==================== add_stream_n_m
--- config.mk ---
export PLATFORM = sky130hd
export DESIGN_NAME = add_stream_n_m
export DESIGN_NICKNAME = d
export VERILOG_FILES = /design/src/rtl/add_pkg.sv /design/src/rtl/add_sat_n.sv /design/src/rtl/add_stream_n_m.sv
export SDC_FILE = /design/constraint.sdc
export NUM_CORES = 1
export LEC_CHECK = 0
export CAP_MARGIN = 10
export CORE_MARGIN = 2
export CORE_UTILIZATION = 35
export CTS_CLUSTER_DIAMETER = 80
export DETAILED_ROUTE_END_ITERATION = 10
export GPL_TIMING_DRIVEN = 1
export PLACE_DENSITY = 0.7
export SLEW_MARGIN = 0
export SYNTH_ARGS = -nofsm -noshare
export SYNTH_HDL_FRONTEND = slang
export SYNTH_SLANG_ARGS = --single-unit
--- constraint.sdc ---
create_clock -name clk_i -period 2.7 [get_ports clk_i]
set_clock_uncertainty 0.15 [all_clocks]
set_input_delay 0.405 -clock clk_i [delete_from_list [all_inputs] [get_ports clk_i]]
set_output_delay 0.405 -clock clk_i [all_outputs]
set_load 0.05 [all_outputs]
--- src/rtl/add_pkg.sv ---
// Shared types and helpers for the streaming frame accumulator.
//   state_e  : accumulator FSM states
//   eff_len  : maps a requested frame length onto 1..M
//   AllOnes / Zero : wide constants, sliced to the data width at the use site
package add_pkg;

  // Widest data width the wide constants cover; N must not exceed this.
  localparam int unsigned MaxW = 256;

  localparam logic [MaxW-1:0] AllOnes = {MaxW{1'b1}};
  localparam logic [MaxW-1:0] Zero    = {MaxW{1'b0}};

  typedef enum logic [1:0] {
    StIdle = 2'd0,
    StAcc  = 2'd1,
    StDone = 2'd2
  } state_e;

  // A length of 0 or anything above m means a full-size frame of m words.
  function automatic int unsigned eff_len(input int unsigned len, input int unsigned m);
    return ((len == 0) || (len > m)) ? m : len;
  endfunction

endpackage

--- src/rtl/add_sat_n.sv ---
// Combinational N-bit adder step with wrap or saturate behaviour.
//   a, b       : operands
//   sticky_in  : overflow already seen earlier in the frame
//   sum        : next accumulator value
//   sticky_out : overflow seen up to and including this step
// SAT=0 wraps and ORs the carry into the sticky flag.
// SAT=1 pins the result at all-ones once any overflow has occurred.
module add_sat_n #(
  parameter int unsigned N   = 32,
  parameter int unsigned SAT = 0
) (
  input  logic [N-1:0] a,
  input  logic [N-1:0] b,
  input  logic         sticky_in,
  output logic [N-1:0] sum,
  output logic         sticky_out
);
  import add_pkg::*;

  logic [N:0] full;

  always_comb begin
    full = {1'b0, a} + {1'b0, b};
    if (SAT != 0) begin
      if (full[N] || sticky_in) begin
        sum        = AllOnes[N-1:0];
        sticky_out = 1'b1;
      end else begin
        sum        = full[N-1:0];
        sticky_out = 1'b0;
      end
    end else begin
      sum        = full[N-1:0];
      sticky_out = sticky_in | full[N];
    end
  end

endmodule

--- src/rtl/add_stream_n_m.sv ---
// Streaming frame accumulator: sums 1..M serially delivered N-bit words and
// presents one N-bit result with an overflow flag per frame.
//   clk_i   : clock, rising edge
//   rst_i   : synchronous active-low reset
//   data_i / valid_i / ready_o : word input handshake
//   len_i   : frame length, sampled with the first word (0 or >M means M)
//   sum_o / c_o / valid_o / ready_i : result output handshake
//   fl_end  : one-cycle pulse after the result handshake
module add_stream_n_m #(
  parameter int unsigned N   = 32,
  parameter int unsigned M   = 4,
  parameter int unsigned SAT = 0,
  parameter int unsigned LW  = $clog2(M + 1)
) (
  input  logic          clk_i,
  input  logic          rst_i,
  input  logic [N-1:0]  data_i,
  input  logic          valid_i,
  input  logic [LW-1:0] len_i,
  output logic          ready_o,
  output logic [N-1:0]  sum_o,
  output logic          c_o,
  output logic          valid_o,
  input  logic          ready_i,
  output logic          fl_end
);
  import add_pkg::*;

  state_e        state_q;
  logic [LW-1:0] cnt_q;
  logic [LW-1:0] len_q;
  logic [N-1:0]  acc_q;
  logic          c_q;
  logic          ready_q;
  logic          valid_q;
  logic          fl_end_q;

  logic [LW-1:0] len_eff;
  logic [LW-1:0] cnt_inc;
  logic [N-1:0]  add_sum;
  logic          add_sticky;
  logic          word_xfer;

  assign len_eff   = LW'(eff_len(32'(len_i), M));
  assign cnt_inc   = cnt_q + LW'(1);
  assign word_xfer = valid_i & ready_q;

  add_sat_n #(
    .N   (N),
    .SAT (SAT)
  ) u_add (
    .a          (acc_q),
    .b          (data_i),
    .sticky_in  (c_q),
    .sum        (add_sum),
    .sticky_out (add_sticky)
  );

  // ready/valid/fl_end are registered alongside the state so that ready_o
  // stays low for the reset cycle and rises one cycle after reset releases.
  always_ff @(posedge clk_i) begin
    if (!rst_i) begin
      state_q  <= StIdle;
      cnt_q    <= '0;
      len_q    <= LW'(M);
      acc_q    <= Zero[N-1:0];
      c_q      <= 1'b0;
      ready_q  <= 1'b0;
      valid_q  <= 1'b0;
      fl_end_q <= 1'b0;
    end else begin
      fl_end_q <= 1'b0;
      unique case (state_q)
        StIdle: begin
          ready_q <= 1'b1;
          if (word_xfer) begin
            acc_q <= data_i;
            cnt_q <= LW'(1);
            c_q   <= 1'b0;
            len_q <= len_eff;
            if (len_eff == LW'(1)) begin
              state_q <= StDone;
              ready_q <= 1'b0;
              valid_q <= 1'b1;
            end else begin
              state_q <= StAcc;
            end
          end
        end
        StAcc: begin
          if (word_xfer) begin
            acc_q <= add_sum;
            c_q   <= add_sticky;
            cnt_q <= cnt_inc;
            if (cnt_inc == len_q) begin
              state_q <= StDone;
              ready_q <= 1'b0;
              valid_q <= 1'b1;
            end
          end
        end
        StDone: begin
          if (ready_i) begin
            state_q  <= StIdle;
            ready_q  <= 1'b1;
            valid_q  <= 1'b0;
            fl_end_q <= 1'b1;
          end
        end
        default: begin
          state_q <= StIdle;
          ready_q <= 1'b1;
          valid_q <= 1'b0;
        end
      endcase
    end
  end

  assign ready_o = ready_q;
  assign valid_o = valid_q;
  assign sum_o   = acc_q;
  assign c_o     = c_q;
  assign fl_end  = fl_end_q;

endmodule

==================== display_reg_cmd_sequencer
**config.mk**
```make
export PLATFORM = sky130hd
export DESIGN_NAME = display_reg_cmd_sequencer
export DESIGN_NICKNAME = d
export VERILOG_FILES = /design/src/rtl/display_reg_cmd_sequencer.sv
export SDC_FILE = /design/constraint.sdc
export NUM_CORES = 1
export LEC_CHECK = 0
export ABC_AREA = 1
export ABC_CLOCK_PERIOD_IN_PS = 2700
export CAP_MARGIN = 10
export CELL_PAD_IN_SITES_DETAIL_PLACEMENT = 1
export CELL_PAD_IN_SITES_GLOBAL_PLACEMENT = 1
export CORE_UTILIZATION = 32
export CTS_CLUSTER_SIZE = 40
export DETAILED_ROUTE_END_ITERATION = 10
export PLACE_DENSITY_LB_ADDON = 0.1
export SLEW_MARGIN = 20
export SYNTH_ARGS = -nofsm -noshare
export SYNTH_HDL_FRONTEND = slang
export SYNTH_SLANG_ARGS = --single-unit
```
**constraint.sdc**
```tcl
create_clock -name clk -period 2.7 [get_ports clk]
set_input_delay 0.54 -clock clk [delete_from_list [all_inputs] [get_ports clk]]
set_output_delay 0.54 -clock clk [all_outputs]
set_load 0.005 [all_outputs]
```
**src/rtl/display_reg_cmd_sequencer.sv**
```systemverilog
// Button-to-command sequencer for an N-bit up/down display register.
// Turns debounced button rises into single-cycle register commands with fixed
// priority, hold-to-auto-repeat on inc/dec and optional saturation at the limits.
module display_reg_cmd_sequencer #(
  parameter int unsigned N             = 4,
  parameter int unsigned HOLD_CYCLES   = 50_000_000,
  parameter int unsigned REPEAT_CYCLES = 10_000_000,
  parameter bit          WRAP          = 1'b0
) (
  input  logic         clk,
  input  logic         reset_n,
  input  logic         btn_clr,
  input  logic         btn_max,
  input  logic         btn_load,
  input  logic         btn_inc,
  input  logic         btn_dec,
  input  logic [N-1:0] load_val,
  input  logic [N-1:0] q,
  output logic         reg_reset_n,
  output logic         reg_set,
  output logic         reg_load,
  output logic         reg_add,
  output logic         reg_sub,
  output logic [N-1:0] reg_d,
  output logic         busy
);

  localparam int unsigned CNT_MAX = (HOLD_CYCLES > REPEAT_CYCLES) ? HOLD_CYCLES : REPEAT_CYCLES;
  localparam int unsigned CNT_W   = $clog2(CNT_MAX + 1);
  localparam int unsigned NBTN    = 5;

  // Bit positions inside the packed button vector
  localparam int unsigned B_CLR  = 4;
  localparam int unsigned B_MAX  = 3;
  localparam int unsigned B_LOAD = 2;
  localparam int unsigned B_INC  = 1;
  localparam int unsigned B_DEC  = 0;

  typedef enum logic [1:0] {
    IDLE   = 2'd0,
    HOLD   = 2'd1,
    REPEAT = 2'd2
  } state_t;

  typedef enum logic [2:0] {
    CMD_NONE = 3'd0,
    CMD_CLR  = 3'd1,
    CMD_MAX  = 3'd2,
    CMD_LOAD = 3'd3,
    CMD_ADD  = 3'd4,
    CMD_SUB  = 3'd5
  } cmd_t;

  state_t            state;
  state_t            state_next;
  logic [CNT_W-1:0]  cnt;
  logic [CNT_W-1:0]  cnt_next;
  logic              dir;        // 0 = incrementing, 1 = decrementing
  logic              dir_next;
  logic [NBTN-1:0]   btn;
  logic [NBTN-1:0]   btn_prev;
  logic [NBTN-1:0]   rise_c;
  logic              abort_c;
  logic              btn_dir_c;
  logic              expire_c;
  cmd_t              special_c;
  cmd_t              cmd_c;

  assign btn       = {btn_clr, btn_max, btn_load, btn_inc, btn_dec};
  assign rise_c    = btn & ~btn_prev;
  assign abort_c   = rise_c[B_CLR] | rise_c[B_MAX] | rise_c[B_LOAD];
  assign btn_dir_c = dir ? btn[B_DEC] : btn[B_INC];
  assign expire_c  = (cnt == CNT_W'(1));

  // Highest-priority non-repeating command among this cycle's rises
  always_comb begin
    special_c = CMD_NONE;
    if (rise_c[B_CLR])       special_c = CMD_CLR;
    else if (rise_c[B_MAX])  special_c = CMD_MAX;
    else if (rise_c[B_LOAD]) special_c = CMD_LOAD;
  end

  // Button history; reset high so a button held through reset never fires
  always_ff @(posedge clk or negedge reset_n) begin
    if (!reset_n) btn_prev <= '1;
    else          btn_prev <= btn;
  end

  // State, repeat counter and remembered direction
  always_ff @(posedge clk or negedge reset_n) begin
    if (!reset_n) begin
      state <= IDLE;
      cnt   <= '0;
      dir   <= 1'b0;
    end else begin
      state <= state_next;
      cnt   <= cnt_next;
      dir   <= dir_next;
    end
  end

  // Next-state: arm on inc/dec rise, abort on clr/max/load, drop on release
  always_comb begin
    state_next = state;
    cnt_next   = cnt;
    dir_next   = dir;
    case (state)
      IDLE: begin
        if (!abort_c) begin
          if (rise_c[B_INC]) begin
            state_next = HOLD;
            cnt_next   = CNT_W'(HOLD_CYCLES);
            dir_next   = 1'b0;
          end else if (rise_c[B_DEC]) begin
            state_next = HOLD;
            cnt_next   = CNT_W'(HOLD_CYCLES);
            dir_next   = 1'b1;
          end
        end
      end
      HOLD, REPEAT: begin
        if (abort_c || !btn_dir_c) begin
          state_next = IDLE;
        end else if (expire_c) begin
          state_next = REPEAT;
          cnt_next   = CNT_W'(REPEAT_CYCLES);
        end else begin
          cnt_next   = cnt - CNT_W'(1);
        end
      end
      default: state_next = IDLE;
    endcase
  end

  // Command selection, then saturation against the register's current value
  always_comb begin
    cmd_c = CMD_NONE;
    case (state)
      IDLE: begin
        if (special_c != CMD_NONE) cmd_c = special_c;
        else if (rise_c[B_INC])    cmd_c = CMD_ADD;
        else if (rise_c[B_DEC])    cmd_c = CMD_SUB;
      end
      HOLD, REPEAT: begin
        if (special_c != CMD_NONE)     cmd_c = special_c;
        else if (btn_dir_c && expire_c) cmd_c = dir ? CMD_SUB : CMD_ADD;
      end
      default: cmd_c = CMD_NONE;
    endcase
    if (!WRAP) begin
      if ((cmd_c == CMD_ADD) && (&q))      cmd_c = CMD_NONE;
      else if ((cmd_c == CMD_SUB) && !(|q)) cmd_c = CMD_NONE;
    end
  end

  // Registered command pulses, captured load data and busy flag
  always_ff @(posedge clk or negedge reset_n) begin
    if (!reset_n) begin
      reg_reset_n <= 1'b0;
      reg_set     <= 1'b0;
      reg_load    <= 1'b0;
      reg_add     <= 1'b0;
      reg_sub     <= 1'b0;
      reg_d       <= '0;
      busy        <= 1'b0;
    end else begin
      reg_reset_n <= (cmd_c != CMD_CLR);
      reg_set     <= (cmd_c == CMD_MAX);
      reg_load    <= (cmd_c == CMD_LOAD);
      reg_add     <= (cmd_c == CMD_ADD);
      reg_sub     <= (cmd_c == CMD_SUB);
      if (cmd_c == CMD_LOAD) reg_d <= load_val;
      busy        <= (state_next != IDLE);
    end
  end

endmodule
```
==> add_stream_n_m/gates.png <==
Bar = 20 um.
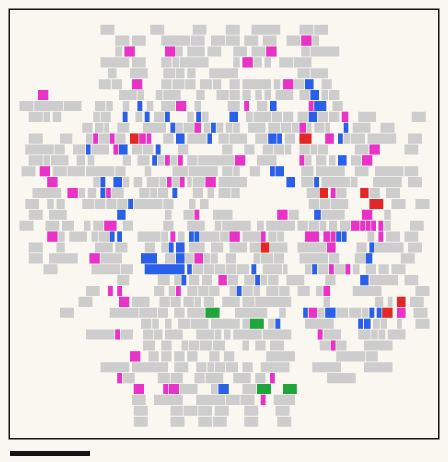
- nand cells: blue (cells 63)
- and/or cells: red (cells 8)
- nor cells: magenta (cells 74)
- mux cells: green (cells 4; where south)

==> add_stream_n_m/closeup.png <==
Bar = 10 um. Region (41, 20) to (66, 45) um. Cells in gray, sequential cells in the stronger gray; small squares are vias.
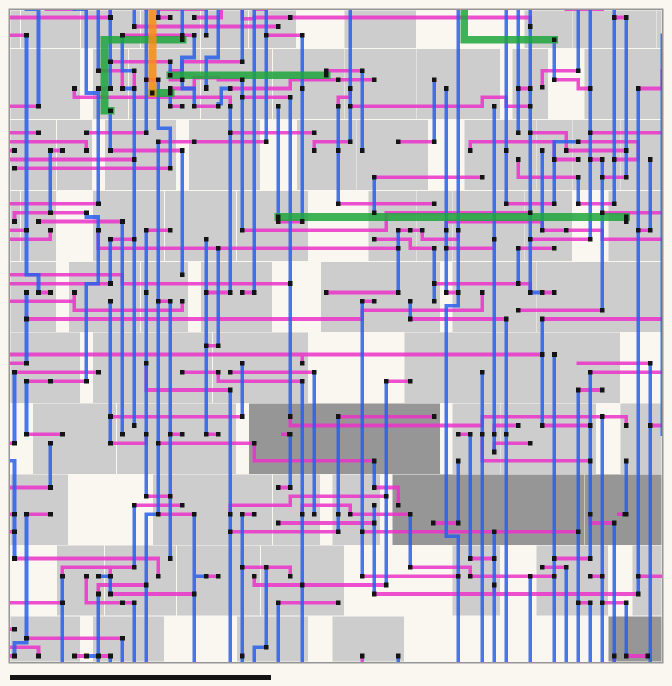
- M4: orange
- M3: green
- M1: magenta
- M2: blue
- sequential cells in the window: 2
- cells with their middle in the window: 66
- most frequent: buf_4 (15), a21oi_1 (9), nand2_1 (5)
- netlist names of flops here include: sum_o (2)

==> flow_summary.ini, add_stream_n_m <==
; generated from flow reports
[global_route]
grtUsageMet1 = 0.276
grt_use_total = 0.203

[finish]
flops = 44
layout_top_cell = buf_4
num-nonclk-buffers = 156

[run_status]
outcome = finished, final reports clean

[detailed_routing]
num_vias = 4105
met1Wirelength_mm = 5.43

[place]
gp_congestion = 0.963

[floorplanning]
core-area_um2 = 10300

[setup_path]
criticalPathCategory = input pin to flip-flop
rrSetupSlack_ns = 0.29
rr_worst_depth = 8
path_buffers = 1

[worst_hold_path]
whs_endpoint = sum_o[9]
hold_depth = 2

[power_and_ir_drop]
clockPowerShare = 0.202
powerDensity_nw_per_um2 = 422

[synthesis]
synth_cell_types = 62
==> display_reg_cmd_sequencer/gates.png <==
Bar = 20 um.
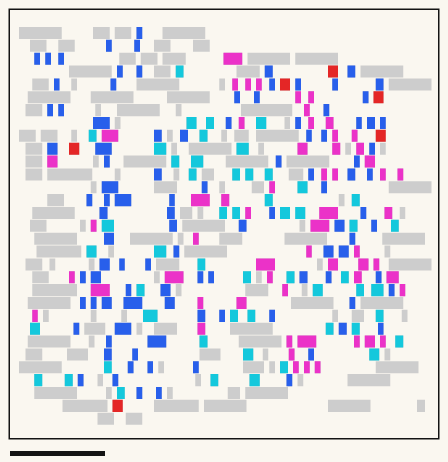
- aoi and oai cells: cyan (cells 52)
- and/or cells: red (cells 6)
- nor cells: magenta (cells 58)
- nand cells: blue (cells 101; where spread over the die)

==> flow_summary.ini, display_reg_cmd_sequencer <==
; generated from flow reports
[sta]
post-route-period-util = 0.793
hold_violations = 0
final.setup.tns_ns = 0
rsz0062_at_grt = no
finClkSkew_ns = 0.0116
slew_headroom = 0.661
setup_viol = 0
worst_pin_slew_ns = 0.509
max_freq_mhz = 467
drv_slew = 0
post-route-worst-setup-slack_ns = 0.559

[clocking]
postCtsSetupBuffers = 0
cts_max_path_buffers = 2
clock_sinks = 44
clockRootBuffer = clkbuf_8

[floorplanning]
fp.dieArea_um2 = 8200
die_w_um = 90.5
core-area_um2 = 7410

[synthesis]
ff_type = dfrtp_1
ys_seq_frac = 0.441
synth-seq-cells = 44
topCellsByArea = dfrtp_1 39%, nand2_1 10%, inv_1 5.8%, dfstp_2 5.2%, nor2_1 5.1%
synthMuxAreaShare = 0
common_cells = 68 x nand2_1, 39 x dfrtp_1, 39 x inv_1

[detailed_routing]
num_vias = 2222
met1Wirelength_mm = 3.18
drc = 0
wl_met3_um = 141

[power_and_ir_drop]
swShare = 0.413
p_int_w = 0.00153
combinationalPowerShare = 0.422
ir_drop_uv = 416
clock_power_w = 0.000576
power_leader = combinational logic
leakage_nw = 1.34

[place]
dp_hpwl_mm = 5.08

[job]
tool_warnings = 28
maxCapViolations = 0

[finish]
areaGrowthSynthToFinish_pct = 19.5
diodes = 0
logic_area_um2 = 1190
largest_class = multi-input combinational cells
layout_top_cell = nand2_1
finalNetCount = 371
flops = 44
mostFrequentLayoutCells = 68 x nand2_1, 39 x inv_1, 39 x dfrtp_1

[setup_path]
rr_startpoint = cnt[0]
rrSetupSlack_ns = 0.57
max_stage_delay_ns = 0.49
path_buffers = 2
crit_cells = 11
critical_path_arrival_ns = 2.34
r2r_end = cnt[18]
crit_end = cnt[12]
worstSetupStartpoint = btn_inc

[global_route]
grt_use_total = 0.183
grt_pass1_vias = 2359
grt_pass1_wl_mm = 11.8
grt_max_degree = 21

[run_status]
outcome = finished, final reports clean

==> gallery <==
Clock network drawn from the DEF.
panel A
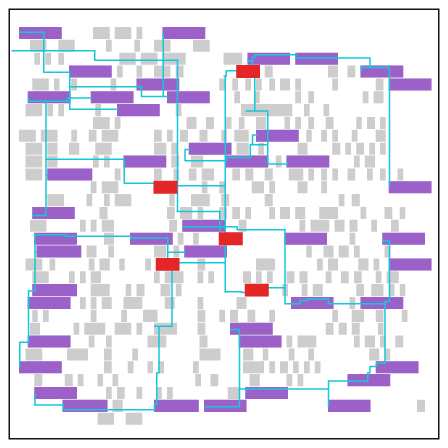
panel B
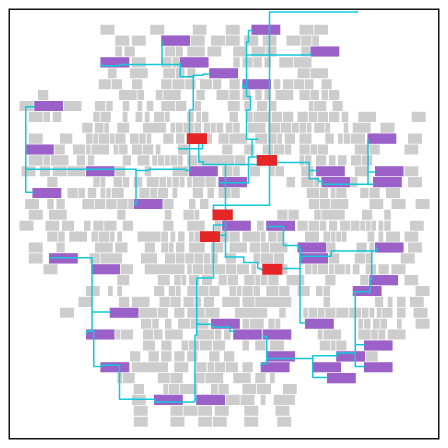
| picture | from |
|---|---|
| panel A | display_reg_cmd_sequencer |
| panel B | add_stream_n_m |


==================== rr_mux_arbiter_4
==> rr_mux_arbiter_4/closeup.png <==
Bar = 10 um. Region (17, 5) to (42, 30) um. Cells in gray, sequential cells in the stronger gray; small squares are vias.
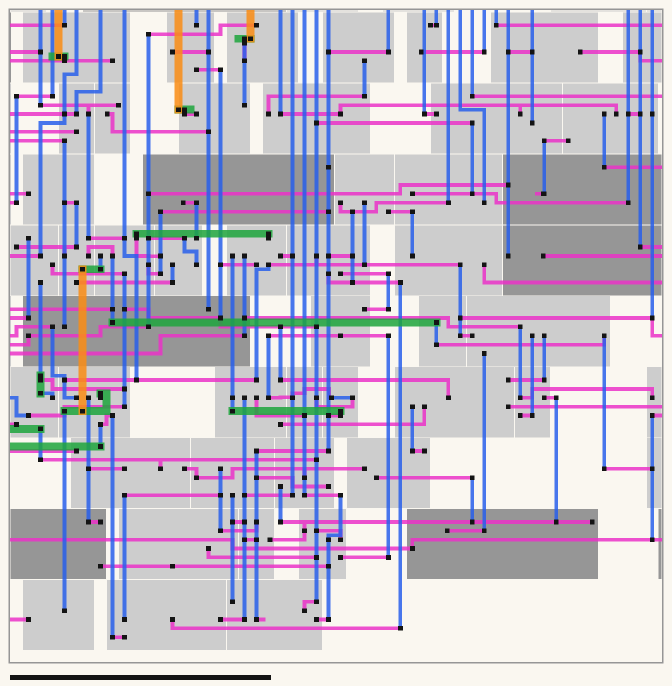

<file path="src/rtl/rr_mux_arbiter_4.sv">
// Round-robin 4:1 mux arbiter with bounded burst ownership and a single-entry
// registered output stage under valid/ready backpressure.
module rr_mux_arbiter_4 #(
  parameter int WIDTH     = 4,
  parameter int MAX_BURST = 4
) (
  input  logic               clk,
  input  logic               rst,
  input  logic [3:0]         req_valid,
  input  logic [4*WIDTH-1:0] req_data,
  output logic [3:0]         req_ready,
  output logic               out_valid,
  output logic [WIDTH-1:0]   out_data,
  output logic [1:0]         out_src,
  input  logic               out_ready
);

  typedef enum logic {IDLE, LOCKED} state_t;

  state_t           state_q, state_d;
  logic [1:0]       ptr_q, ptr_d;
  logic [1:0]       owner_q, owner_d;
  logic [3:0]       cnt_q, cnt_d;
  logic             out_valid_q, out_valid_d;
  logic [WIDTH-1:0] out_data_q, out_data_d;
  logic [1:0]       out_src_q, out_src_d;

  logic             can_accept;
  logic             cand_found;
  logic [1:0]       cand_idx;
  logic [1:0]       idx;
  logic [1:0]       sel;
  logic             grant;
  logic [WIDTH-1:0] sel_data;

  // Round-robin search: scanning offsets downward leaves the nearest hit to ptr.
  always_comb begin
    cand_found = 1'b0;
    cand_idx   = 2'd0;
    idx        = 2'd0;
    for (int i = 3; i >= 0; i--) begin
      idx = ptr_q + 2'(i);
      if (req_valid[idx]) begin
        cand_found = 1'b1;
        cand_idx   = idx;
      end
    end
  end

  always_comb begin
    can_accept = !out_valid_q || out_ready;
    sel        = (state_q == LOCKED) ? owner_q : cand_idx;
    grant      = 1'b0;
    if (rst && can_accept) begin
      if (state_q == LOCKED) grant = req_valid[owner_q];
      else                   grant = cand_found;
    end
    req_ready = grant ? (4'b0001 << sel) : 4'b0000;
    sel_data  = '0;
    for (int i = 0; i < 4; i++) begin
      if (sel == 2'(i)) sel_data = req_data[i*WIDTH +: WIDTH];
    end
  end

  always_comb begin
    state_d     = state_q;
    ptr_d       = ptr_q;
    owner_d     = owner_q;
    cnt_d       = cnt_q;
    out_valid_d = out_valid_q;
    out_data_d  = out_data_q;
    out_src_d   = out_src_q;

    case (state_q)
      IDLE: begin
        if (grant) begin
          if (MAX_BURST == 1) begin
            ptr_d = sel + 2'd1;
          end else begin
            state_d = LOCKED;
            owner_d = sel;
            cnt_d   = 4'd1;
          end
        end
      end
      LOCKED: begin
        // An owner that goes quiet forfeits the rest of its burst.
        if (!req_valid[owner_q]) begin
          state_d = IDLE;
          ptr_d   = owner_q + 2'd1;
          cnt_d   = 4'd0;
        end else if (grant) begin
          cnt_d = cnt_q + 4'd1;
          if (cnt_q + 4'd1 == 4'(MAX_BURST)) begin
            state_d = IDLE;
            ptr_d   = owner_q + 2'd1;
            cnt_d   = 4'd0;
          end
        end
      end
      default: state_d = IDLE;
    endcase

    if (grant) begin
      out_valid_d = 1'b1;
      out_data_d  = sel_data;
      out_src_d   = sel;
    end else if (out_valid_q && out_ready) begin
      out_valid_d = 1'b0;
    end
  end

  always_ff @(posedge clk) begin
    if (!rst) begin
      state_q     <= IDLE;
      ptr_q       <= 2'd0;
      owner_q     <= 2'd0;
      cnt_q       <= 4'd0;
      out_valid_q <= 1'b0;
      out_data_q  <= '0;
      out_src_q   <= 2'd0;
    end else begin
      state_q     <= state_d;
      ptr_q       <= ptr_d;
      owner_q     <= owner_d;
      cnt_q       <= cnt_d;
      out_valid_q <= out_valid_d;
      out_data_q  <= out_data_d;
      out_src_q   <= out_src_d;
    end
  end

  assign out_valid = out_valid_q;
  assign out_data  = out_data_q;
  assign out_src   = out_src_q;

endmodule

</file>
<file path="config.mk">
export PLATFORM = sky130hd
export DESIGN_NAME = rr_mux_arbiter_4
export DESIGN_NICKNAME = d
export VERILOG_FILES = /design/src/rtl/rr_mux_arbiter_4.sv
export SDC_FILE = /design/constraint.sdc
export NUM_CORES = 1
export LEC_CHECK = 0
export ABC_AREA = 0
export CAP_MARGIN = 15
export CORE_MARGIN = 3
export CORE_UTILIZATION = 40
export CTS_CLUSTER_SIZE = 24
export DETAILED_ROUTE_END_ITERATION = 10
export GPL_ROUTABILITY_DRIVEN = 0
export GPL_TIMING_DRIVEN = 0
export HOLD_SLACK_MARGIN = 0.03
export PLACE_DENSITY = 0.69
export SYNTH_ARGS = -nofsm -noshare
export SYNTH_HDL_FRONTEND = slang
export SYNTH_SLANG_ARGS = --single-unit
</file>
<file path="constraint.sdc">
create_clock -name clk -period 1.7 [get_ports clk]
set_input_delay 0.34 -clock clk [delete_from_list [all_inputs] [get_ports clk]]
set_output_delay 0.34 -clock clk [all_outputs]
set_load 0.005 [all_outputs]
</file>
==================== int_ctrl
<file path="config.mk">
export PLATFORM = sky130hd
export DESIGN_NAME = int_ctrl
export DESIGN_NICKNAME = d
export VERILOG_FILES = /design/src/rtl/int_ctrl_pkg.sv /design/src/rtl/int_ctrl_prio_enc4.sv /design/src/rtl/int_ctrl.sv
export SDC_FILE = /design/constraint.sdc
export NUM_CORES = 1
export LEC_CHECK = 0
export ABC_AREA = 1
export CORE_MARGIN = 4
export CORE_UTILIZATION = 38
export CTS_BUF_LIST = sky130_fd_sc_hd__clkbuf_4
export CTS_CLUSTER_DIAMETER = 40
export DETAILED_ROUTE_END_ITERATION = 8
export GPL_TIMING_DRIVEN = 1
export PLACE_DENSITY = 0.77
export SLEW_MARGIN = 20
export SYNTH_ARGS = -nofsm -noshare
export SYNTH_HDL_FRONTEND = slang
export SYNTH_SLANG_ARGS = --single-unit
</file>
<file path="constraint.sdc">
create_clock -name clk -period 1.4 [get_ports clk]
set_input_delay 0.28 -clock clk [delete_from_list [all_inputs] [get_ports clk]]
set_output_delay 0.28 -clock clk [all_outputs]
set_load 0.005 [all_outputs]
</file>
<file path="src/rtl/int_ctrl_pkg.sv">
// int_ctrl_pkg: shared constants for the interrupt controller.
//   - FSM state encoding (IDLE, ENTER, SERVICE, RETURN)
//   - PC source select codes driven on pc_sel
//   - PC width of the host CPU
package int_ctrl_pkg;

  localparam int PC_W = 10;

  // FSM state encoding
  localparam logic [1:0] ST_IDLE    = 2'b00;
  localparam logic [1:0] ST_ENTER   = 2'b01;
  localparam logic [1:0] ST_SERVICE = 2'b10;
  localparam logic [1:0] ST_RETURN  = 2'b11;

  // PC source select
  localparam logic [1:0] PC_SEQ = 2'b00;
  localparam logic [1:0] PC_VEC = 2'b01;
  localparam logic [1:0] PC_STK = 2'b10;

endpackage

</file>
<file path="src/rtl/int_ctrl_prio_enc4.sv">
// prio_enc4: combinational fixed-priority encoder.
//   req   in  4  request vector, bit 3 has the highest priority
//   id    out 2  index of the highest set request (0 when none)
//   valid out 1  at least one request is set
module prio_enc4 (
  input  logic [3:0] req,
  output logic [1:0] id,
  output logic       valid
);

  always_comb begin
    id    = 2'd0;
    valid = 1'b1;
    if (req[3])      id = 2'd3;
    else if (req[2]) id = 2'd2;
    else if (req[1]) id = 2'd1;
    else if (req[0]) id = 2'd0;
    else             valid = 1'b0;
  end

endmodule

</file>
<file path="src/rtl/int_ctrl.sv">
// int_ctrl: single-level, four-source interrupt controller.
// Latches rising edges on irq into pending, arbitrates pending & mask (gated
// by gie) by fixed priority, and sequences the return-address stack and PC
// mux for vector entry and return from the service routine.
//   clk        in   system clock (rising edge)
//   reset      in   synchronous active-high reset
//   irq        in   4 request lines, rising-edge sensitive
//   cfg_we     in   load strobe for cfg_mask / cfg_gie
//   cfg_mask   in   per-source enable
//   cfg_gie    in   global enable
//   cpu_ready  in   CPU at an instruction boundary, grants allowed
//   pc_next    in   return address from the datapath
//   reti       in   return-from-interrupt pulse
//   push/pop   out  stack strobes
//   push_data  out  address to push (captured pc_next)
//   pc_sel     out  PC source: 00 seq, 01 vector, 10 stack
//   vector     out  service address of active_id
//   busy       out  ENTER, SERVICE or RETURN
//   active_id  out  source being serviced
//   pending    out  latched requests before masking
module int_ctrl
  import int_ctrl_pkg::*;
#(
  parameter logic [PC_W-1:0] VEC0 = 10'h3C0,
  parameter logic [PC_W-1:0] VEC1 = 10'h3D0,
  parameter logic [PC_W-1:0] VEC2 = 10'h3E0,
  parameter logic [PC_W-1:0] VEC3 = 10'h3F0
) (
  input  logic            clk,
  input  logic            reset,
  input  logic [3:0]      irq,
  input  logic            cfg_we,
  input  logic [3:0]      cfg_mask,
  input  logic            cfg_gie,
  input  logic            cpu_ready,
  input  logic [PC_W-1:0] pc_next,
  input  logic            reti,
  output logic            push,
  output logic            pop,
  output logic [PC_W-1:0] push_data,
  output logic [1:0]      pc_sel,
  output logic [PC_W-1:0] vector,
  output logic            busy,
  output logic [1:0]      active_id,
  output logic [3:0]      pending
);

  logic [1:0]      state_reg, state_next;
  logic [3:0]      irq_q_reg;
  logic [3:0]      pending_reg, pending_next;
  logic [3:0]      mask_reg;
  logic            gie_reg;
  logic [1:0]      active_id_reg;
  logic [PC_W-1:0] pc_cap_reg;

  logic [3:0] rise;
  logic [3:0] cand;
  logic [1:0] win_id;
  logic       win_valid;
  logic       grant;

  assign rise = irq & ~irq_q_reg;
  assign cand = gie_reg ? (pending_reg & mask_reg) : 4'b0000;

  prio_enc4 u_prio (
    .req   (cand),
    .id    (win_id),
    .valid (win_valid)
  );

  // A grant may also be taken from RETURN so the next ENTER follows with
  // no idle gap; the single nesting level is preserved because the stack
  // has already been popped in that same cycle.
  assign grant = ((state_reg == ST_IDLE) || (state_reg == ST_RETURN)) &&
                 win_valid && cpu_ready;

  // Per-bit pending update: a new rise wins over the grant clear.
  generate
    for (genvar gi = 0; gi < 4; gi++) begin : g_pend
      assign pending_next[gi] = rise[gi] |
          (pending_reg[gi] & ~(grant && (win_id == 2'(gi))));
    end
  endgenerate

  always_comb begin
    state_next = state_reg;
    case (state_reg)
      ST_IDLE:    if (grant) state_next = ST_ENTER;
      ST_ENTER:   state_next = ST_SERVICE;
      ST_SERVICE: if (reti) state_next = ST_RETURN;
      ST_RETURN:  state_next = grant ? ST_ENTER : ST_IDLE;
      default:    state_next = ST_IDLE;
    endcase
  end

  always_ff @(posedge clk) begin
    if (reset) begin
      state_reg     <= ST_IDLE;
      irq_q_reg     <= 4'b0000;
      pending_reg   <= 4'b0000;
      mask_reg      <= 4'b0000;
      gie_reg       <= 1'b0;
      active_id_reg <= 2'd0;
      pc_cap_reg    <= '0;
    end else begin
      state_reg   <= state_next;
      irq_q_reg   <= irq;
      pending_reg <= pending_next;
      if (cfg_we) begin
        mask_reg <= cfg_mask;
        gie_reg  <= cfg_gie;
      end
      if (grant) begin
        active_id_reg <= win_id;
        pc_cap_reg    <= pc_next;
      end
    end
  end

  // Outputs decoded from state and registers only.
  always_comb begin
    push   = (state_reg == ST_ENTER);
    pop    = (state_reg == ST_RETURN);
    busy   = (state_reg != ST_IDLE);
    pc_sel = PC_SEQ;
    if (state_reg == ST_ENTER)  pc_sel = PC_VEC;
    if (state_reg == ST_RETURN) pc_sel = PC_STK;
    case (active_id_reg)
      2'd0:    vector = VEC0;
      2'd1:    vector = VEC1;
      2'd2:    vector = VEC2;
      default: vector = VEC3;
    endcase
  end

  assign push_data = pc_cap_reg;
  assign active_id = active_id_reg;
  assign pending   = pending_reg;

endmodule

</file>
==================== wallace_mul_pipe
--- src/rtl/wallace_mul_pipe.sv ---
// Pipelined Baugh-Wooley / Wallace-tree multiplier with valid/ready handshake and sideband tag.
// Defining WALLACE_MUL_OVF_EN adds the out_ovf flag (product does not fit in WIDTH bits).
module wallace_mul_pipe #(
  parameter int WIDTH  = 32,
  parameter int STAGES = 4,
  parameter int TAG_W  = 5
) (
  input  logic               clk,
  input  logic               rst,
  input  logic               in_valid,
  output logic               in_ready,
  input  logic [WIDTH-1:0]   in_a,
  input  logic [WIDTH-1:0]   in_b,
  input  logic               in_signed,
  input  logic [TAG_W-1:0]   in_tag,
  output logic               out_valid,
  input  logic               out_ready,
  output logic [2*WIDTH-1:0] out_product,
  output logic [TAG_W-1:0]   out_tag
`ifdef WALLACE_MUL_OVF_EN
  ,
  output logic               out_ovf
`endif
);

  localparam int PW = 2 * WIDTH;
  localparam int NR = WIDTH;
  localparam int NG = STAGES - 1;

  typedef logic [NR-1:0][PW-1:0] rows_t;

  function automatic int rows_after(input int levels);
    int r;
    r = NR;
    for (int k = 0; k < levels; k++) r = r - r / 3;
    return r;
  endfunction

  function automatic int count_levels();
    int r;
    int l;
    r = NR;
    l = 0;
    while (r > 2) begin
      r = r - r / 3;
      l++;
    end
    return l;
  endfunction

  localparam int LEVELS = count_levels();
  localparam int LPS    = (LEVELS + NG - 1) / NG;

  // One 3:2 level: each full triple becomes sum+carry, leftover rows pass straight through.
  function automatic rows_t csa_level(input rows_t r, input int n);
    rows_t o;
    int    ng;
    o  = '0;
    ng = n / 3;
    for (int g = 0; g < NR / 3; g++) begin
      if (g < ng) begin
        o[2*g]   = r[3*g] ^ r[3*g+1] ^ r[3*g+2];
        o[2*g+1] = ((r[3*g] & r[3*g+1]) | (r[3*g] & r[3*g+2]) | (r[3*g+1] & r[3*g+2])) << 1;
      end
    end
    for (int k = 0; k < NR; k++) begin
      if (k >= 3 * ng && k < n) o[k-ng] = r[k];
    end
    return o;
  endfunction

  function automatic rows_t reduce_group(input rows_t r, input int n_in, input int cnt);
    rows_t o;
    int    n;
    o = r;
    n = n_in;
    for (int k = 0; k < LPS; k++) begin
      if (k < cnt) begin
        o = csa_level(o, n);
        n = n - n / 3;
      end
    end
    return o;
  endfunction

  function automatic logic [PW-1:0] add_rows(input rows_t r);
    return r[0] + r[1];
  endfunction

  rows_t             pp;
  rows_t             grp_in   [NG];
  rows_t             grp_out  [NG];
  rows_t             stg_rows [NG];
  logic [STAGES-1:0] stg_valid;
  logic [TAG_W-1:0]  stg_tag  [STAGES];
  logic [PW-1:0]     prod_q;
  logic [PW-1:0]     sum_last;
  logic              stall;

  // Baugh-Wooley: in signed mode the cross terms with exactly one MSB are inverted,
  // and the correction 1s at columns WIDTH and 2*WIDTH-1 ride in the empty top of row 0.
  always_comb begin
    pp = '0;
    for (int i = 0; i < WIDTH; i++) begin
      for (int j = 0; j < WIDTH; j++) begin
        pp[i][i+j] = (in_a[j] & in_b[i]) ^ (in_signed & ((i == WIDTH - 1) != (j == WIDTH - 1)));
      end
    end
    pp[0][WIDTH] = in_signed;
    pp[0][PW-1]  = in_signed;
  end

  for (genvar g = 0; g < NG; g++) begin : g_grp
    localparam int FIRST = g * LPS;
    localparam int CNT   = (FIRST >= LEVELS) ? 0 :
                           ((LEVELS - FIRST < LPS) ? (LEVELS - FIRST) : LPS);
    if (g == 0) begin : g_src
      assign grp_in[g] = pp;
    end else begin : g_src
      assign grp_in[g] = stg_rows[g-1];
    end
    assign grp_out[g] = reduce_group(grp_in[g], rows_after(FIRST), CNT);
  end

  assign sum_last    = add_rows(stg_rows[NG-1]);
  assign out_valid   = stg_valid[STAGES-1];
  assign stall       = out_valid & ~out_ready;
  assign in_ready    = ~stall;
  assign out_product = prod_q;
  assign out_tag     = stg_tag[STAGES-1];

  // Payload only moves with a valid op, so bubbles never disturb the output registers.
  always_ff @(posedge clk or posedge rst) begin
    if (rst) begin
      stg_valid <= '0;
      prod_q    <= '0;
      for (int s = 0; s < NG; s++) stg_rows[s] <= '0;
      for (int s = 0; s < STAGES; s++) stg_tag[s] <= '0;
    end else if (!stall) begin
      stg_valid <= {stg_valid[STAGES-2:0], in_valid};
      if (in_valid) begin
        stg_rows[0] <= grp_out[0];
        stg_tag[0]  <= in_tag;
      end
      for (int s = 1; s < NG; s++) begin
        if (stg_valid[s-1]) begin
          stg_rows[s] <= grp_out[s];
          stg_tag[s]  <= stg_tag[s-1];
        end
      end
      if (stg_valid[STAGES-2]) begin
        prod_q              <= sum_last;
        stg_tag[STAGES-1]   <= stg_tag[STAGES-2];
      end
    end
  end

`ifdef WALLACE_MUL_OVF_EN
  logic [NG-1:0] stg_signed;
  logic          ovf_q;

  function automatic logic product_ovf(input logic [PW-1:0] p, input logic s);
    return s ? !((&p[PW-1:WIDTH-1]) | ~(|p[PW-1:WIDTH-1])) : (|p[PW-1:WIDTH]);
  endfunction

  always_ff @(posedge clk or posedge rst) begin
    if (rst) begin
      stg_signed <= '0;
      ovf_q      <= 1'b0;
    end else if (!stall) begin
      if (in_valid) stg_signed[0] <= in_signed;
      for (int s = 1; s < NG; s++) begin
        if (stg_valid[s-1]) stg_signed[s] <= stg_signed[s-1];
      end
      if (stg_valid[STAGES-2]) ovf_q <= product_ovf(sum_last, stg_signed[NG-1]);
    end
  end

  assign out_ovf = ovf_q;
`endif

endmodule

--- config.mk ---
export PLATFORM = sky130hd
export DESIGN_NAME = wallace_mul_pipe
export DESIGN_NICKNAME = d
export VERILOG_FILES = /design/src/rtl/wallace_mul_pipe.sv
export SDC_FILE = /design/constraint.sdc
export NUM_CORES = 2
export LEC_CHECK = 0
export CAP_MARGIN = 20
export CORE_MARGIN = 1.5
export CORE_UTILIZATION = 50
export DETAILED_ROUTE_END_ITERATION = 6
export PLACE_DENSITY = 0.69
export SKIP_LAST_GASP = 1
export SYNTH_ARGS = -nofsm -noshare
export SYNTH_HDL_FRONTEND = slang
export SYNTH_SLANG_ARGS = --single-unit
--- constraint.sdc ---
create_clock -name clk -period 27.1 [get_ports clk]
set_input_delay 5.42 -clock clk [delete_from_list [all_inputs] [get_ports clk]]
set_output_delay 5.42 -clock clk [all_outputs]
set_load 0.05 [all_outputs]
==================== capt_rd_sched
## src/rtl/capt_rd_sched.sv

```systemverilog
// Capture FIFO read scheduler: clears the checksum, aligns to start-of-frame, then
// drains bytes to the host in host-paced bursts of burst_len bytes.
module capt_rd_sched #(
    parameter int CLR_CYCLES = 4,
    parameter int LEN_W      = 16,
    parameter int TMO_CYCLES = 65535
) (
    input  logic             clk_reg,
    input  logic             rst_reg_n,
    input  logic             start,
    input  logic             cont,
    input  logic             abort,
    input  logic [LEN_W-1:0] burst_len,
    input  logic             host_rdy,
    input  logic             cfifo_rd_vld,
    input  logic [7:0]       cfifo_rd_data,
    input  logic             sob,
    input  logic             eob,
    input  logic             capt_fifo_underrun,
    output logic             cfifo_rd_en,
    output logic             clr_chksm,
    output logic             resume_fill,
    output logic             host_vld,
    output logic [7:0]       host_data,
    output logic             busy,
    output logic             burst_done,
    output logic             frame_done,
    output logic [31:0]      frm_byte_cnt,
    output logic [1:0]       err_code
);
    localparam int CLR_W = (CLR_CYCLES > 1) ? $clog2(CLR_CYCLES) : 1;
    localparam int TMO_W = (TMO_CYCLES > 1) ? $clog2(TMO_CYCLES) : 1;

    localparam logic [1:0] ERR_NONE    = 2'b00;
    localparam logic [1:0] ERR_TIMEOUT = 2'b01;
    localparam logic [1:0] ERR_UNDERRUN = 2'b10;
    localparam logic [1:0] ERR_ABORT   = 2'b11;

    typedef enum logic [2:0] {IDLE, CLR, WAIT_SOB, BURST, PAUSE} state_t;

    state_t           state, state_nxt;
    logic [LEN_W-1:0] len_q;
    logic [LEN_W-1:0] bcnt;
    logic [LEN_W-1:0] last_idx;
    logic [CLR_W-1:0] clr_cnt;
    logic [TMO_W-1:0] tmo_cnt;
    logic             abort_hit, unrun_hit, kill;
    logic             discard, xfer, pop;
    logic             tmo_hit, burst_end, enter_burst;

    // Abort and underrun suppress any pop in the cycle they are seen.
    assign abort_hit   = abort && (state != IDLE);
    assign unrun_hit   = capt_fifo_underrun && (state != IDLE) && (state != CLR);
    assign kill        = abort_hit || unrun_hit;
    assign discard     = (state == WAIT_SOB) && cfifo_rd_vld && !sob && !kill;
    assign xfer        = (state == BURST) && cfifo_rd_vld && host_rdy && !kill;
    assign pop         = discard || xfer;
    assign tmo_hit     = ((state == WAIT_SOB) || (state == BURST)) && !pop &&
                         (tmo_cnt == TMO_W'(TMO_CYCLES - 1));
    assign last_idx    = (len_q == '0) ? '0 : len_q - LEN_W'(1);
    assign burst_end   = xfer && (bcnt == last_idx);
    assign enter_burst = (state_nxt == BURST) && (state != BURST);

    always_ff @(posedge clk_reg or negedge rst_reg_n) begin
        if (!rst_reg_n) begin
            state <= IDLE;
        end else begin
            state <= state_nxt;
        end
    end

    always_comb begin
        state_nxt = state;
        case (state)
            IDLE:     if (start) state_nxt = CLR;
            CLR:      if (clr_cnt == CLR_W'(CLR_CYCLES - 1)) state_nxt = WAIT_SOB;
            WAIT_SOB: begin
                if (tmo_hit)                  state_nxt = IDLE;
                else if (cfifo_rd_vld && sob) state_nxt = BURST;
            end
            BURST: begin
                if (tmo_hit)          state_nxt = IDLE;
                else if (xfer && eob) state_nxt = IDLE;
                else if (burst_end)   state_nxt = PAUSE;
            end
            PAUSE:    if (cont) state_nxt = BURST;
            default:  state_nxt = IDLE;
        endcase
        if (kill) state_nxt = IDLE;
    end

    always_comb begin
        cfifo_rd_en = pop;
        host_vld    = (state == BURST) && cfifo_rd_vld && !kill;
        host_data   = cfifo_rd_data;
        clr_chksm   = (state == CLR) && !abort;
        busy        = (state != IDLE);
    end

    always_ff @(posedge clk_reg or negedge rst_reg_n) begin
        if (!rst_reg_n) begin
            len_q        <= '0;
            bcnt         <= '0;
            clr_cnt      <= '0;
            tmo_cnt      <= '0;
            frm_byte_cnt <= '0;
            err_code     <= ERR_NONE;
            burst_done   <= 1'b0;
            frame_done   <= 1'b0;
            resume_fill  <= 1'b0;
        end else begin
            clr_cnt <= (state == CLR) ? clr_cnt + CLR_W'(1) : '0;

            // Idle timer only runs while the scheduler expects data to move.
            if (((state == WAIT_SOB) || (state == BURST)) && !pop)
                tmo_cnt <= tmo_cnt + TMO_W'(1);
            else
                tmo_cnt <= '0;

            if (state == IDLE && start) begin
                len_q        <= burst_len;
                frm_byte_cnt <= '0;
                err_code     <= ERR_NONE;
            end else if (xfer) begin
                frm_byte_cnt <= frm_byte_cnt + 32'd1;
            end

            if (enter_burst)
                bcnt <= '0;
            else if (xfer)
                bcnt <= bcnt + LEN_W'(1);

            if (abort_hit)
                err_code <= ERR_ABORT;
            else if (unrun_hit)
                err_code <= ERR_UNDERRUN;
            else if (tmo_hit)
                err_code <= ERR_TIMEOUT;

            burst_done  <= burst_end && !eob;
            frame_done  <= xfer && eob;
            resume_fill <= enter_burst;
        end
    end
endmodule
```

## config.mk

```make
export PLATFORM = sky130hd
export DESIGN_NAME = capt_rd_sched
export DESIGN_NICKNAME = d
export VERILOG_FILES = /design/src/rtl/capt_rd_sched.sv
export SDC_FILE = /design/constraint.sdc
export NUM_CORES = 1
export LEC_CHECK = 0
export CORE_MARGIN = 2
export CORE_UTILIZATION = 58
export DETAILED_ROUTE_END_ITERATION = 16
export GPL_ROUTABILITY_DRIVEN = 1
export PLACE_DENSITY_LB_ADDON = 0.3
export SLEW_MARGIN = 20
export SYNTH_ARGS = -nofsm -noshare
export SYNTH_HDL_FRONTEND = slang
export SYNTH_SLANG_ARGS = --single-unit
```

## constraint.sdc

```tcl
create_clock -name clk_reg -period 8.88 [get_ports clk_reg]
set_input_delay 2.22 -clock clk_reg [delete_from_list [all_inputs] [get_ports clk_reg]]
set_output_delay 2.22 -clock clk_reg [all_outputs]
set_load 0.01 [all_outputs]
```

==> wallace_mul_pipe/placed.png <==
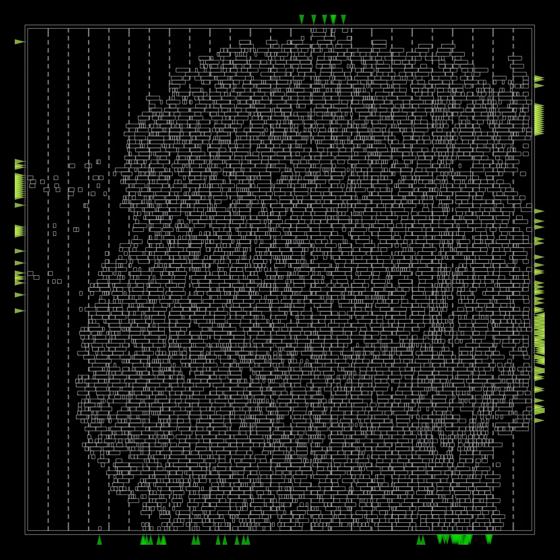
Core ar.: 118000 um^2
flop share of the area: 0.292
n_taps: 1536
row count: 126

==> wallace_mul_pipe/clock_wires.png <==
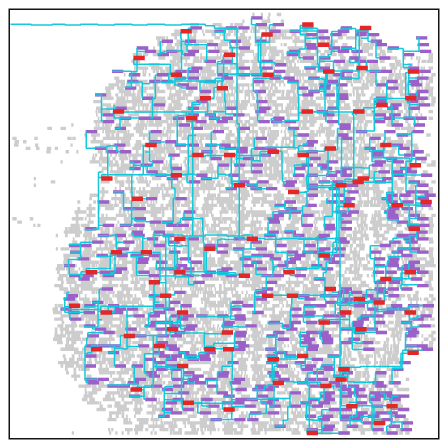
- clock wires: cyan (length 10900 um)
- clock-net drivers: red (count 88)
- flip-flops: purple (count 756)
- flops lie: spread over the die

==> flow_summary.ini, wallace_mul_pipe <==
; generated from flow reports
[power_and_ir_drop]
p_comb_w = 0.00418
sequentialPowerShare = 0.272
p_int_w = 0.00438
combinationalPowerShare = 0.559

[finish]
n_clock_buffer = 122
mostFrequentLayoutCells = 907 x fa_1, 756 x dfrtp_1, 724 x nand2_1
comb_share = 0.569
logic_area_um2 = 36900
clock_area_frac = 0.0478
n_fill_cell = 9861
num-nonclk-buffers = 184

[sta]
final.setup.tns_ns = 0
rsz0062_at_grt = no
finClkSkew_ns = 0.0324
whs_ns = 0.474

[clocking]
post_cts_resized = 0
clk_latency_ns = 0.68
path_clk_slew_ns = 0.06

[synthesis]
ys_sh_xor = 0.0162
ys_seq_frac = 0.318
syn_nets = 6300
yosysTopAreaCell = dfrtp_1
ff_type = dfrtp_1
synth_cell_types = 73
synth_top_cell_by_count = fa_1
ys_cells = 5106

[detailed_routing]
postRouteAntennaNets = 0
wl_per_cell_um = 22.6
drc = 0
drtIter0Drc = 2539

[floorplanning]
ios = 145
fp.dieArea_um2 = 121000

[setup_path]
criticalPathCategory = input pin to output pin
cp_max_fo = 7
cp_top_family = buffers and inverters
crit_end = in_ready
cp_slowest_cell = clkdlybuf4s50_1
critical_path_arrival_ns = 7.29
cp-end-kind = output pin

[job]
tool_warnings = 35

[place]
dp_slack_ns = 14.36
dp_hpwl_mm = 103
gp_congestion = 0.859
placed_area_um2 = 61700

[run_status]
outcome = finished, final reports clean

[global_route]
grt-ovfl-total = 0
busiest_layer = met2
met3_usage = 0.0624
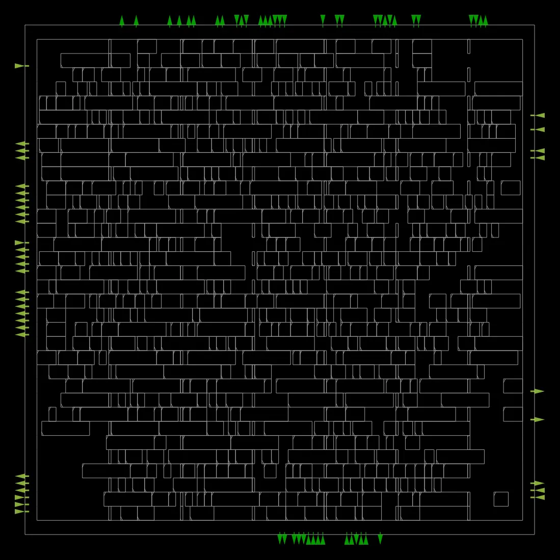
(capt_rd_sched/placed.png)
row count: 34
fill cell count: 680
fin util: 0.692
Final Non-Filler Cells: 746

==> flow_summary.ini, capt_rd_sched <==
; generated from flow reports
[run_status]
outcome = finished, final reports clean

[synthesis]
ys_seq_frac = 0.440
yosysTopAreaCell = dfrtp_1
common_cells = 90 x dfrtp_1, 84 x nor2_1, 82 x nand2_1
edf_count = 0
synth-seq-cells = 90

[setup_path]
critical_path_required_ns = 6.66
rr_startpoint = len_q[0]
rr_worst_depth = 9
crit_end = cfifo_rd_en
worstSetupStartpoint = abort
crit_cells = 5
critPathMostFrequentCell = clkdlybuf4s50_1

[sta]
post-route-worst-setup-slack_ns = 2.77
max_freq_mhz = 164
slew_headroom = 0.312
finClkSkew_ns = 0.00809
worst_pin_slew_ns = 1.02
period_minus_slack_ns = 6.11
whs_ns = 0.437

[power_and_ir_drop]
p_seq_w = 0.000549
combinationalPowerShare = 0.346
finalPower_w = 0.00127
p_sw_w = 0.000493
clockPowerShare = 0.222
swShare = 0.388

[clocking]
postCtsSetupBuffers = 0
clock_sinks = 90

[finish]
logic_area_um2 = 2670
mostFrequentLayoutCells = 90 x dfrtp_1, 84 x nor2_1, 82 x nand2_1
design_area_um2 = 5970
drive_gt1_frac = 0.0486

[place]
portBuffers = 66
dp_hpwl_mm = 8.19

[detailed_routing]
wl_per_cell_um = 15.8

[floorplanning]
fp.dieArea_um2 = 9600
die_h_um = 98.0

[worst_hold_path]
hold_depth = 1

[global_route]
antenna_found_initial = 0
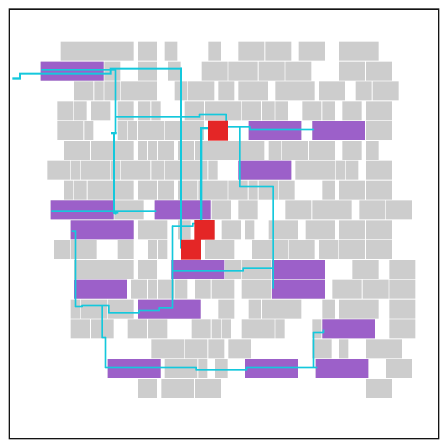
(rr_mux_arbiter_4/clock_wires.png)
- clock wires: cyan (length 273 um)
- clock-net drivers: red (count 3)
- flip-flops: purple (count 16)
- routed clock nets: 4

==> rr_mux_arbiter_4/gates.png <==
Bar = 20 um.
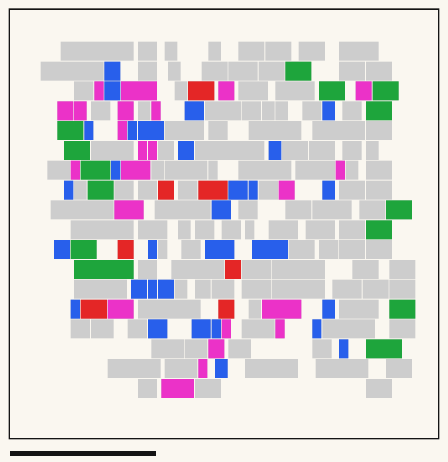
- and/or cells: red (cells 7)
- nand cells: blue (cells 30)
- nor cells: magenta (cells 23)
- mux cells: green (cells 14)

Notes on rr_mux_arbiter_4/closeup.png above:
- M4: orange
- M1: magenta
- M3: green
- M2: blue
- netlist names of flops here include: cnt_q (3)
- sequential cells in the window: 6
- most frequent: dfxtp_1 (5), buf_6 (4)
- cells with their middle in the window: 48

==> flow_summary.ini, rr_mux_arbiter_4 <==
; generated from flow reports
[run_status]
outcome = finished with violations
violations = setup timing

[floorplanning]
rows = 18
fp.dieArea_um2 = 3450
core-area_um2 = 2570

[sta]
setup_viol = 16
post-route-worst-setup-slack_ns = -0.541
period_minus_slack_ns = 2.24

[power_and_ir_drop]
clockPowerShare = 0.216
leakage_nw = 0.756
p_seq_w = 0.000449
finalPower_w = 0.00125

[finish]
seq_share = 0.185
num-nonclk-buffers = 61
comb_share = 0.479
diodes = 0
utilization = 0.708
logic_area_um2 = 870

[synthesis]
common_cells = 16 x dfxtp_1, 13 x nor2_1, 12 x mux2i_1, 12 x nand2_1, 6 x nand3_1
synth_cell_types = 43
ys_seq_frac = 0.288
synthMuxAreaShare = 0.139

[global_route]
grt-ovfl-total = 0

[clocking]
cts_max_path_buffers = 2
post_cts_resized = 63

[setup_path]
rr_startpoint = ptr_q[0]
crit_end = req_ready[3]
criticalPathCategory = flip-flop to output pin

[detailed_routing]
top_layer_used = met4
wl_per_cell_um = 16.8
==> int_ctrl/clock_wires.png <==
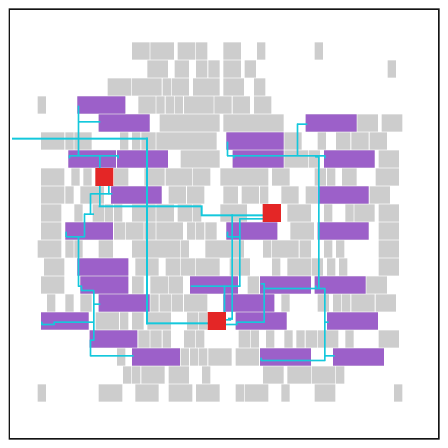
- flip-flops: purple (count 27)
- clock wires: cyan (length 300 um)
- clock-net drivers: red (count 3)
- routed clock nets: 4

==> int_ctrl/gates.png <==
Bar = 20 um.
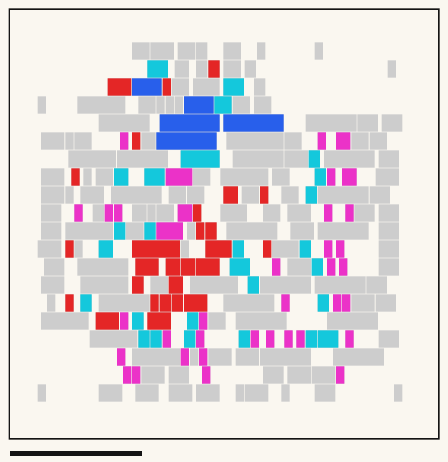
- aoi and oai cells: cyan (cells 27)
- nor cells: magenta (cells 37)
- nand cells: red (cells 27)
- fa/ha/maj cells: blue (cells 5; where north)

==> flow_summary.ini, int_ctrl <==
; generated from flow reports
[setup_path]
crit_end = pending[1]

[clocking]
clk_latency_ns = 0.34
cts_max_path_buffers = 2
clockRootBuffer = clkbuf_4

[place]
portBuffers = 46

[power_and_ir_drop]
sequentialPowerShare = 0.376

[run_status]
violations = setup timing
outcome = finished with violations

[sta]
post-route-worst-setup-slack_ns = -0.0903
setup_viol = 21
final.setup.tns_ns = -0.652

[synthesis]
top_cell_area_share = 0.443
async_reset_ff_frac = 0
ys_sh_simple = 0.237

[global_route]
grt-ovfl-total = 0
grt_use_total = 0.139

[finish]
instances_no_fill = 264

[floorplanning]
die_w_um = 64.7
ios = 55

==================== mod3_frame_tx
==> mod3_frame_tx/placed.png <==
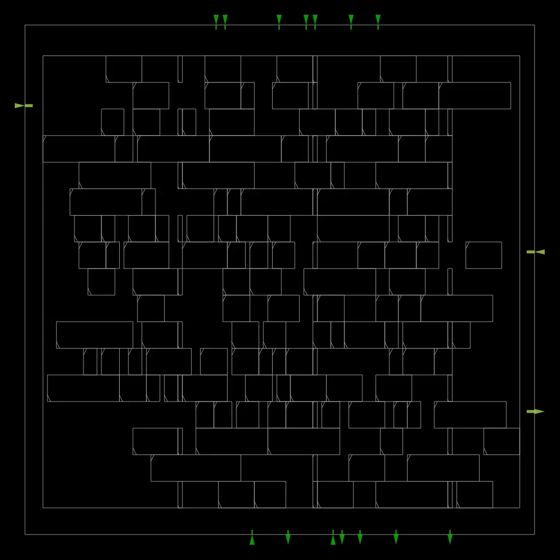

**config.mk**
```make
export PLATFORM = sky130hd
export DESIGN_NAME = mod3_frame_tx
export DESIGN_NICKNAME = d
export VERILOG_FILES = /design/src/rtl/mod3_frame_tx.sv
export SDC_FILE = /design/constraint.sdc
export NUM_CORES = 1
export LEC_CHECK = 0
export CAP_MARGIN = 25
export CORE_MARGIN = 1.5
export CORE_UTILIZATION = 40
export DETAILED_ROUTE_END_ITERATION = 6
export HOLD_SLACK_MARGIN = 0.05
export SYNTH_ARGS = -nofsm -noshare
export SYNTH_HDL_FRONTEND = slang
export SYNTH_SLANG_ARGS = --single-unit
```
**constraint.sdc**
```tcl
create_clock -name clk -period 1.8 [get_ports clk]
set_input_delay 0.36 -clock clk [delete_from_list [all_inputs] [get_ports clk]]
set_output_delay 0.36 -clock clk [all_outputs]
set_load 0.005 [all_outputs]
```
**src/rtl/mod3_frame_tx.sv**
```systemverilog
// Serial frame transmitter: shifts a DW-bit word out MSB-first, then appends a
// 2-bit check field so every frame, read as a binary number, is divisible by 3.
module mod3_frame_tx #(
  parameter int DW = 8
) (
  input  logic          clk,
  input  logic          rst,
  input  logic [DW-1:0] din,
  input  logic          din_vld,
  output logic          din_rdy,
  output logic          dout,
  output logic          dout_vld,
  output logic          dout_first,
  output logic          dout_last,
  output logic          busy
);

  // state  | meaning
  // S_IDLE | no frame on the line, ready to accept a word
  // S_DATA | dout carries a data bit; cnt = data bits still to follow
  // S_CHK0 | dout carries c[1]
  // S_CHK1 | dout carries c[0] (frame end)

  localparam int CW = (DW > 1) ? $clog2(DW) : 1;

  typedef enum logic [1:0] {
    S_IDLE = 2'd0,
    S_DATA = 2'd1,
    S_CHK0 = 2'd2,
    S_CHK1 = 2'd3
  } state_t;

  state_t        state, state_nxt;
  logic [DW-1:0] sreg, sreg_nxt;
  logic [CW-1:0] cnt, cnt_nxt;
  logic [1:0]    res, res_nxt;
  logic          c0, c0_nxt;
  logic          dout_nxt, vld_nxt, first_nxt, last_nxt;
  logic          accept;

  // (2*r + b) mod 3 without a divider; r is always 0..2 so one subtract suffices
  function automatic logic [1:0] res_step(input logic [1:0] r, input logic b);
    logic [2:0] s;
    s = {r, 1'b0} + {2'b00, b};
    if (s >= 3'd3) s = s - 3'd3;
    return s[1:0];
  endfunction

  assign din_rdy = (state == S_IDLE) & ~rst;
  assign accept  = din_vld & din_rdy;
  assign busy    = dout_vld;

  always_ff @(posedge clk) begin
    if (rst) begin
      state      <= S_IDLE;
      sreg       <= '0;
      cnt        <= '0;
      res        <= '0;
      c0         <= 1'b0;
      dout       <= 1'b0;
      dout_vld   <= 1'b0;
      dout_first <= 1'b0;
      dout_last  <= 1'b0;
    end else begin
      state      <= state_nxt;
      sreg       <= sreg_nxt;
      cnt        <= cnt_nxt;
      res        <= res_nxt;
      c0         <= c0_nxt;
      dout       <= dout_nxt;
      dout_vld   <= vld_nxt;
      dout_first <= first_nxt;
      dout_last  <= last_nxt;
    end
  end

  always_comb begin
    state_nxt = state;
    case (state)
      S_IDLE:  if (accept) state_nxt = S_DATA;
      S_DATA:  if (cnt == '0) state_nxt = S_CHK0;
      S_CHK0:  state_nxt = S_CHK1;
      S_CHK1:  state_nxt = S_IDLE;
      default: state_nxt = S_IDLE;
    endcase
  end

  // Output registers hold the bit currently on the line, so the values
  // computed here are what appears on dout after the next edge.
  always_comb begin
    sreg_nxt  = sreg;
    cnt_nxt   = cnt;
    res_nxt   = res;
    c0_nxt    = c0;
    dout_nxt  = 1'b0;
    vld_nxt   = 1'b0;
    first_nxt = 1'b0;
    last_nxt  = 1'b0;
    case (state)
      S_IDLE: begin
        if (accept) begin
          sreg_nxt  = {din[DW-2:0], 1'b0};
          cnt_nxt   = CW'(DW - 1);
          res_nxt   = res_step(2'd0, din[DW-1]);
          dout_nxt  = din[DW-1];
          vld_nxt   = 1'b1;
          first_nxt = 1'b1;
        end
      end
      S_DATA: begin
        vld_nxt = 1'b1;
        if (cnt != '0) begin
          dout_nxt = sreg[DW-1];
          sreg_nxt = {sreg[DW-2:0], 1'b0};
          res_nxt  = res_step(res, sreg[DW-1]);
          cnt_nxt  = cnt - CW'(1);
        end else begin
          // c = (3 - res) mod 3 maps 0->00, 1->10, 2->01: the residue bits swapped
          dout_nxt = res[0];
          c0_nxt   = res[1];
        end
      end
      S_CHK0: begin
        dout_nxt = c0;
        vld_nxt  = 1'b1;
        last_nxt = 1'b1;
      end
      default: ;
    endcase
  end

endmodule

```
==================== usb_in_tx
===== src/rtl/usb_in_tx_pkg.sv =====
// Shared USB SIE types and helpers: PID encodings, CRC16 constants and byte-wide CRC step.
// Used by both the transmit and receive sides of the device SIE.
package usb_in_tx_pkg;

    typedef enum logic [3:0] {
        PidOut   = 4'h1,
        PidIn    = 4'h9,
        PidSof   = 4'h5,
        PidSetup = 4'hD,
        PidData0 = 4'h3,
        PidData1 = 4'hB,
        PidAck   = 4'h2,
        PidNak   = 4'hA,
        PidStall = 4'hE
    } pid_t;

    typedef enum logic [2:0] {
        StIdle,
        StPid,
        StData,
        StCrcLo,
        StCrcHi,
        StEop,
        StWaitAck,
        StFin
    } tx_state_e;

    localparam logic [15:0] CrcPoly     = 16'hA001;
    localparam logic [15:0] CrcInit     = 16'hFFFF;
    // Remainder left after a correct packet including its inverted CRC, bit-reversed form.
    localparam logic [15:0] CrcResidual = 16'hB001;

    // A PID byte carries its own check nibble in the upper half.
    function automatic logic valid_pid(input logic [7:0] b);
        return b[7:4] == ~b[3:0];
    endfunction

    function automatic logic [7:0] tx_pid(input pid_t p);
        logic [3:0] v;
        v = p;
        return {~v, v};
    endfunction

    function automatic logic [15:0] step_crc16(input logic [15:0] crc, input logic [7:0] data);
        logic [15:0] c;
        c = crc ^ {8'h00, data};
        for (int i = 0; i < 8; i++) begin
            c = c[0] ? ((c >> 1) ^ CrcPoly) : (c >> 1);
        end
        return c;
    endfunction

endpackage


===== src/rtl/usb_crc16_gen.sv =====
// Byte-wide, LSB-first CRC16 accumulator with synchronous clear and enable.
module usb_crc16_gen
    import usb_in_tx_pkg::*;
(
    input  logic        clk_i,
    input  logic        rst_ni,
    input  logic        clr_i,
    input  logic        en_i,
    input  logic [7:0]  data_i,
    output logic [15:0] crc_o
);

    logic [15:0] crc_q, crc_d;

    always_comb begin
        crc_d = crc_q;
        if (clr_i) begin
            crc_d = CrcInit;
        end else if (en_i) begin
            crc_d = step_crc16(crc_q, data_i);
        end
    end

    always_ff @(posedge clk_i or negedge rst_ni) begin
        if (!rst_ni) begin
            crc_q <= CrcInit;
        end else begin
            crc_q <= crc_d;
        end
    end

    assign crc_o = crc_q;

endmodule


===== src/rtl/usb_in_tx.sv =====
// Low-speed USB IN data stage transmitter: PID, payload, CRC16, then host handshake wait.
// Define USB_IN_TIMEOUT_EN to build the handshake timeout counter.
module usb_in_tx
    import usb_in_tx_pkg::*;
#(
    parameter int unsigned NumEndp       = 1,
    parameter int unsigned MaxPacket     = 8,
    parameter int unsigned TimeoutCycles = 288
) (
    input  logic               clk_i,
    input  logic               rst_ni,
    input  logic               start_i,
    input  logic [1:0]         start_endp_i,
    input  logic               nak_i,
    input  logic               stall_i,
    input  logic [NumEndp-1:0] toggle_clr_i,
    input  logic [7:0]         endpi_data_i,
    input  logic               endpi_valid_i,
    input  logic               endpi_last_i,
    input  logic               endpi_zlp_i,
    output logic               endpi_ready_o,
    output logic [7:0]         tx_data_o,
    output logic               tx_valid_o,
    input  logic               tx_ready_i,
    input  logic [7:0]         rx_data_i,
    input  logic               rx_valid_i,
    input  logic               rx_active_i,
    output logic               busy_o,
    output logic               done_o,
    output logic               acked_o,
    output logic [NumEndp-1:0] toggle_o
);

    localparam int unsigned CntW = $clog2(MaxPacket + 1);

    tx_state_e         state_q, state_d;
    pid_t              pid_q, pid_d;
    logic [1:0]        endp_q, endp_d;
    logic              hs_q, hs_d;
    logic              zlp_q, zlp_d;
    logic              underrun_q, underrun_d;
    logic              acked_q, acked_d;
    logic [CntW-1:0]   cnt_q, cnt_d;
    logic [NumEndp-1:0] toggle_q, toggle_d;
    logic              start_toggle;
    logic              flip;
    logic              crc_clr, crc_en;
    logic [15:0]       crc;

    usb_crc16_gen u_crc (
        .clk_i  (clk_i),
        .rst_ni (rst_ni),
        .clr_i  (crc_clr),
        .en_i   (crc_en),
        .data_i (endpi_data_i),
        .crc_o  (crc)
    );

`ifdef USB_IN_TIMEOUT_EN
    localparam int unsigned TmrW = $clog2(TimeoutCycles + 1);
    logic [TmrW-1:0] timer_q, timer_d;
`else
    logic unused_rx_active;
    assign unused_rx_active = rx_active_i;
`endif

    always_comb begin
        start_toggle = 1'b0;
        for (int i = 0; i < NumEndp; i++) begin
            if (start_endp_i == 2'(i)) start_toggle = toggle_q[i];
        end
    end

    always_comb begin
        state_d    = state_q;
        pid_d      = pid_q;
        endp_d     = endp_q;
        hs_d       = hs_q;
        zlp_d      = zlp_q;
        underrun_d = underrun_q;
        acked_d    = acked_q;
        cnt_d      = cnt_q;
        flip       = 1'b0;
        crc_clr    = 1'b0;
        crc_en     = 1'b0;
`ifdef USB_IN_TIMEOUT_EN
        timer_d    = timer_q;
`endif
        unique case (state_q)
            StIdle: begin
                if (start_i) begin
                    endp_d     = start_endp_i;
                    hs_d       = stall_i | nak_i;
                    zlp_d      = endpi_zlp_i;
                    underrun_d = 1'b0;
                    acked_d    = 1'b0;
                    cnt_d      = '0;
                    crc_clr    = 1'b1;
                    if (stall_i)           pid_d = PidStall;
                    else if (nak_i)        pid_d = PidNak;
                    else if (start_toggle) pid_d = PidData1;
                    else                   pid_d = PidData0;
                    state_d = StPid;
                end
            end
            StPid: begin
                if (tx_ready_i) begin
                    if (hs_q)       state_d = StFin;
                    else if (zlp_q) state_d = StCrcLo;
                    else            state_d = StData;
                end
            end
            StData: begin
                if (tx_ready_i) begin
                    if (endpi_valid_i) begin
                        crc_en = 1'b1;
                        cnt_d  = cnt_q + CntW'(1);
                        if (endpi_last_i || cnt_q == CntW'(MaxPacket - 1)) state_d = StCrcLo;
                    end else begin
                        underrun_d = 1'b1;
                        state_d    = StCrcLo;
                    end
                end
            end
            StCrcLo: if (tx_ready_i) state_d = StCrcHi;
            StCrcHi: if (tx_ready_i) state_d = StEop;
            StEop: begin
`ifdef USB_IN_TIMEOUT_EN
                timer_d = '0;
`endif
                state_d = StWaitAck;
            end
            StWaitAck: begin
                if (rx_valid_i && valid_pid(rx_data_i)) begin
                    // A packet we poisoned by underrun must never advance the toggle.
                    if (rx_data_i[3:0] == PidAck && !underrun_q) begin
                        flip    = 1'b1;
                        acked_d = 1'b1;
                    end
                    state_d = StFin;
                end
`ifdef USB_IN_TIMEOUT_EN
                else if (!rx_active_i) begin
                    if (timer_q == TmrW'(TimeoutCycles - 1)) state_d = StFin;
                    else timer_d = timer_q + TmrW'(1);
                end
`endif
            end
            StFin:   state_d = StIdle;
            default: state_d = StIdle;
        endcase
    end

    always_comb begin
        for (int i = 0; i < NumEndp; i++) begin
            toggle_d[i] = toggle_q[i];
            if (flip && endp_q == 2'(i)) toggle_d[i] = ~toggle_q[i];
            if (toggle_clr_i[i])         toggle_d[i] = 1'b0;
        end
    end

    always_ff @(posedge clk_i or negedge rst_ni) begin
        if (!rst_ni) begin
            state_q    <= StIdle;
            pid_q      <= PidData0;
            endp_q     <= '0;
            hs_q       <= 1'b0;
            zlp_q      <= 1'b0;
            underrun_q <= 1'b0;
            acked_q    <= 1'b0;
            cnt_q      <= '0;
            toggle_q   <= '0;
        end else begin
            state_q    <= state_d;
            pid_q      <= pid_d;
            endp_q     <= endp_d;
            hs_q       <= hs_d;
            zlp_q      <= zlp_d;
            underrun_q <= underrun_d;
            acked_q    <= acked_d;
            cnt_q      <= cnt_d;
            toggle_q   <= toggle_d;
        end
    end

`ifdef USB_IN_TIMEOUT_EN
    always_ff @(posedge clk_i or negedge rst_ni) begin
        if (!rst_ni) timer_q <= '0;
        else         timer_q <= timer_d;
    end
`endif

    // Outputs decode straight from state so a reset cuts the packet in the same cycle.
    always_comb begin
        tx_data_o = 8'h00;
        unique case (state_q)
            StPid:   tx_data_o = tx_pid(pid_q);
            StData:  tx_data_o = endpi_data_i;
            StCrcLo: tx_data_o = underrun_q ? crc[7:0] : ~crc[7:0];
            StCrcHi: tx_data_o = underrun_q ? crc[15:8] : ~crc[15:8];
            default: tx_data_o = 8'h00;
        endcase
    end

    assign tx_valid_o    = (state_q == StPid) || (state_q == StData) ||
                           (state_q == StCrcLo) || (state_q == StCrcHi);
    assign endpi_ready_o = tx_ready_i && endpi_valid_i && (state_q == StData);
    assign busy_o        = state_q != StIdle;
    assign done_o        = state_q == StFin;
    assign acked_o       = acked_q;
    assign toggle_o      = toggle_q;

endmodule


===== config.mk =====
export PLATFORM = sky130hd
export DESIGN_NAME = usb_in_tx
export DESIGN_NICKNAME = d
export VERILOG_FILES = /design/src/rtl/usb_in_tx_pkg.sv /design/src/rtl/usb_crc16_gen.sv /design/src/rtl/usb_in_tx.sv
export SDC_FILE = /design/constraint.sdc
export NUM_CORES = 1
export LEC_CHECK = 0
export CELL_PAD_IN_SITES_DETAIL_PLACEMENT = 2
export CELL_PAD_IN_SITES_GLOBAL_PLACEMENT = 2
export CORE_MARGIN = 8
export CORE_UTILIZATION = 28
export DETAILED_ROUTE_END_ITERATION = 12
export GPL_ROUTABILITY_DRIVEN = 0
export PLACE_DENSITY = 0.73
export SLEW_MARGIN = 10
export SYNTH_ARGS = -nofsm -noshare
export SYNTH_HDL_FRONTEND = slang
export SYNTH_SLANG_ARGS = --single-unit

===== constraint.sdc =====
create_clock -name clk_i -period 1.9 [get_ports clk_i]
set_input_delay 0.38 -clock clk_i [delete_from_list [all_inputs] [get_ports clk_i]]
set_output_delay 0.38 -clock clk_i [all_outputs]
set_load 0.03 [all_outputs]

==> mod3_frame_tx/gates.png <==
Bar = 20 um.
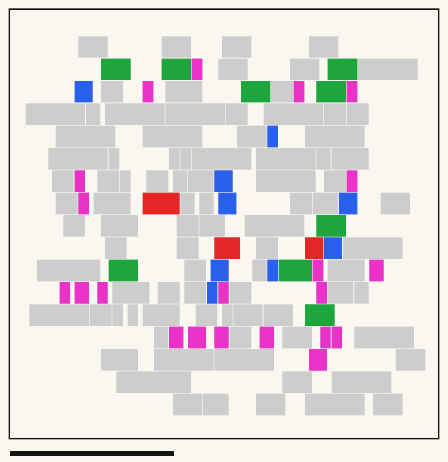
- nor cells: magenta (cells 21)
- mux cells: green (cells 9)
- nand cells: blue (cells 9; where center)
- and/or cells: red (cells 3)

==> mod3_frame_tx/closeup.png <==
Bar = 10 um. Region (14, 3) to (39, 28) um. Cells in gray, sequential cells in the stronger gray; small squares are vias.
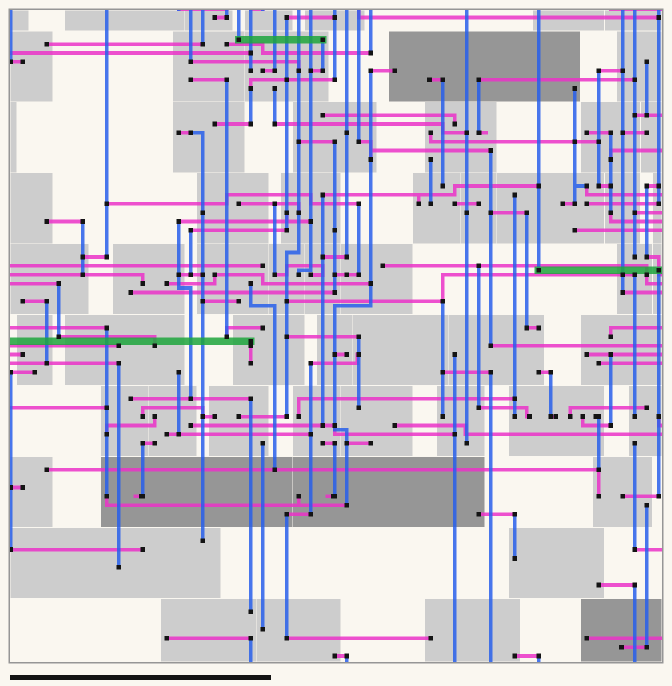
- M1: magenta
- M3: green
- M2: blue
- most frequent: clkdlybuf4s50_1 (5), nor2_1 (4)
- sequential cells in the window: 3
- cells with their middle in the window: 43

Notes on mod3_frame_tx/placed.png above:
n_taps: 28
flop count: 19
Core ar.: 2250 um^2

==> flow_summary.ini, mod3_frame_tx <==
; generated from flow reports
[run_status]
outcome = finished, final reports clean

[finish]
design_area_um2 = 1280
n_fill_cell = 217
n_clock_buffer = 4
utilization = 0.569
top_regs = sreg (7), cnt (3)
comb_share = 0.427
inv_count = 6
instances_no_fill = 159
drive_gt1_frac = 0.206
layout_top_cell = dfxtp_1
areaGrowthSynthToFinish_pct = 32.9
clock_area_frac = 0.0205
num-nonclk-buffers = 29
logic_area_um2 = 548

[detailed_routing]
drtIter0Drc = 28
routed_wl_mm = 1.99
viasPerCell = 5.08
first_pass_iters = 4
wl_met3_um = 65
num_vias = 808

[clocking]
cts_max_path_buffers = 2
ctsHoldBuffers = 0
clock_sinks = 19
cts_tree = yes
htreeDepth = 1

[setup_path]
rr_worst_depth = 6
r2r_end = res[0]
critical_path_arrival_ns = 1.90
rr_startpoint = state[0]
cp_cell_sequence = buf_4 -> ha_1 -> and3b_4 -> or3b_2 -> a22oi_1 -> o21ai_0
criticalPathCategory = flip-flop to flip-flop
cp_top_family = simple AND/OR/NAND/NOR gates
start_kind = flip-flop
path_buffers = 1

[place]
dp_slack_ns = -0.122
placed_area_um2 = 1200
portBuffers = 16

[power_and_ir_drop]
swShare = 0.376
powerDensity_nw_per_um2 = 1760
power_leader = combinational logic
clockPowerShare = 0.096
p_int_w = 0.00140
p_comb_w = 0.00136
finalPower_w = 0.00225

[synthesis]
yosys_area_um2 = 965
async_reset_ff_frac = 0
ys_cells = 104
aoi_share = 0.187
synth_cell_types = 28
ys_sh_simple = 0.173
avgSynthCellArea_um2 = 9.28
common_cells = 19 x dfxtp_1, 14 x nor2_1, 8 x a211oi_1, 8 x mux2i_1, 7 x ha_1
ys_sh_xor = 0
syn_nets = 122
ys_seq_frac = 0.394
synthCells = 104

[global_route]
grt-ovfl-total = 0
grt_use_total = 0.164
grt_pass1_vias = 729
grtUsageMet1 = 0.217

[sta]
max_freq_mhz = 584
hold_violations = 0
rsz0062_at_grt = no
finClkSkew_ns = 0.00247
slew_headroom = 0.734

[floorplanning]
initial_core_util = 0.428
die_h_um = 52.1
rows = 17

[worst_hold_path]
hold_class = flip-flop to flip-flop
==> usb_in_tx/closeup.png <==
Bar = 10 um. Region (39, 18) to (64, 43) um. Cells in gray, sequential cells in the stronger gray; small squares are vias.
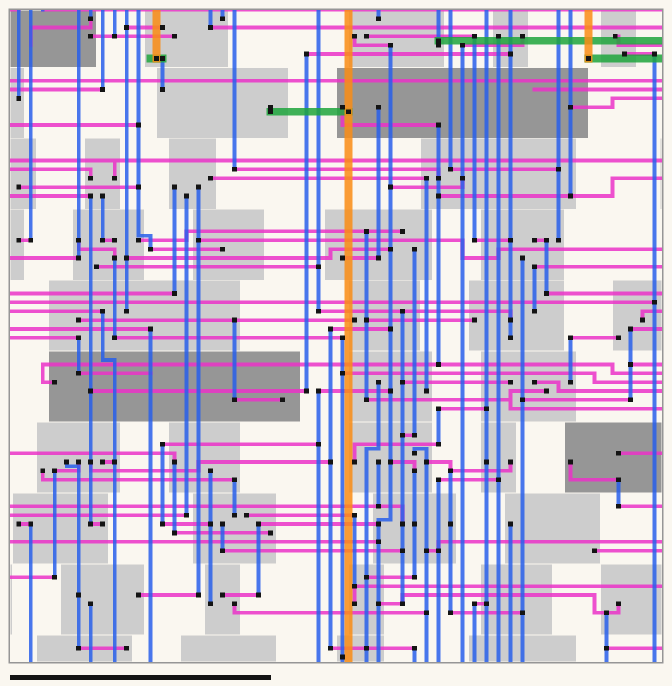
- M1: magenta
- M3: green
- M4: orange
- M2: blue
- most frequent: buf_4 (4), nand2_1 (3)
- sequential cells in the window: 2
- netlist names of flops here include: state_q (1), underrun_q (1)
- cells with their middle in the window: 32

==> flow_summary.ini, usb_in_tx <==
; generated from flow reports
[run_status]
outcome = finished with violations
violations = setup timing

[detailed_routing]
first_pass_iters = 4
drc = 0
wl_met3_um = 264
met1Wirelength_mm = 3.65
wl_met2_mm = 4.71

[finish]
drive_gt1_frac = 0.415
diodes = 0

[job]
tool_warnings = 29

[power_and_ir_drop]
clockPowerShare = 0.115
ir_drop_uv = 502
clock_power_w = 0.000694

[synthesis]
topCellsByArea = dfstp_2 22%, dfrtp_1 19%, xnor2_1 11%, xor2_1 7.2%, nor2_1 6.0%
synth_top_cell_by_count = nor2_1
yosysWarningCount = 0
yosys_area_um2 = 2070
aoi_share = 0.170
synth.logic.top_family = XOR/XNOR gates

[setup_path]
rr_worst_depth = 7
cp_top_family = flip-flops
path_buffers = 1
max_stage_delay_ns = 0.48

[sta]
post-route-worst-setup-slack_ns = -0.117
post-route-period-util = 1.06
setup_viol = 11

[floorplanning]
ios = 44

[global_route]
grt-ovfl-total = 0

==================== flex_counter_lead
==> flex_counter_lead/clock_wires.png <==
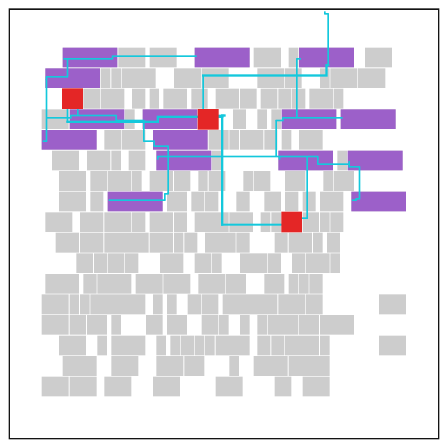

## config.mk

```make
export PLATFORM = sky130hd
export DESIGN_NAME = flex_counter_lead
export DESIGN_NICKNAME = d
export VERILOG_FILES = /design/src/rtl/flex_counter_pkg.sv /design/src/rtl/flex_wrap_tally.sv /design/src/rtl/flex_counter_lead.sv
export SDC_FILE = /design/constraint.sdc
export NUM_CORES = 1
export LEC_CHECK = 0
export ABC_AREA = 0
export CORE_MARGIN = 4
export CORE_UTILIZATION = 54
export DETAILED_ROUTE_END_ITERATION = 6
export HOLD_SLACK_MARGIN = 0.1
export PLACE_DENSITY = 0.85
export REMOVE_ABC_BUFFERS = 1
export SLEW_MARGIN = 20
export SYNTH_ARGS = -nofsm -noshare
export SYNTH_HDL_FRONTEND = slang
export SYNTH_SLANG_ARGS = --single-unit
```

## constraint.sdc

```tcl
create_clock -name clk -period 5.4 [get_ports clk]
set_input_delay 1.08 -clock clk [delete_from_list [all_inputs] [get_ports clk]]
set_output_delay 1.08 -clock clk [all_outputs]
set_load 0.03 [all_outputs]
```

## src/rtl/flex_counter_pkg.sv

```systemverilog
// rtl/flex_counter_pkg.sv - shared types and constants for the flex counter
package flex_counter_pkg;
  typedef enum logic {CNT_RUN, CNT_DONE} cnt_state_t;

  localparam int unsigned CNT_INIT = 1;
endpackage

```

## src/rtl/flex_wrap_tally.sv

```systemverilog
// rtl/flex_wrap_tally.sv - saturating wrap tally with synchronous clear
module flex_wrap_tally #(
  parameter int WRAP_BITS = 8
) (
  input  logic                 clk,
  input  logic                 n_rst,
  input  logic                 clear,
  input  logic                 inc,
  output logic [WRAP_BITS-1:0] count
);

  always_ff @(posedge clk) begin
    if (!n_rst || clear) begin
      count <= '0;
    end else if (inc && (count != {WRAP_BITS{1'b1}})) begin
      count <= count + WRAP_BITS'(1);
    end
  end

endmodule

```

## src/rtl/flex_counter_lead.sv

```systemverilog
// rtl/flex_counter_lead.sv - programmable-rollover counter with lead flag, one-shot stop and wrap tally
module flex_counter_lead
  import flex_counter_pkg::*;
#(
  parameter int NUM_CNT_BITS = 4,
  parameter int WRAP_BITS    = 8
) (
  input  logic                    clk,
  input  logic                    n_rst,
  input  logic                    clear,
  input  logic                    count_enable,
  input  logic                    one_shot,
  input  logic [NUM_CNT_BITS-1:0] rollover_val,
  input  logic [NUM_CNT_BITS-1:0] lead_val,
  output logic [NUM_CNT_BITS-1:0] count_out,
  output logic                    rollover_flag,
  output logic                    lead_flag,
  output logic                    done,
  output logic [WRAP_BITS-1:0]    wrap_count
);

  localparam logic [NUM_CNT_BITS-1:0] INIT = NUM_CNT_BITS'(CNT_INIT);

  cnt_state_t              state, state_nxt;
  logic [NUM_CNT_BITS-1:0] nxt, cnt_nxt;
  logic                    rf_nxt, lf_nxt, done_nxt, wrap_inc;
  logic [NUM_CNT_BITS:0]   lead_target;

  // One extra bit so rollover_val - lead_val can never alias through underflow
  assign lead_target = {1'b0, rollover_val} - {1'b0, lead_val};

  always_comb begin
    state_nxt = state;
    nxt       = count_out;
    cnt_nxt   = count_out;
    rf_nxt    = rollover_flag;
    lf_nxt    = lead_flag;
    done_nxt  = done;
    wrap_inc  = 1'b0;
    if ((state == CNT_RUN) && count_enable) begin
      if (rollover_val == '0) begin
        nxt = INIT;
      end else if ((count_out == rollover_val) && one_shot) begin
        nxt       = count_out;
        state_nxt = CNT_DONE;
        done_nxt  = 1'b1;
      end else if (count_out >= rollover_val) begin
        nxt      = INIT;
        wrap_inc = 1'b1;
      end else begin
        nxt = count_out + NUM_CNT_BITS'(1);
      end
      cnt_nxt = nxt;
      rf_nxt  = (nxt == rollover_val);
      lf_nxt  = (lead_val != '0) && (lead_val < rollover_val) &&
                ({1'b0, nxt} == lead_target);
    end
  end

  always_ff @(posedge clk) begin
    if (!n_rst || clear) begin
      state         <= CNT_RUN;
      count_out     <= INIT;
      rollover_flag <= 1'b0;
      lead_flag     <= 1'b0;
      done          <= 1'b0;
    end else begin
      state         <= state_nxt;
      count_out     <= cnt_nxt;
      rollover_flag <= rf_nxt;
      lead_flag     <= lf_nxt;
      done          <= done_nxt;
    end
  end

  flex_wrap_tally #(.WRAP_BITS(WRAP_BITS)) u_wrap_tally (
    .clk   (clk),
    .n_rst (n_rst),
    .clear (clear),
    .inc   (wrap_inc),
    .count (wrap_count)
  );

endmodule

```

==================== uart_tx_scheduler
<file path="config.mk">
export PLATFORM = sky130hd
export DESIGN_NAME = uart_tx_scheduler
export DESIGN_NICKNAME = d
export VERILOG_FILES = /design/src/rtl/uart_sched_pkg.sv /design/src/rtl/uart_tx_scheduler_rr_pick.sv /design/src/rtl/uart_tx_scheduler.sv
export SDC_FILE = /design/constraint.sdc
export NUM_CORES = 1
export LEC_CHECK = 0
export CAP_MARGIN = 40
export CORE_MARGIN = 2
export CORE_UTILIZATION = 40
export CTS_BUF_LIST = sky130_fd_sc_hd__clkbuf_4 sky130_fd_sc_hd__clkbuf_8
export DETAILED_ROUTE_END_ITERATION = 10
export MAX_ROUTING_LAYER = met4
export PLACE_DENSITY = 0.7
export RECOVER_POWER = 100
export SLEW_MARGIN = 30
export SYNTH_ARGS = -nofsm -noshare
export SYNTH_HDL_FRONTEND = slang
export SYNTH_SLANG_ARGS = --single-unit
</file>
<file path="constraint.sdc">
create_clock -name CLK50MHZ -period 6.2 [get_ports CLK50MHZ]
set_input_delay 1.24 -clock CLK50MHZ [delete_from_list [all_inputs] [get_ports CLK50MHZ]]
set_output_delay 1.24 -clock CLK50MHZ [all_outputs]
set_load 0.1 [all_outputs]
</file>
<file path="src/rtl/uart_sched_pkg.sv">
// Shared definitions for the UART transmit scheduler: state encoding,
// default timing constants and a constant-safe clog2 helper.
package uart_sched_pkg;

    typedef enum logic [2:0] {
        IDLE      = 3'd0,
        START     = 3'd1,
        WAIT_BUSY = 3'd2,
        WAIT_DONE = 3'd3,
        GAP       = 3'd4
    } sched_state_t;

    localparam int DEF_START_TIMEOUT = 16;
    localparam int DEF_GUARD_CYCLES  = 0;

    // Never returns less than 1 so a 1-entry index still has a bit.
    function automatic int clog2(input int value);
        int width;
        width = 1;
        while ((1 << width) < value) begin
            width++;
        end
        return width;
    endfunction

endpackage

</file>
<file path="src/rtl/uart_tx_scheduler_rr_pick.sv">
// Combinational round-robin select: first set request at or after ptr,
// wrapping modulo N. Reusable by any shared-resource arbiter.
module rr_pick
    import uart_sched_pkg::*;
#(
    parameter int N  = 4,
    parameter int PW = clog2(N)
) (
    input  logic [N-1:0]  req,
    input  logic [PW-1:0] ptr,
    output logic [N-1:0]  onehot,
    output logic [PW-1:0] idx,
    output logic          valid
);

    logic [PW:0]   sum;
    logic [PW-1:0] cand;

    // Scan offsets from farthest to nearest so the nearest hit is kept.
    always_comb begin
        onehot = '0;
        idx    = '0;
        sum    = '0;
        cand   = '0;
        for (int i = N - 1; i >= 0; i--) begin
            sum = {1'b0, ptr} + (PW + 1)'(i);
            if (sum >= (PW + 1)'(N)) begin
                sum = sum - (PW + 1)'(N);
            end
            cand = sum[PW-1:0];
            if (req[cand]) begin
                onehot       = '0;
                onehot[cand] = 1'b1;
                idx          = cand;
            end
        end
    end

    assign valid = |req;

endmodule

</file>
<file path="src/rtl/uart_tx_scheduler.sv">
// Round-robin scheduler sharing one UART transmitter among NREQ requesters.
// Optional packet lock (grant held until last byte) under `UART_TX_LOCK_EN.
module uart_tx_scheduler
    import uart_sched_pkg::*;
#(
    parameter int NREQ          = 4,
    parameter int GUARD_CYCLES  = DEF_GUARD_CYCLES,
    parameter int START_TIMEOUT = DEF_START_TIMEOUT
) (
    input  logic              CLK50MHZ,
    input  logic              RST,
    input  logic [NREQ-1:0]   req,
    input  logic [NREQ*8-1:0] data,
    output logic [NREQ-1:0]   ack,
    output logic [NREQ-1:0]   grant,
    output logic              TxD_start,
    output logic [7:0]        TxD_data,
    input  logic              TxD_busy,
`ifdef UART_TX_LOCK_EN
    input  logic [NREQ-1:0]   last,
`endif
    output logic              err,
    output logic              active
);

    localparam int PW    = clog2(NREQ);
    localparam int CMAX  = (START_TIMEOUT > GUARD_CYCLES) ? START_TIMEOUT : GUARD_CYCLES;
    localparam int CW    = clog2(CMAX + 1);

    sched_state_t      state_reg, state_next;
    logic [PW-1:0]     ptr_reg, ptr_next;
    logic [PW-1:0]     sel_reg, sel_next;
    logic [CW-1:0]     cnt_reg, cnt_next;
    logic [NREQ-1:0]   ack_reg, ack_next;
    logic [NREQ-1:0]   grant_reg, grant_next;
    logic              start_reg, start_next;
    logic [7:0]        data_reg, data_next;
    logic              err_reg, err_next;
    logic              lock_reg, lock_next;

    logic [NREQ-1:0]   eff_req;
    logic [NREQ-1:0]   pick_onehot;
    logic [PW-1:0]     pick_idx;
    logic              pick_valid;
    logic [PW-1:0]     sel_inc;

`ifdef UART_TX_LOCK_EN
    logic [NREQ-1:0]   lock_mask;

    // While a packet is locked only its owner may be picked.
    for (genvar gi = 0; gi < NREQ; gi++) begin : g_lock_mask
        assign lock_mask[gi] = (sel_reg == PW'(gi));
    end

    assign eff_req = lock_reg ? (req & lock_mask) : req;
`else
    assign eff_req = req;
`endif

    rr_pick #(
        .N  (NREQ),
        .PW (PW)
    ) u_rr_pick (
        .req    (eff_req),
        .ptr    (ptr_reg),
        .onehot (pick_onehot),
        .idx    (pick_idx),
        .valid  (pick_valid)
    );

    assign sel_inc = (sel_reg == PW'(NREQ - 1)) ? '0 : sel_reg + 1'b1;

    always_comb begin
        state_next = state_reg;
        ptr_next   = ptr_reg;
        sel_next   = sel_reg;
        cnt_next   = cnt_reg;
        ack_next   = '0;
        grant_next = grant_reg;
        start_next = 1'b0;
        data_next  = data_reg;
        err_next   = 1'b0;
        lock_next  = lock_reg;

        case (state_reg)
            IDLE: begin
                if (pick_valid) begin
                    sel_next   = pick_idx;
                    ack_next   = pick_onehot;
                    grant_next = pick_onehot;
                    data_next  = data[{pick_idx, 3'b000} +: 8];
`ifdef UART_TX_LOCK_EN
                    lock_next  = !last[pick_idx];
`endif
                    state_next = START;
                end
            end
            START: begin
                start_next = 1'b1;
                cnt_next   = '0;
                state_next = WAIT_BUSY;
            end
            WAIT_BUSY: begin
                if (TxD_busy) begin
                    state_next = WAIT_DONE;
                end else if (cnt_reg == CW'(START_TIMEOUT)) begin
                    // Transmitter never acknowledged: drop the byte and any lock.
                    err_next   = 1'b1;
                    grant_next = '0;
                    ptr_next   = sel_inc;
                    lock_next  = 1'b0;
                    state_next = IDLE;
                end else begin
                    cnt_next = cnt_reg + 1'b1;
                end
            end
            WAIT_DONE: begin
                if (!TxD_busy) begin
                    grant_next = '0;
                    cnt_next   = '0;
                    if (!lock_reg) begin
                        ptr_next = sel_inc;
                    end
                    state_next = (GUARD_CYCLES > 0) ? GAP : IDLE;
                end
            end
            GAP: begin
                if (cnt_reg == CW'(GUARD_CYCLES - 1)) begin
                    state_next = IDLE;
                end else begin
                    cnt_next = cnt_reg + 1'b1;
                end
            end
            default: begin
                state_next = IDLE;
            end
        endcase
    end

    always_ff @(posedge CLK50MHZ) begin
        if (!RST) begin
            state_reg <= IDLE;
            ptr_reg   <= '0;
            sel_reg   <= '0;
            cnt_reg   <= '0;
            ack_reg   <= '0;
            grant_reg <= '0;
            start_reg <= 1'b0;
            data_reg  <= 8'h00;
            err_reg   <= 1'b0;
            lock_reg  <= 1'b0;
        end else begin
            state_reg <= state_next;
            ptr_reg   <= ptr_next;
            sel_reg   <= sel_next;
            cnt_reg   <= cnt_next;
            ack_reg   <= ack_next;
            grant_reg <= grant_next;
            start_reg <= start_next;
            data_reg  <= data_next;
            err_reg   <= err_next;
            lock_reg  <= lock_next;
        end
    end

    assign ack       = ack_reg;
    assign grant     = grant_reg;
    assign TxD_start = start_reg;
    assign TxD_data  = data_reg;
    assign err       = err_reg;
    assign active    = (state_reg != IDLE);

endmodule

</file>
==================== vector_sweep_ctrl
**config.mk**
```make
export PLATFORM = sky130hd
export DESIGN_NAME = vector_sweep_ctrl
export DESIGN_NICKNAME = d
export VERILOG_FILES = /design/src/rtl/sweep_pkg.sv /design/src/rtl/sweep_settle_timer.sv /design/src/rtl/vector_sweep_ctrl.sv
export SDC_FILE = /design/constraint.sdc
export NUM_CORES = 1
export LEC_CHECK = 0
export CELL_PAD_IN_SITES_DETAIL_PLACEMENT = 1
export CELL_PAD_IN_SITES_GLOBAL_PLACEMENT = 1
export CORE_MARGIN = 4
export CORE_UTILIZATION = 37
export CTS_CLUSTER_DIAMETER = 120
export DETAILED_ROUTE_END_ITERATION = 10
export PLACE_DENSITY_LB_ADDON = 0.1
export SKIP_LAST_GASP = 1
export SYNTH_ARGS = -nofsm -noshare
export SYNTH_HDL_FRONTEND = slang
export SYNTH_SLANG_ARGS = --single-unit
```
**constraint.sdc**
```tcl
create_clock -name CK -period 2.33 [get_ports CK]
set_clock_uncertainty 0.15 [all_clocks]
set_input_delay 0.3495 -clock CK [delete_from_list [all_inputs] [get_ports CK]]
set_output_delay 0.3495 -clock CK [all_outputs]
set_load 0.05 [all_outputs]
```
**src/rtl/sweep_pkg.sv**
```systemverilog
// Shared types and limits for the exhaustive vector sweep controller.
package sweep_pkg;

  localparam int N_IN_MAX   = 6;
  localparam int SETTLE_MAX = 15;
  localparam int SETTLE_W   = $clog2(SETTLE_MAX + 1);

  typedef enum logic [2:0] {
    ST_IDLE   = 3'd0,
    ST_APPLY  = 3'd1,
    ST_WAIT   = 3'd2,
    ST_SAMPLE = 3'd3,
    ST_EMIT   = 3'd4,
    ST_DONE   = 3'd5
  } sweep_state_t;

endpackage

```
**src/rtl/sweep_settle_timer.sv**
```systemverilog
// Settle timer: loaded while a vector is applied, then counts down while
// enabled. Expire fires on the last enabled cycle, so an enabled window
// lasts exactly load_val cycles.
module sweep_settle_timer
  import sweep_pkg::*;
#(
  parameter int W = SETTLE_W
) (
  input  logic         CK,
  input  logic         reset,
  input  logic         load,
  input  logic [W-1:0] load_val,
  input  logic         en,
  output logic         expire
);

  logic [W-1:0] count_reg;

  // Load takes precedence; otherwise count down while enabled, stopping at zero.
  always_ff @(posedge CK or negedge reset) begin
    if (!reset) begin
      count_reg <= '0;
    end else if (load) begin
      count_reg <= load_val;
    end else if (en && (count_reg != '0)) begin
      count_reg <= count_reg - W'(1);
    end
  end

  assign expire = en && (count_reg == W'(1));

endmodule

```
**src/rtl/vector_sweep_ctrl.sv**
```systemverilog
// Exhaustive input-vector sweep controller: applies every vector 0..2**N_IN-1,
// waits SETTLE cycles, samples the single-bit response, compares it with the
// golden map and hands each result to a logger over a valid/ready handshake.
module vector_sweep_ctrl
  import sweep_pkg::*;
#(
  parameter int N_IN   = 3,
  parameter int SETTLE = 1
) (
  input  logic                   CK,
  input  logic                   reset,
  input  logic                   start,
  input  logic                   abort,
  input  logic [(1<<N_IN)-1:0]   golden,
  output logic [N_IN-1:0]        vec_out,
  input  logic                   dut_out,
  output logic                   rsp_valid,
  input  logic                   rsp_ready,
  output logic [N_IN-1:0]        rsp_vec,
  output logic                   rsp_bit,
  output logic [(1<<N_IN)-1:0]   resp_map,
  output logic [N_IN:0]          mism_cnt,
  output logic                   busy,
  output logic                   done
);

  localparam int              NV       = 1 << N_IN;
  localparam logic [N_IN-1:0] VEC_LAST = '1;

  sweep_state_t    state_reg;
  sweep_state_t    state_next;
  logic [N_IN-1:0] vec_reg;
  logic [NV-1:0]   map_reg;
  logic [N_IN:0]   mism_reg;
  logic            settle_expire;

  sweep_settle_timer #(
    .W (SETTLE_W)
  ) u_settle (
    .CK       (CK),
    .reset    (reset),
    .load     (state_reg == ST_APPLY),
    .load_val (SETTLE_W'(SETTLE)),
    .en       (state_reg == ST_WAIT),
    .expire   (settle_expire)
  );

  // Next-state selection; abort overrides every other transition.
  always_comb begin
    state_next = state_reg;
    if (abort) begin
      state_next = ST_IDLE;
    end else begin
      case (state_reg)
        ST_IDLE:   if (start) state_next = ST_APPLY;
        ST_APPLY:  state_next = ST_WAIT;
        ST_WAIT:   if (settle_expire) state_next = ST_SAMPLE;
        ST_SAMPLE: state_next = ST_EMIT;
        ST_EMIT:   if (rsp_ready) state_next = (vec_reg == VEC_LAST) ? ST_DONE : ST_APPLY;
        ST_DONE:   state_next = ST_IDLE;
        default:   state_next = ST_IDLE;
      endcase
    end
  end

  // State register.
  always_ff @(posedge CK or negedge reset) begin
    if (!reset) begin
      state_reg <= ST_IDLE;
    end else begin
      state_reg <= state_next;
    end
  end

  // Sweep datapath: clear on start, capture on sample, advance on transfer.
  // Abort freezes everything so partial results stay visible.
  always_ff @(posedge CK or negedge reset) begin
    if (!reset) begin
      vec_reg  <= '0;
      map_reg  <= '0;
      mism_reg <= '0;
    end else if (!abort) begin
      if ((state_reg == ST_IDLE) && start) begin
        vec_reg  <= '0;
        map_reg  <= '0;
        mism_reg <= '0;
      end
      if (state_reg == ST_SAMPLE) begin
        map_reg[vec_reg] <= dut_out;
        if (dut_out != golden[vec_reg]) begin
          mism_reg <= mism_reg + (N_IN+1)'(1);
        end
      end
      // The last vector never advances, so vec_out cannot wrap within a sweep.
      if ((state_reg == ST_EMIT) && rsp_ready && (vec_reg != VEC_LAST)) begin
        vec_reg <= vec_reg + N_IN'(1);
      end
    end
  end

  assign vec_out   = vec_reg;
  assign rsp_valid = (state_reg == ST_EMIT);
  assign rsp_vec   = vec_reg;
  assign rsp_bit   = map_reg[vec_reg];
  assign resp_map  = map_reg;
  assign mism_cnt  = mism_reg;
  assign busy      = (state_reg != ST_IDLE);
  assign done      = (state_reg == ST_DONE);

endmodule
```
==================== mips_dmem_arbiter
===== src/rtl/mips_dmem_pkg.sv =====
// Shared definitions for the MIPS data-memory arbiter.
//   - default address/data widths
//   - arbiter FSM state encoding
//   - one-hot grant encoding (bit0 CPU, bit1 loader) and requester indices
package mips_dmem_pkg;

  localparam int DEF_ADDR_W = 32;
  localparam int DEF_DATA_W = 32;

  typedef enum logic [1:0] {
    IDLE   = 2'd0,
    ACCESS = 2'd1,
    RESP   = 2'd2
  } arb_state_t;

  localparam logic [1:0] GNT_NONE = 2'b00;
  localparam logic [1:0] GNT_CPU  = 2'b01;
  localparam logic [1:0] GNT_LDR  = 2'b10;

  localparam int REQ_CPU = 0;
  localparam int REQ_LDR = 1;

endpackage


===== src/rtl/mips_dmem_arb_pick.sv =====
// Combinational requester select for the data-memory arbiter.
// Ports:
//   req      [1:0] in   request vector, bit0 CPU, bit1 loader
//   prio_ldr       in   (DMEM_ARB_RR_EN only) loader has priority on contention
//   pick     [1:0] out  one-hot winner, 00 when nobody requests
// Build option: DMEM_ARB_RR_EN selects round-robin; default is fixed
// priority with the CPU always winning on contention.
module mips_dmem_arb_pick
  import mips_dmem_pkg::*;
(
  input  logic [1:0] req,
`ifdef DMEM_ARB_RR_EN
  input  logic       prio_ldr,
`endif
  output logic [1:0] pick
);

  always_comb begin
    pick = GNT_NONE;
`ifdef DMEM_ARB_RR_EN
    // With a single requester the request vector already is the one-hot grant.
    if (req == 2'b11) pick = prio_ldr ? GNT_LDR : GNT_CPU;
    else              pick = req;
`else
    if (req[REQ_CPU])      pick = GNT_CPU;
    else if (req[REQ_LDR]) pick = GNT_LDR;
`endif
  end

endmodule


===== src/rtl/mips_dmem_arbiter.sv =====
// Two-requester arbiter (CPU data port, program/debug loader) in front of a
// single data memory with one-cycle read latency.
// FSM: IDLE (arbitrate, latch winner's request) -> ACCESS (one memory strobe)
//      -> RESP (reads only, return mem_readdata) -> IDLE.
// Ports:
//   clk, reset (sync, active high), clk_enable (low freezes all state and
//     silences memory strobes)
//   cpu_*  : address/writedata/read/write in, readdata/waitrequest out
//   ldr_*  : same for the loader
//   mem_*  : address/writedata/read/write out, readdata in
//   grant  : one-hot owner (bit0 CPU, bit1 loader), 00 while idle
//   err    : sticky, set when a winner strobes read and write together
// Build option: DMEM_ARB_RR_EN enables round-robin arbitration.
module mips_dmem_arbiter
  import mips_dmem_pkg::*;
#(
  parameter int ADDR_W = DEF_ADDR_W,
  parameter int DATA_W = DEF_DATA_W
) (
  input  logic              clk,
  input  logic              reset,
  input  logic              clk_enable,
  input  logic [ADDR_W-1:0] cpu_address,
  input  logic [DATA_W-1:0] cpu_writedata,
  input  logic              cpu_read,
  input  logic              cpu_write,
  output logic [DATA_W-1:0] cpu_readdata,
  output logic              cpu_waitrequest,
  input  logic [ADDR_W-1:0] ldr_address,
  input  logic [DATA_W-1:0] ldr_writedata,
  input  logic              ldr_read,
  input  logic              ldr_write,
  output logic [DATA_W-1:0] ldr_readdata,
  output logic              ldr_waitrequest,
  output logic [ADDR_W-1:0] mem_address,
  output logic [DATA_W-1:0] mem_writedata,
  output logic              mem_read,
  output logic              mem_write,
  input  logic [DATA_W-1:0] mem_readdata,
  output logic [1:0]        grant,
  output logic              err
);

  arb_state_t        state;
  logic [ADDR_W-1:0] lat_addr;
  logic [DATA_W-1:0] lat_wdata;
  logic              lat_wr;
  logic [DATA_W-1:0] cpu_rd_q, ldr_rd_q;

  logic [1:0]        req, pick;
  logic              sel_ldr;
  logic [ADDR_W-1:0] win_addr;
  logic [DATA_W-1:0] win_wdata;
  logic              win_read, win_write;

  assign req = {ldr_read | ldr_write, cpu_read | cpu_write};

`ifdef DMEM_ARB_RR_EN
  // Set when the loader should win the next contention (CPU was granted last).
  logic prio_ldr;

  mips_dmem_arb_pick u_pick (
    .req      (req),
    .prio_ldr (prio_ldr),
    .pick     (pick)
  );
`else
  mips_dmem_arb_pick u_pick (
    .req  (req),
    .pick (pick)
  );
`endif

  assign sel_ldr   = (pick == GNT_LDR);
  assign win_addr  = sel_ldr ? ldr_address   : cpu_address;
  assign win_wdata = sel_ldr ? ldr_writedata : cpu_writedata;
  assign win_read  = sel_ldr ? ldr_read      : cpu_read;
  assign win_write = sel_ldr ? ldr_write     : cpu_write;

  always_ff @(posedge clk) begin
    if (reset) begin
      state     <= IDLE;
      grant     <= GNT_NONE;
      err       <= 1'b0;
      lat_addr  <= '0;
      lat_wdata <= '0;
      lat_wr    <= 1'b0;
      cpu_rd_q  <= '0;
      ldr_rd_q  <= '0;
`ifdef DMEM_ARB_RR_EN
      prio_ldr  <= 1'b0;
`endif
    end else if (clk_enable) begin
      unique case (state)
        IDLE: begin
          if (pick != GNT_NONE) begin
            grant     <= pick;
            // Request is captured here so the winner may drop its strobes early.
            lat_addr  <= win_addr;
            lat_wdata <= win_wdata;
            // Write takes precedence when both strobes are up; flag the misuse.
            lat_wr    <= win_write;
            if (win_write && win_read) err <= 1'b1;
`ifdef DMEM_ARB_RR_EN
            prio_ldr  <= (pick == GNT_CPU);
`endif
            state     <= ACCESS;
          end
        end
        ACCESS: begin
          if (lat_wr) begin
            grant <= GNT_NONE;
            state <= IDLE;
          end else begin
            state <= RESP;
          end
        end
        RESP: begin
          if (grant == GNT_CPU) cpu_rd_q <= mem_readdata;
          else                  ldr_rd_q <= mem_readdata;
          grant <= GNT_NONE;
          state <= IDLE;
        end
        default: state <= IDLE;
      endcase
    end
  end

  // Outputs are gated so a frozen or resetting arbiter neither strobes memory
  // nor completes a requester's transfer.
  logic active, done;
  assign active = clk_enable && !reset;
  assign done   = active && ((state == ACCESS && lat_wr) || state == RESP);

  assign mem_address   = lat_addr;
  assign mem_writedata = lat_wdata;
  assign mem_write     = active && (state == ACCESS) &&  lat_wr;
  assign mem_read      = active && (state == ACCESS) && !lat_wr;

  assign cpu_waitrequest = !(done && grant == GNT_CPU);
  assign ldr_waitrequest = !(done && grant == GNT_LDR);

  // Read data flows straight through in RESP; otherwise each port holds the
  // last value it was returned.
  assign cpu_readdata = (active && state == RESP && grant == GNT_CPU) ? mem_readdata : cpu_rd_q;
  assign ldr_readdata = (active && state == RESP && grant == GNT_LDR) ? mem_readdata : ldr_rd_q;

endmodule


===== config.mk =====
export PLATFORM = sky130hd
export DESIGN_NAME = mips_dmem_arbiter
export DESIGN_NICKNAME = d
export VERILOG_FILES = /design/src/rtl/mips_dmem_pkg.sv /design/src/rtl/mips_dmem_arb_pick.sv /design/src/rtl/mips_dmem_arbiter.sv
export SDC_FILE = /design/constraint.sdc
export NUM_CORES = 1
export LEC_CHECK = 0
export CAP_MARGIN = 0
export CORE_MARGIN = 2
export CORE_UTILIZATION = 30
export DETAILED_ROUTE_END_ITERATION = 10
export GPL_ROUTABILITY_DRIVEN = 0
export SYNTH_ARGS = -nofsm -noshare
export SYNTH_HDL_FRONTEND = slang
export SYNTH_HIERARCHICAL = 1
export SYNTH_SLANG_ARGS = --single-unit

===== constraint.sdc =====
create_clock -name clk -period 2 [get_ports clk]
set_input_delay 0.2 -clock clk [delete_from_list [all_inputs] [get_ports clk]]
set_output_delay 0.2 -clock clk [all_outputs]
set_load 0.02 [all_outputs]


==> notes/layouts.md <==
Pictures saved along the way, in no particular order.

Gate families picked out.
(a)
Bar = 20 um.
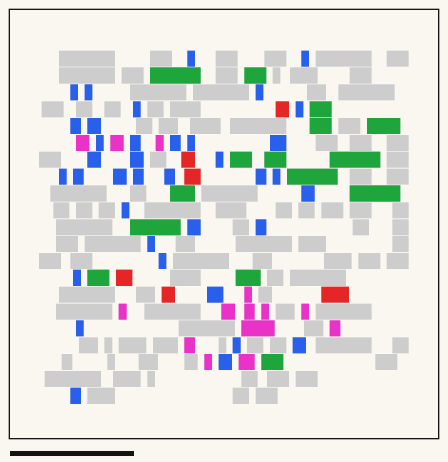
(b)
Bar = 20 um.
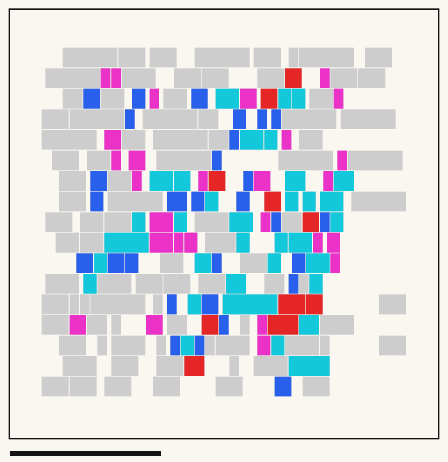
(c)
Bar = 50 um.
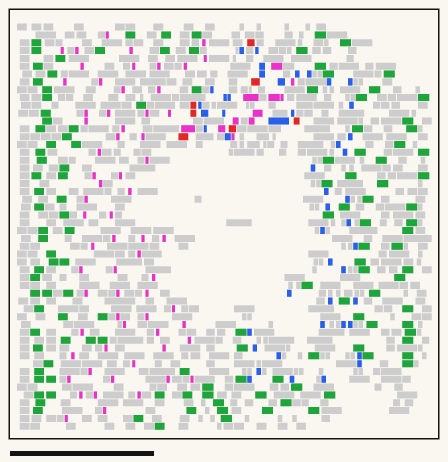
(d)
Bar = 20 um.
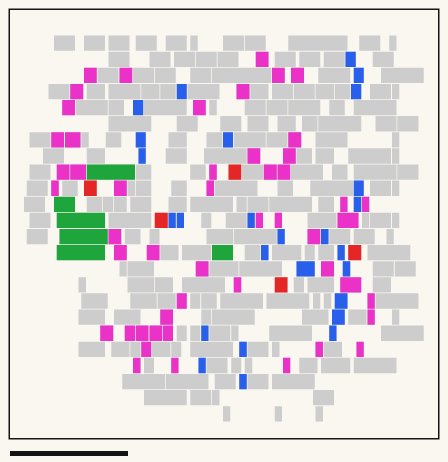
- largest die: (c)
- most cells: (c)
vector_sweep_ctrl -> (a)
mips_dmem_arbiter -> (c)
flex_counter_lead -> (b)
uart_tx_scheduler -> (d)

Key to (c):
- nand cells: blue (cells 47)
- mux cells: green (cells 129; where spread over the die)
- and/or cells: red (cells 7; where north)
- nor cells: magenta (cells 75)

==> uart_tx_scheduler/placed.png <==
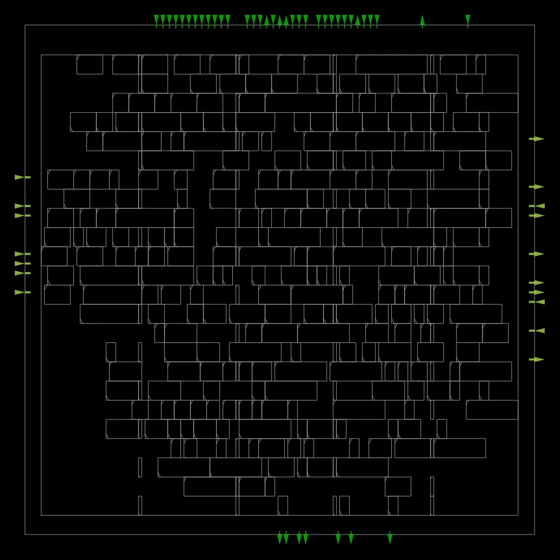
fill cell count: 391
flop count: 29
flop share of the area: 0.221
Final Non-Filler Cells: 330

==> uart_tx_scheduler/closeup.png <==
Bar = 10 um. Region (24, 9) to (49, 34) um. Cells in gray, sequential cells in the stronger gray; small squares are vias.
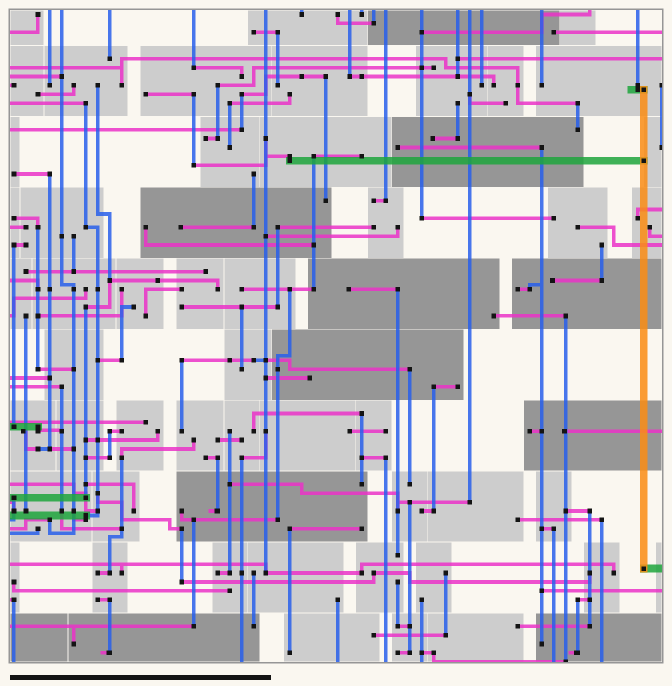
- M2: blue
- M4: orange
- M1: magenta
- M3: green
- sequential cells in the window: 9
- netlist names of flops here include: grant (3), ack (2), cnt_reg (2)
- cells with their middle in the window: 49
- most frequent: dfxtp_1 (9), nand2_1 (5), clkdlybuf4s50_1 (5)

==> flow_summary.ini, uart_tx_scheduler <==
; generated from flow reports
[job]
tool_warnings = 33

[global_route]
grtUsageMet1 = 0.258
grt_pass1_vias = 1676
busiest_layer = met2
grt_pass1_wl_mm = 7.76

[power_and_ir_drop]
ir_drop_uv = 83.6
leakage_nw = 0.976
p_int_w = 0.000395
p_seq_w = 0.000218
sequentialPowerShare = 0.336
combinationalPowerShare = 0.423
clock_power_w = 0.000157
powerDensity_nw_per_um2 = 247

[place]
dp_slack_ns = 2.38
dp_hpwl_mm = 3.65
placed_area_um2 = 2730
portBuffers = 57
gp_congestion = 0.852

[setup_path]
criticalPathCategory = input pin to flip-flop
max_stage_delay_ns = 0.67
rr_worst_depth = 8
cp-end-kind = flip-flop
critical_path_required_ns = 6.37
path_buffers = 2

[finish]
logic_area_um2 = 1160
mostFrequentLayoutCells = 52 x clkdlybuf4s50_1, 29 x dfxtp_1, 27 x nor2b_1
layout.nonclk_buf_frac = 0.269
layout_top_cell = clkdlybuf4s50_1
largest_class = multi-input combinational cells
utilization = 0.595
design_area_um2 = 2630
logic_gates = 156

[synthesis]
synth.logic.top_family = AND-OR/OR-AND gates
syn_nets = 252
topCellsByArea = dfxtp_1 31%, nor2b_1 8.7%, a221oi_2 7.3%, ha_1 6.7%, a221oi_1 5.2%
yosys_area_um2 = 1860
edf_count = 0
ys_cells = 203

[sta]
post-route-period-util = 0.600
period_minus_slack_ns = 3.72
max_freq_mhz = 269
finClkSkew_ns = 0.00505
drv_slew = 0
final.setup.tns_ns = 0

[run_status]
outcome = finished, final reports clean

[floorplanning]
die_h_um = 72.2
die_w_um = 72.2
initial_core_util = 0.422

[detailed_routing]
routed_wl_mm = 4.71
top_layer_used = met4
drtIter0Drc = 52

[clocking]
cts_tree = yes
clock_sinks = 29
clk_latency_ns = 0.27
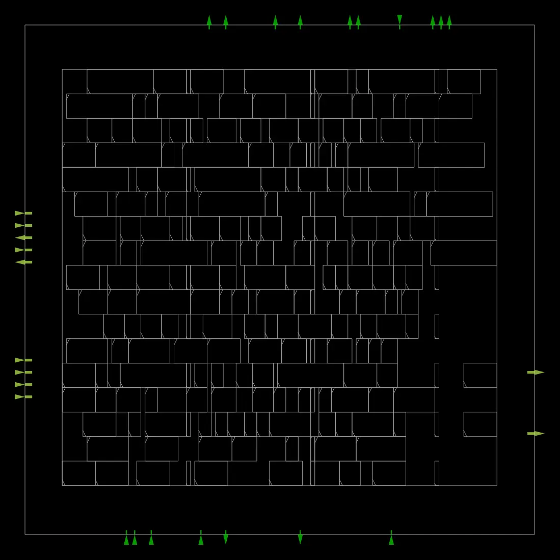
(flex_counter_lead/placed.png)
flop share of the area: 0.189
fill cell count: 195
flop count: 15
Core ar.: 2230 um^2

## Picture notes: flex_counter_lead/clock_wires.png
- clock wires: cyan (length 214 um)
- clock-net drivers: red (count 3)
- flip-flops: purple (count 15)
- routed clock nets: 4

==> flow_summary.ini, flex_counter_lead <==
; generated from flow reports
[finish]
finalNetCount = 214
diodes = 0
utilization = 0.713

[synthesis]
synth.logic.top_family = simple AND/OR/NAND/NOR gates

[setup_path]
cp_slowest_cell = or4b_2
critPathMostFrequentCell = o32a_1

[clocking]
cts_max_path_buffers = 2
ctsHoldBuffers = 0
cts_buffers = 3
clk_latency_ns = 0.29

[run_status]
outcome = finished, final reports clean

[global_route]
busiest_layer = met2
grt_use_total = 0.209

[sta]
whs_ns = 0.506
period_minus_slack_ns = 3.82

[power_and_ir_drop]
combinationalPowerShare = 0.306
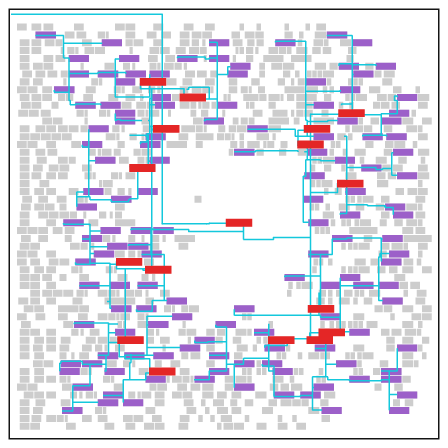
(mips_dmem_arbiter/clock_wires.png)
- clock wires: cyan (length 1930 um)
- flip-flops: purple (count 134)
- clock-net drivers: red (count 17)
- flops lie: spread over the die

==> mips_dmem_arbiter/closeup.png <==
Bar = 10 um. Region (62, 32) to (87, 57) um. Cells in gray, sequential cells in the stronger gray; small squares are vias.
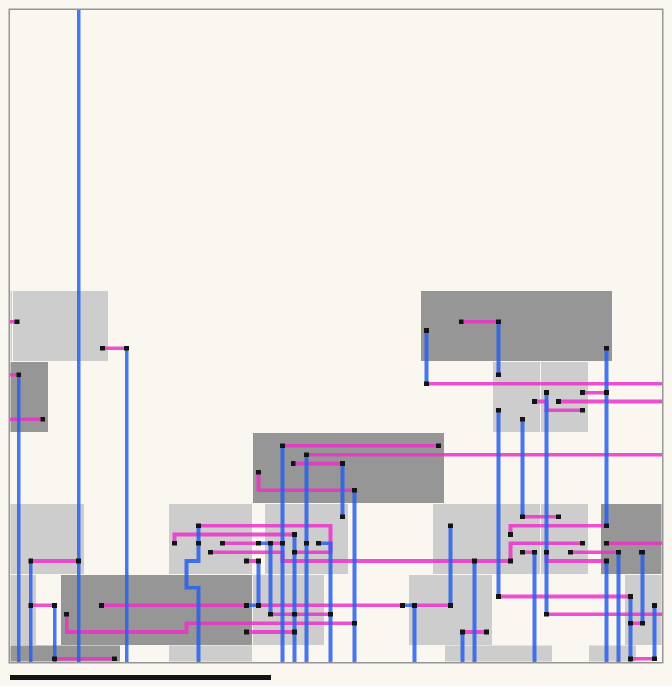
- M1: magenta
- M2: blue
- sequential cells in the window: 3
- most frequent: dfxtp_1 (3)
- cells with their middle in the window: 15
- netlist names of flops here include: cpu_rd_q (2), ldr_rd_q (1)

==> flow_summary.ini, mips_dmem_arbiter <==
; generated from flow reports
[synthesis]
synth_top_cell_by_count = dfxtp_1
top_cell_area_share = 0.427
edf_count = 0
synthCells = 635
topCellsByArea = dfxtp_1 43%, mux2_2 11%, mux2i_1 10%, a211oi_1 7.6%, a22o_1 4.5%
syn_nets = 806
ys_cells = 635
syn_area_um2 = 6280
synth_cell_types = 41
synthMuxAreaShare = 0.218
yosysTopAreaCell = dfxtp_1
ff_type = dfxtp_1
ys_seq_frac = 0.427
yosys_area_um2 = 6280
avgSynthCellArea_um2 = 9.90

[finish]
mostFrequentLayoutCells = 232 x clkdlybuf4s50_1, 134 x dfxtp_1, 67 x nor2_1
comb_share = 0.318
n_clock_buffer = 18
logic_gates = 435
regArea_um2 = 2680
finalNetCount = 1121
largest_class = buffers
n_fill_cell = 1987
areaGrowthSynthToFinish_pct = 62.4
num-nonclk-buffers = 356
inv_count = 6
seq_share = 0.263

[sta]
post-route-worst-setup-slack_ns = -0.329
setup_viol = 64
worst_pin_slew_ns = 0.619
whs_ns = 0.250

[floorplanning]
rows = 52
core-area_um2 = 20400

[place]
placed_area_um2 = 9710
dp_cells = 1191
portBuffers = 301

[setup_path]
critical_path_required_ns = 1.80
worstSetupStartpoint = state[0]
rrSetupSlack_ns = 0.18

[clocking]
cts_buffers = 17
htreeDepth = 4
ctsHoldBuffers = 0
post_cts_resized = 178
clk_latency_ns = 0.42

[detailed_routing]
drc = 0
wl_met2_mm = 10.2
drtIter0Drc = 235
routed_wl_mm = 21.1

[power_and_ir_drop]
p_seq_w = 0.00292
clockPowerShare = 0.398
combinationalPowerShare = 0.210

[run_status]
violations = setup timing
outcome = finished with violations

[global_route]
antenna_found_initial = 0
grt_pass1_vias = 5800
grt-ovfl-total = 0

[worst_hold_path]
hp-start = reset
==> vector_sweep_ctrl/clock_wires.png <==
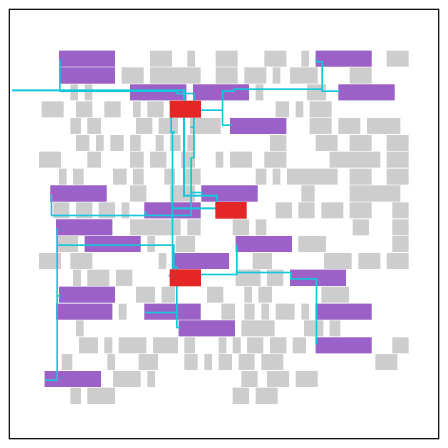
- clock wires: cyan (length 308 um)
- clock-net drivers: red (count 3)
- flip-flops: purple (count 22)
- routed clock nets: 4

==> vector_sweep_ctrl/placed.png <==
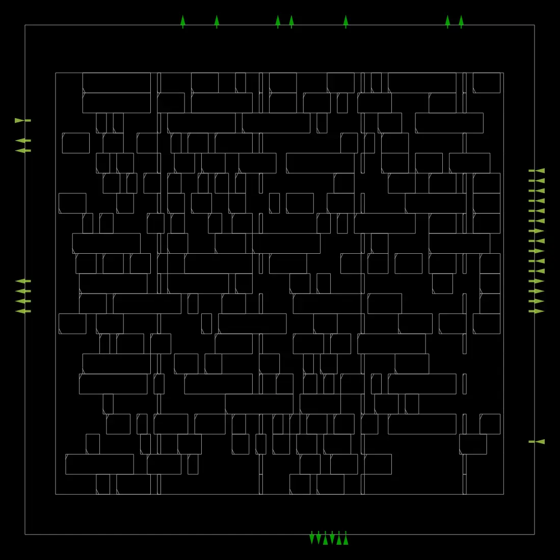
fin util: 0.526
flop share of the area: 0.302

==> flow_summary.ini, vector_sweep_ctrl <==
; generated from flow reports
[setup_path]
rr_worst_depth = 6
path_buffers = 1
critical_path_arrival_ns = 1.75
cp-end-kind = output pin
criticalPathCategory = flip-flop to output pin
r2r_end = rsp_vec[0]
critical_path_required_ns = 1.83
crit_end = rsp_bit

[sta]
max_freq_mhz = 444
slew_headroom = 0.664
worst_pin_slew_ns = 0.503
setup_viol = 0

[global_route]
grt_pass1_wl_mm = 5.89
grtUsageMet1 = 0.204
grt_max_degree = 23

[run_status]
outcome = finished, final reports clean

[synthesis]
synth_cell_types = 36
aoi_share = 0.0907
ff_type = dfrtp_1
syn_nets = 155
yosysWarningCount = 0
top_cell_area_share = 0.399
yosys_area_um2 = 1380
synthMuxAreaShare = 0.160
topCellsByArea = dfrtp_1 40%, mux4_2 6.5%, ha_1 5.4%, mux2i_1 5.1%, nand2_1 4.9%

[power_and_ir_drop]
sequentialPowerShare = 0.442
p_int_w = 0.000704
power_leader = sequential cells
p_seq_w = 0.000469
p_sw_w = 0.000356
swShare = 0.336
ir_drop_uv = 324

[finish]
design_area_um2 = 1820
layout_top_cell = clkdlybuf4s50_1
finalNetCount = 192
comb_share = 0.416
flops = 22
n_clock_buffer = 4

[detailed_routing]
wl_met3_um = 135
wl_met2_mm = 1.49
viasPerCell = 5.23
top_layer_used = met4
num_vias = 1134

[floorplanning]
rows = 21
ios = 36
die_h_um = 69.0

[place]
dp_cells = 213

[worst_hold_path]
hold_class = input pin to asynchronous set/reset pin

[clocking]
cts_buffers = 3
cts_tree = yes

[job]
maxCapViolations = 0


==> layout pictures side by side <==
Zoomed window.
picture 1
Bar = 10 um. Region (20, 7) to (45, 32) um. Cells in gray, sequential cells in the stronger gray; small squares are vias.
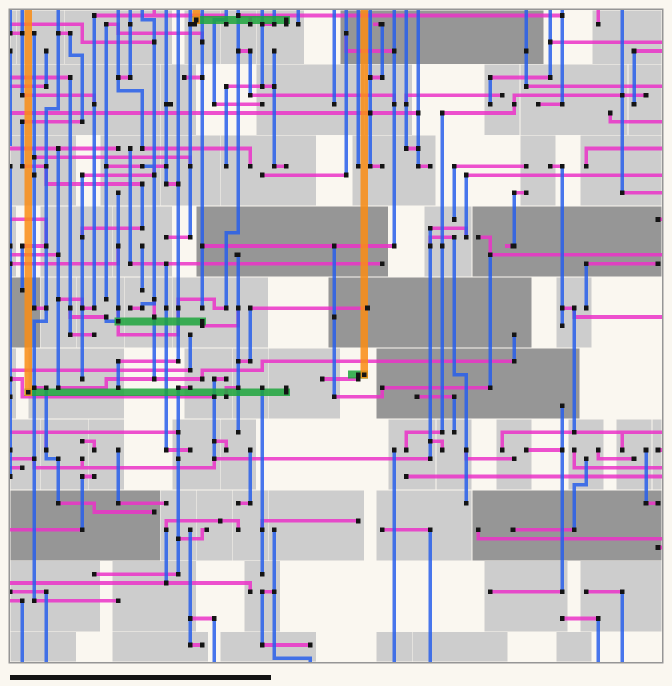
picture 2
Bar = 10 um. Region (22, 8) to (47, 33) um. Cells in gray, sequential cells in the stronger gray; small squares are vias.
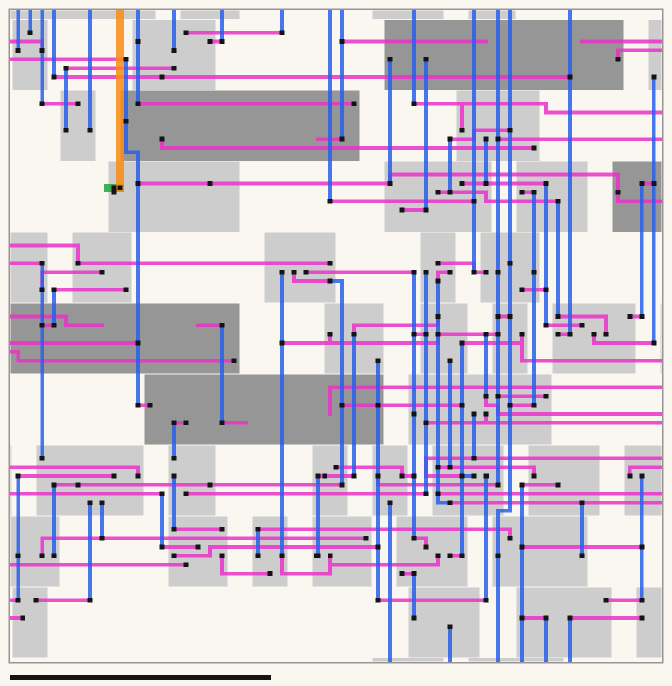
picture 3
Bar = 10 um. Region (16, 4) to (41, 29) um. Cells in gray, sequential cells in the stronger gray; small squares are vias.
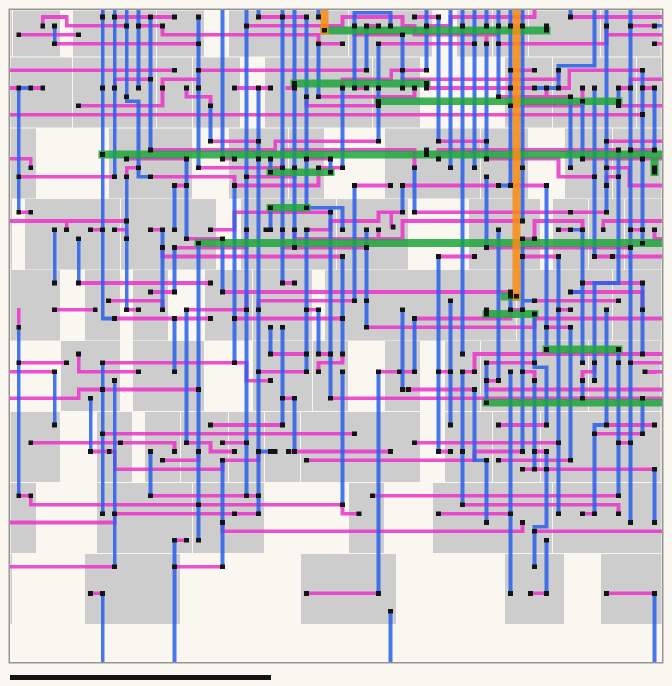
picture 4
Bar = 10 um. Region (36, 17) to (61, 42) um. Cells in gray, sequential cells in the stronger gray; small squares are vias.
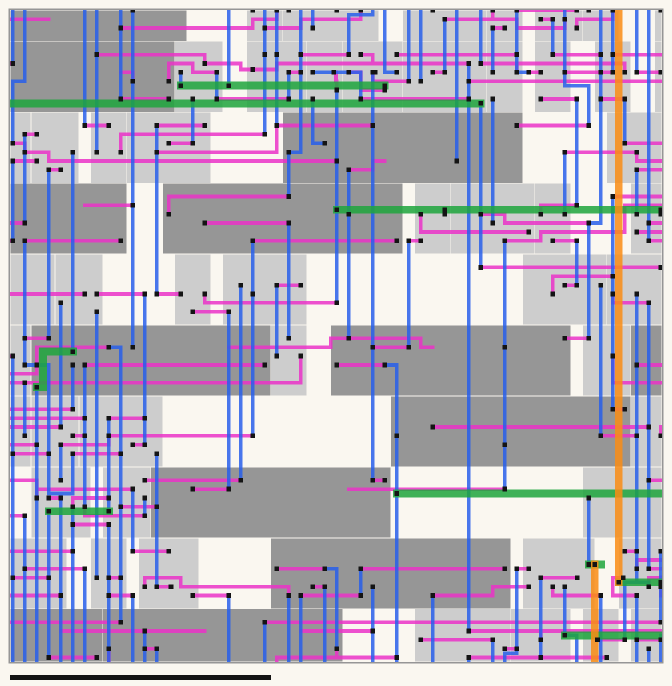
picture 5
Bar = 10 um. Region (33, 15) to (58, 40) um. Cells in gray, sequential cells in the stronger gray; small squares are vias.
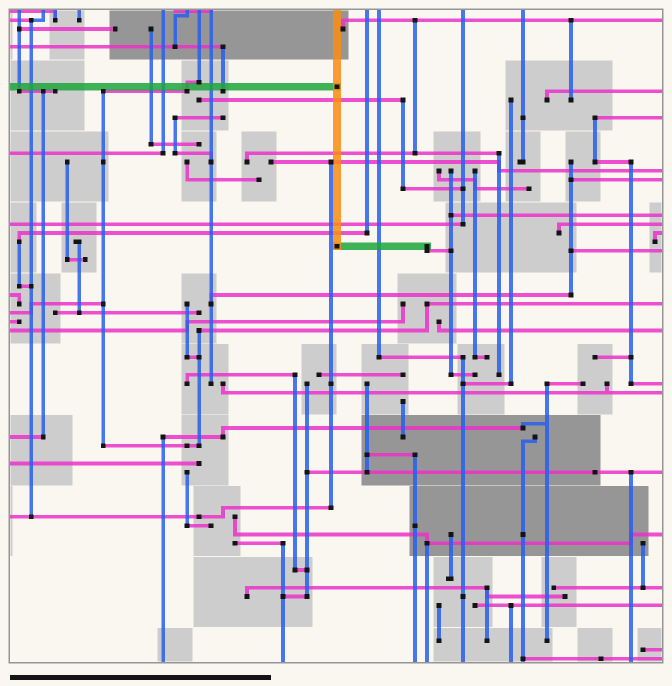
picture 6
Bar = 10 um. Region (161, 92) to (186, 117) um. Cells in gray, sequential cells in the stronger gray; small squares are vias.
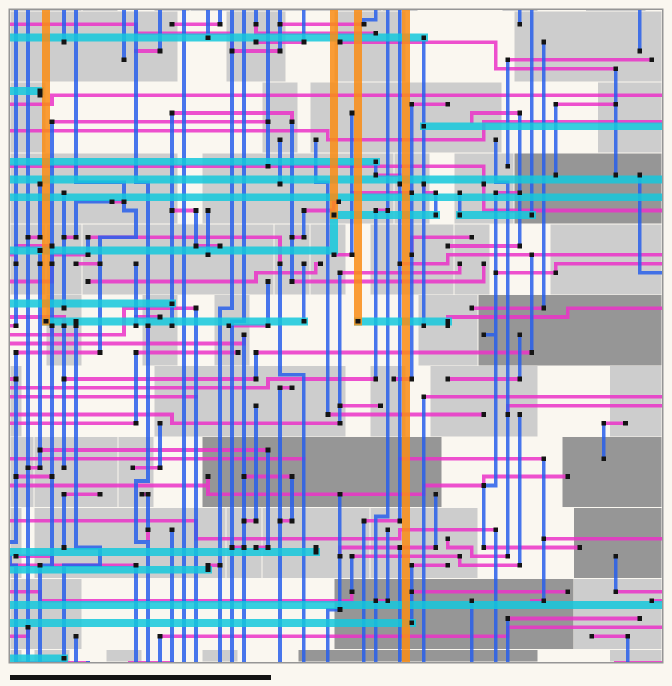
- picture 6 = wallace_mul_pipe
- picture 2 = vector_sweep_ctrl
- picture 1 = int_ctrl
- picture 4 = capt_rd_sched
- picture 5 = display_reg_cmd_sequencer
- picture 3 = flex_counter_lead


==> screenshots <==
Clock network drawn from the DEF.
image #1
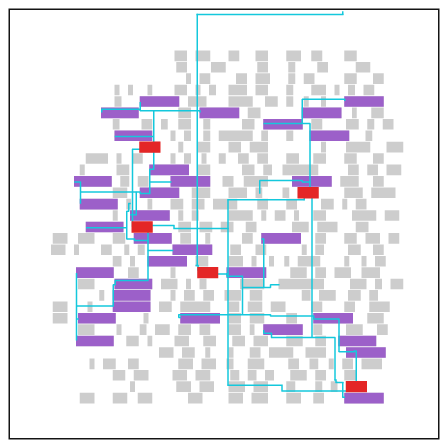
image #2
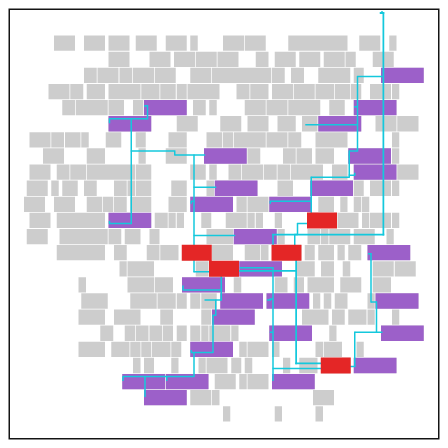
image #3
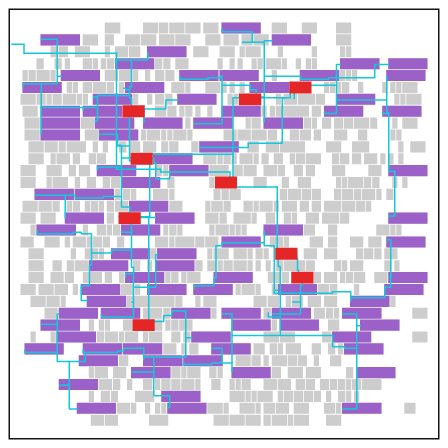
image #4
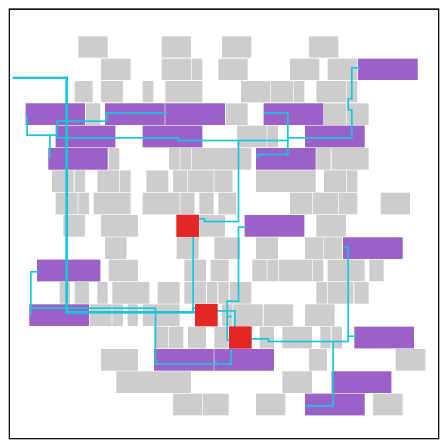
- mod3_frame_tx = image #4
- uart_tx_scheduler = image #2
- usb_in_tx = image #1
- capt_rd_sched = image #3
The one with the fewest sequential cells is image #4.
The one with the most sequential cells is image #3.

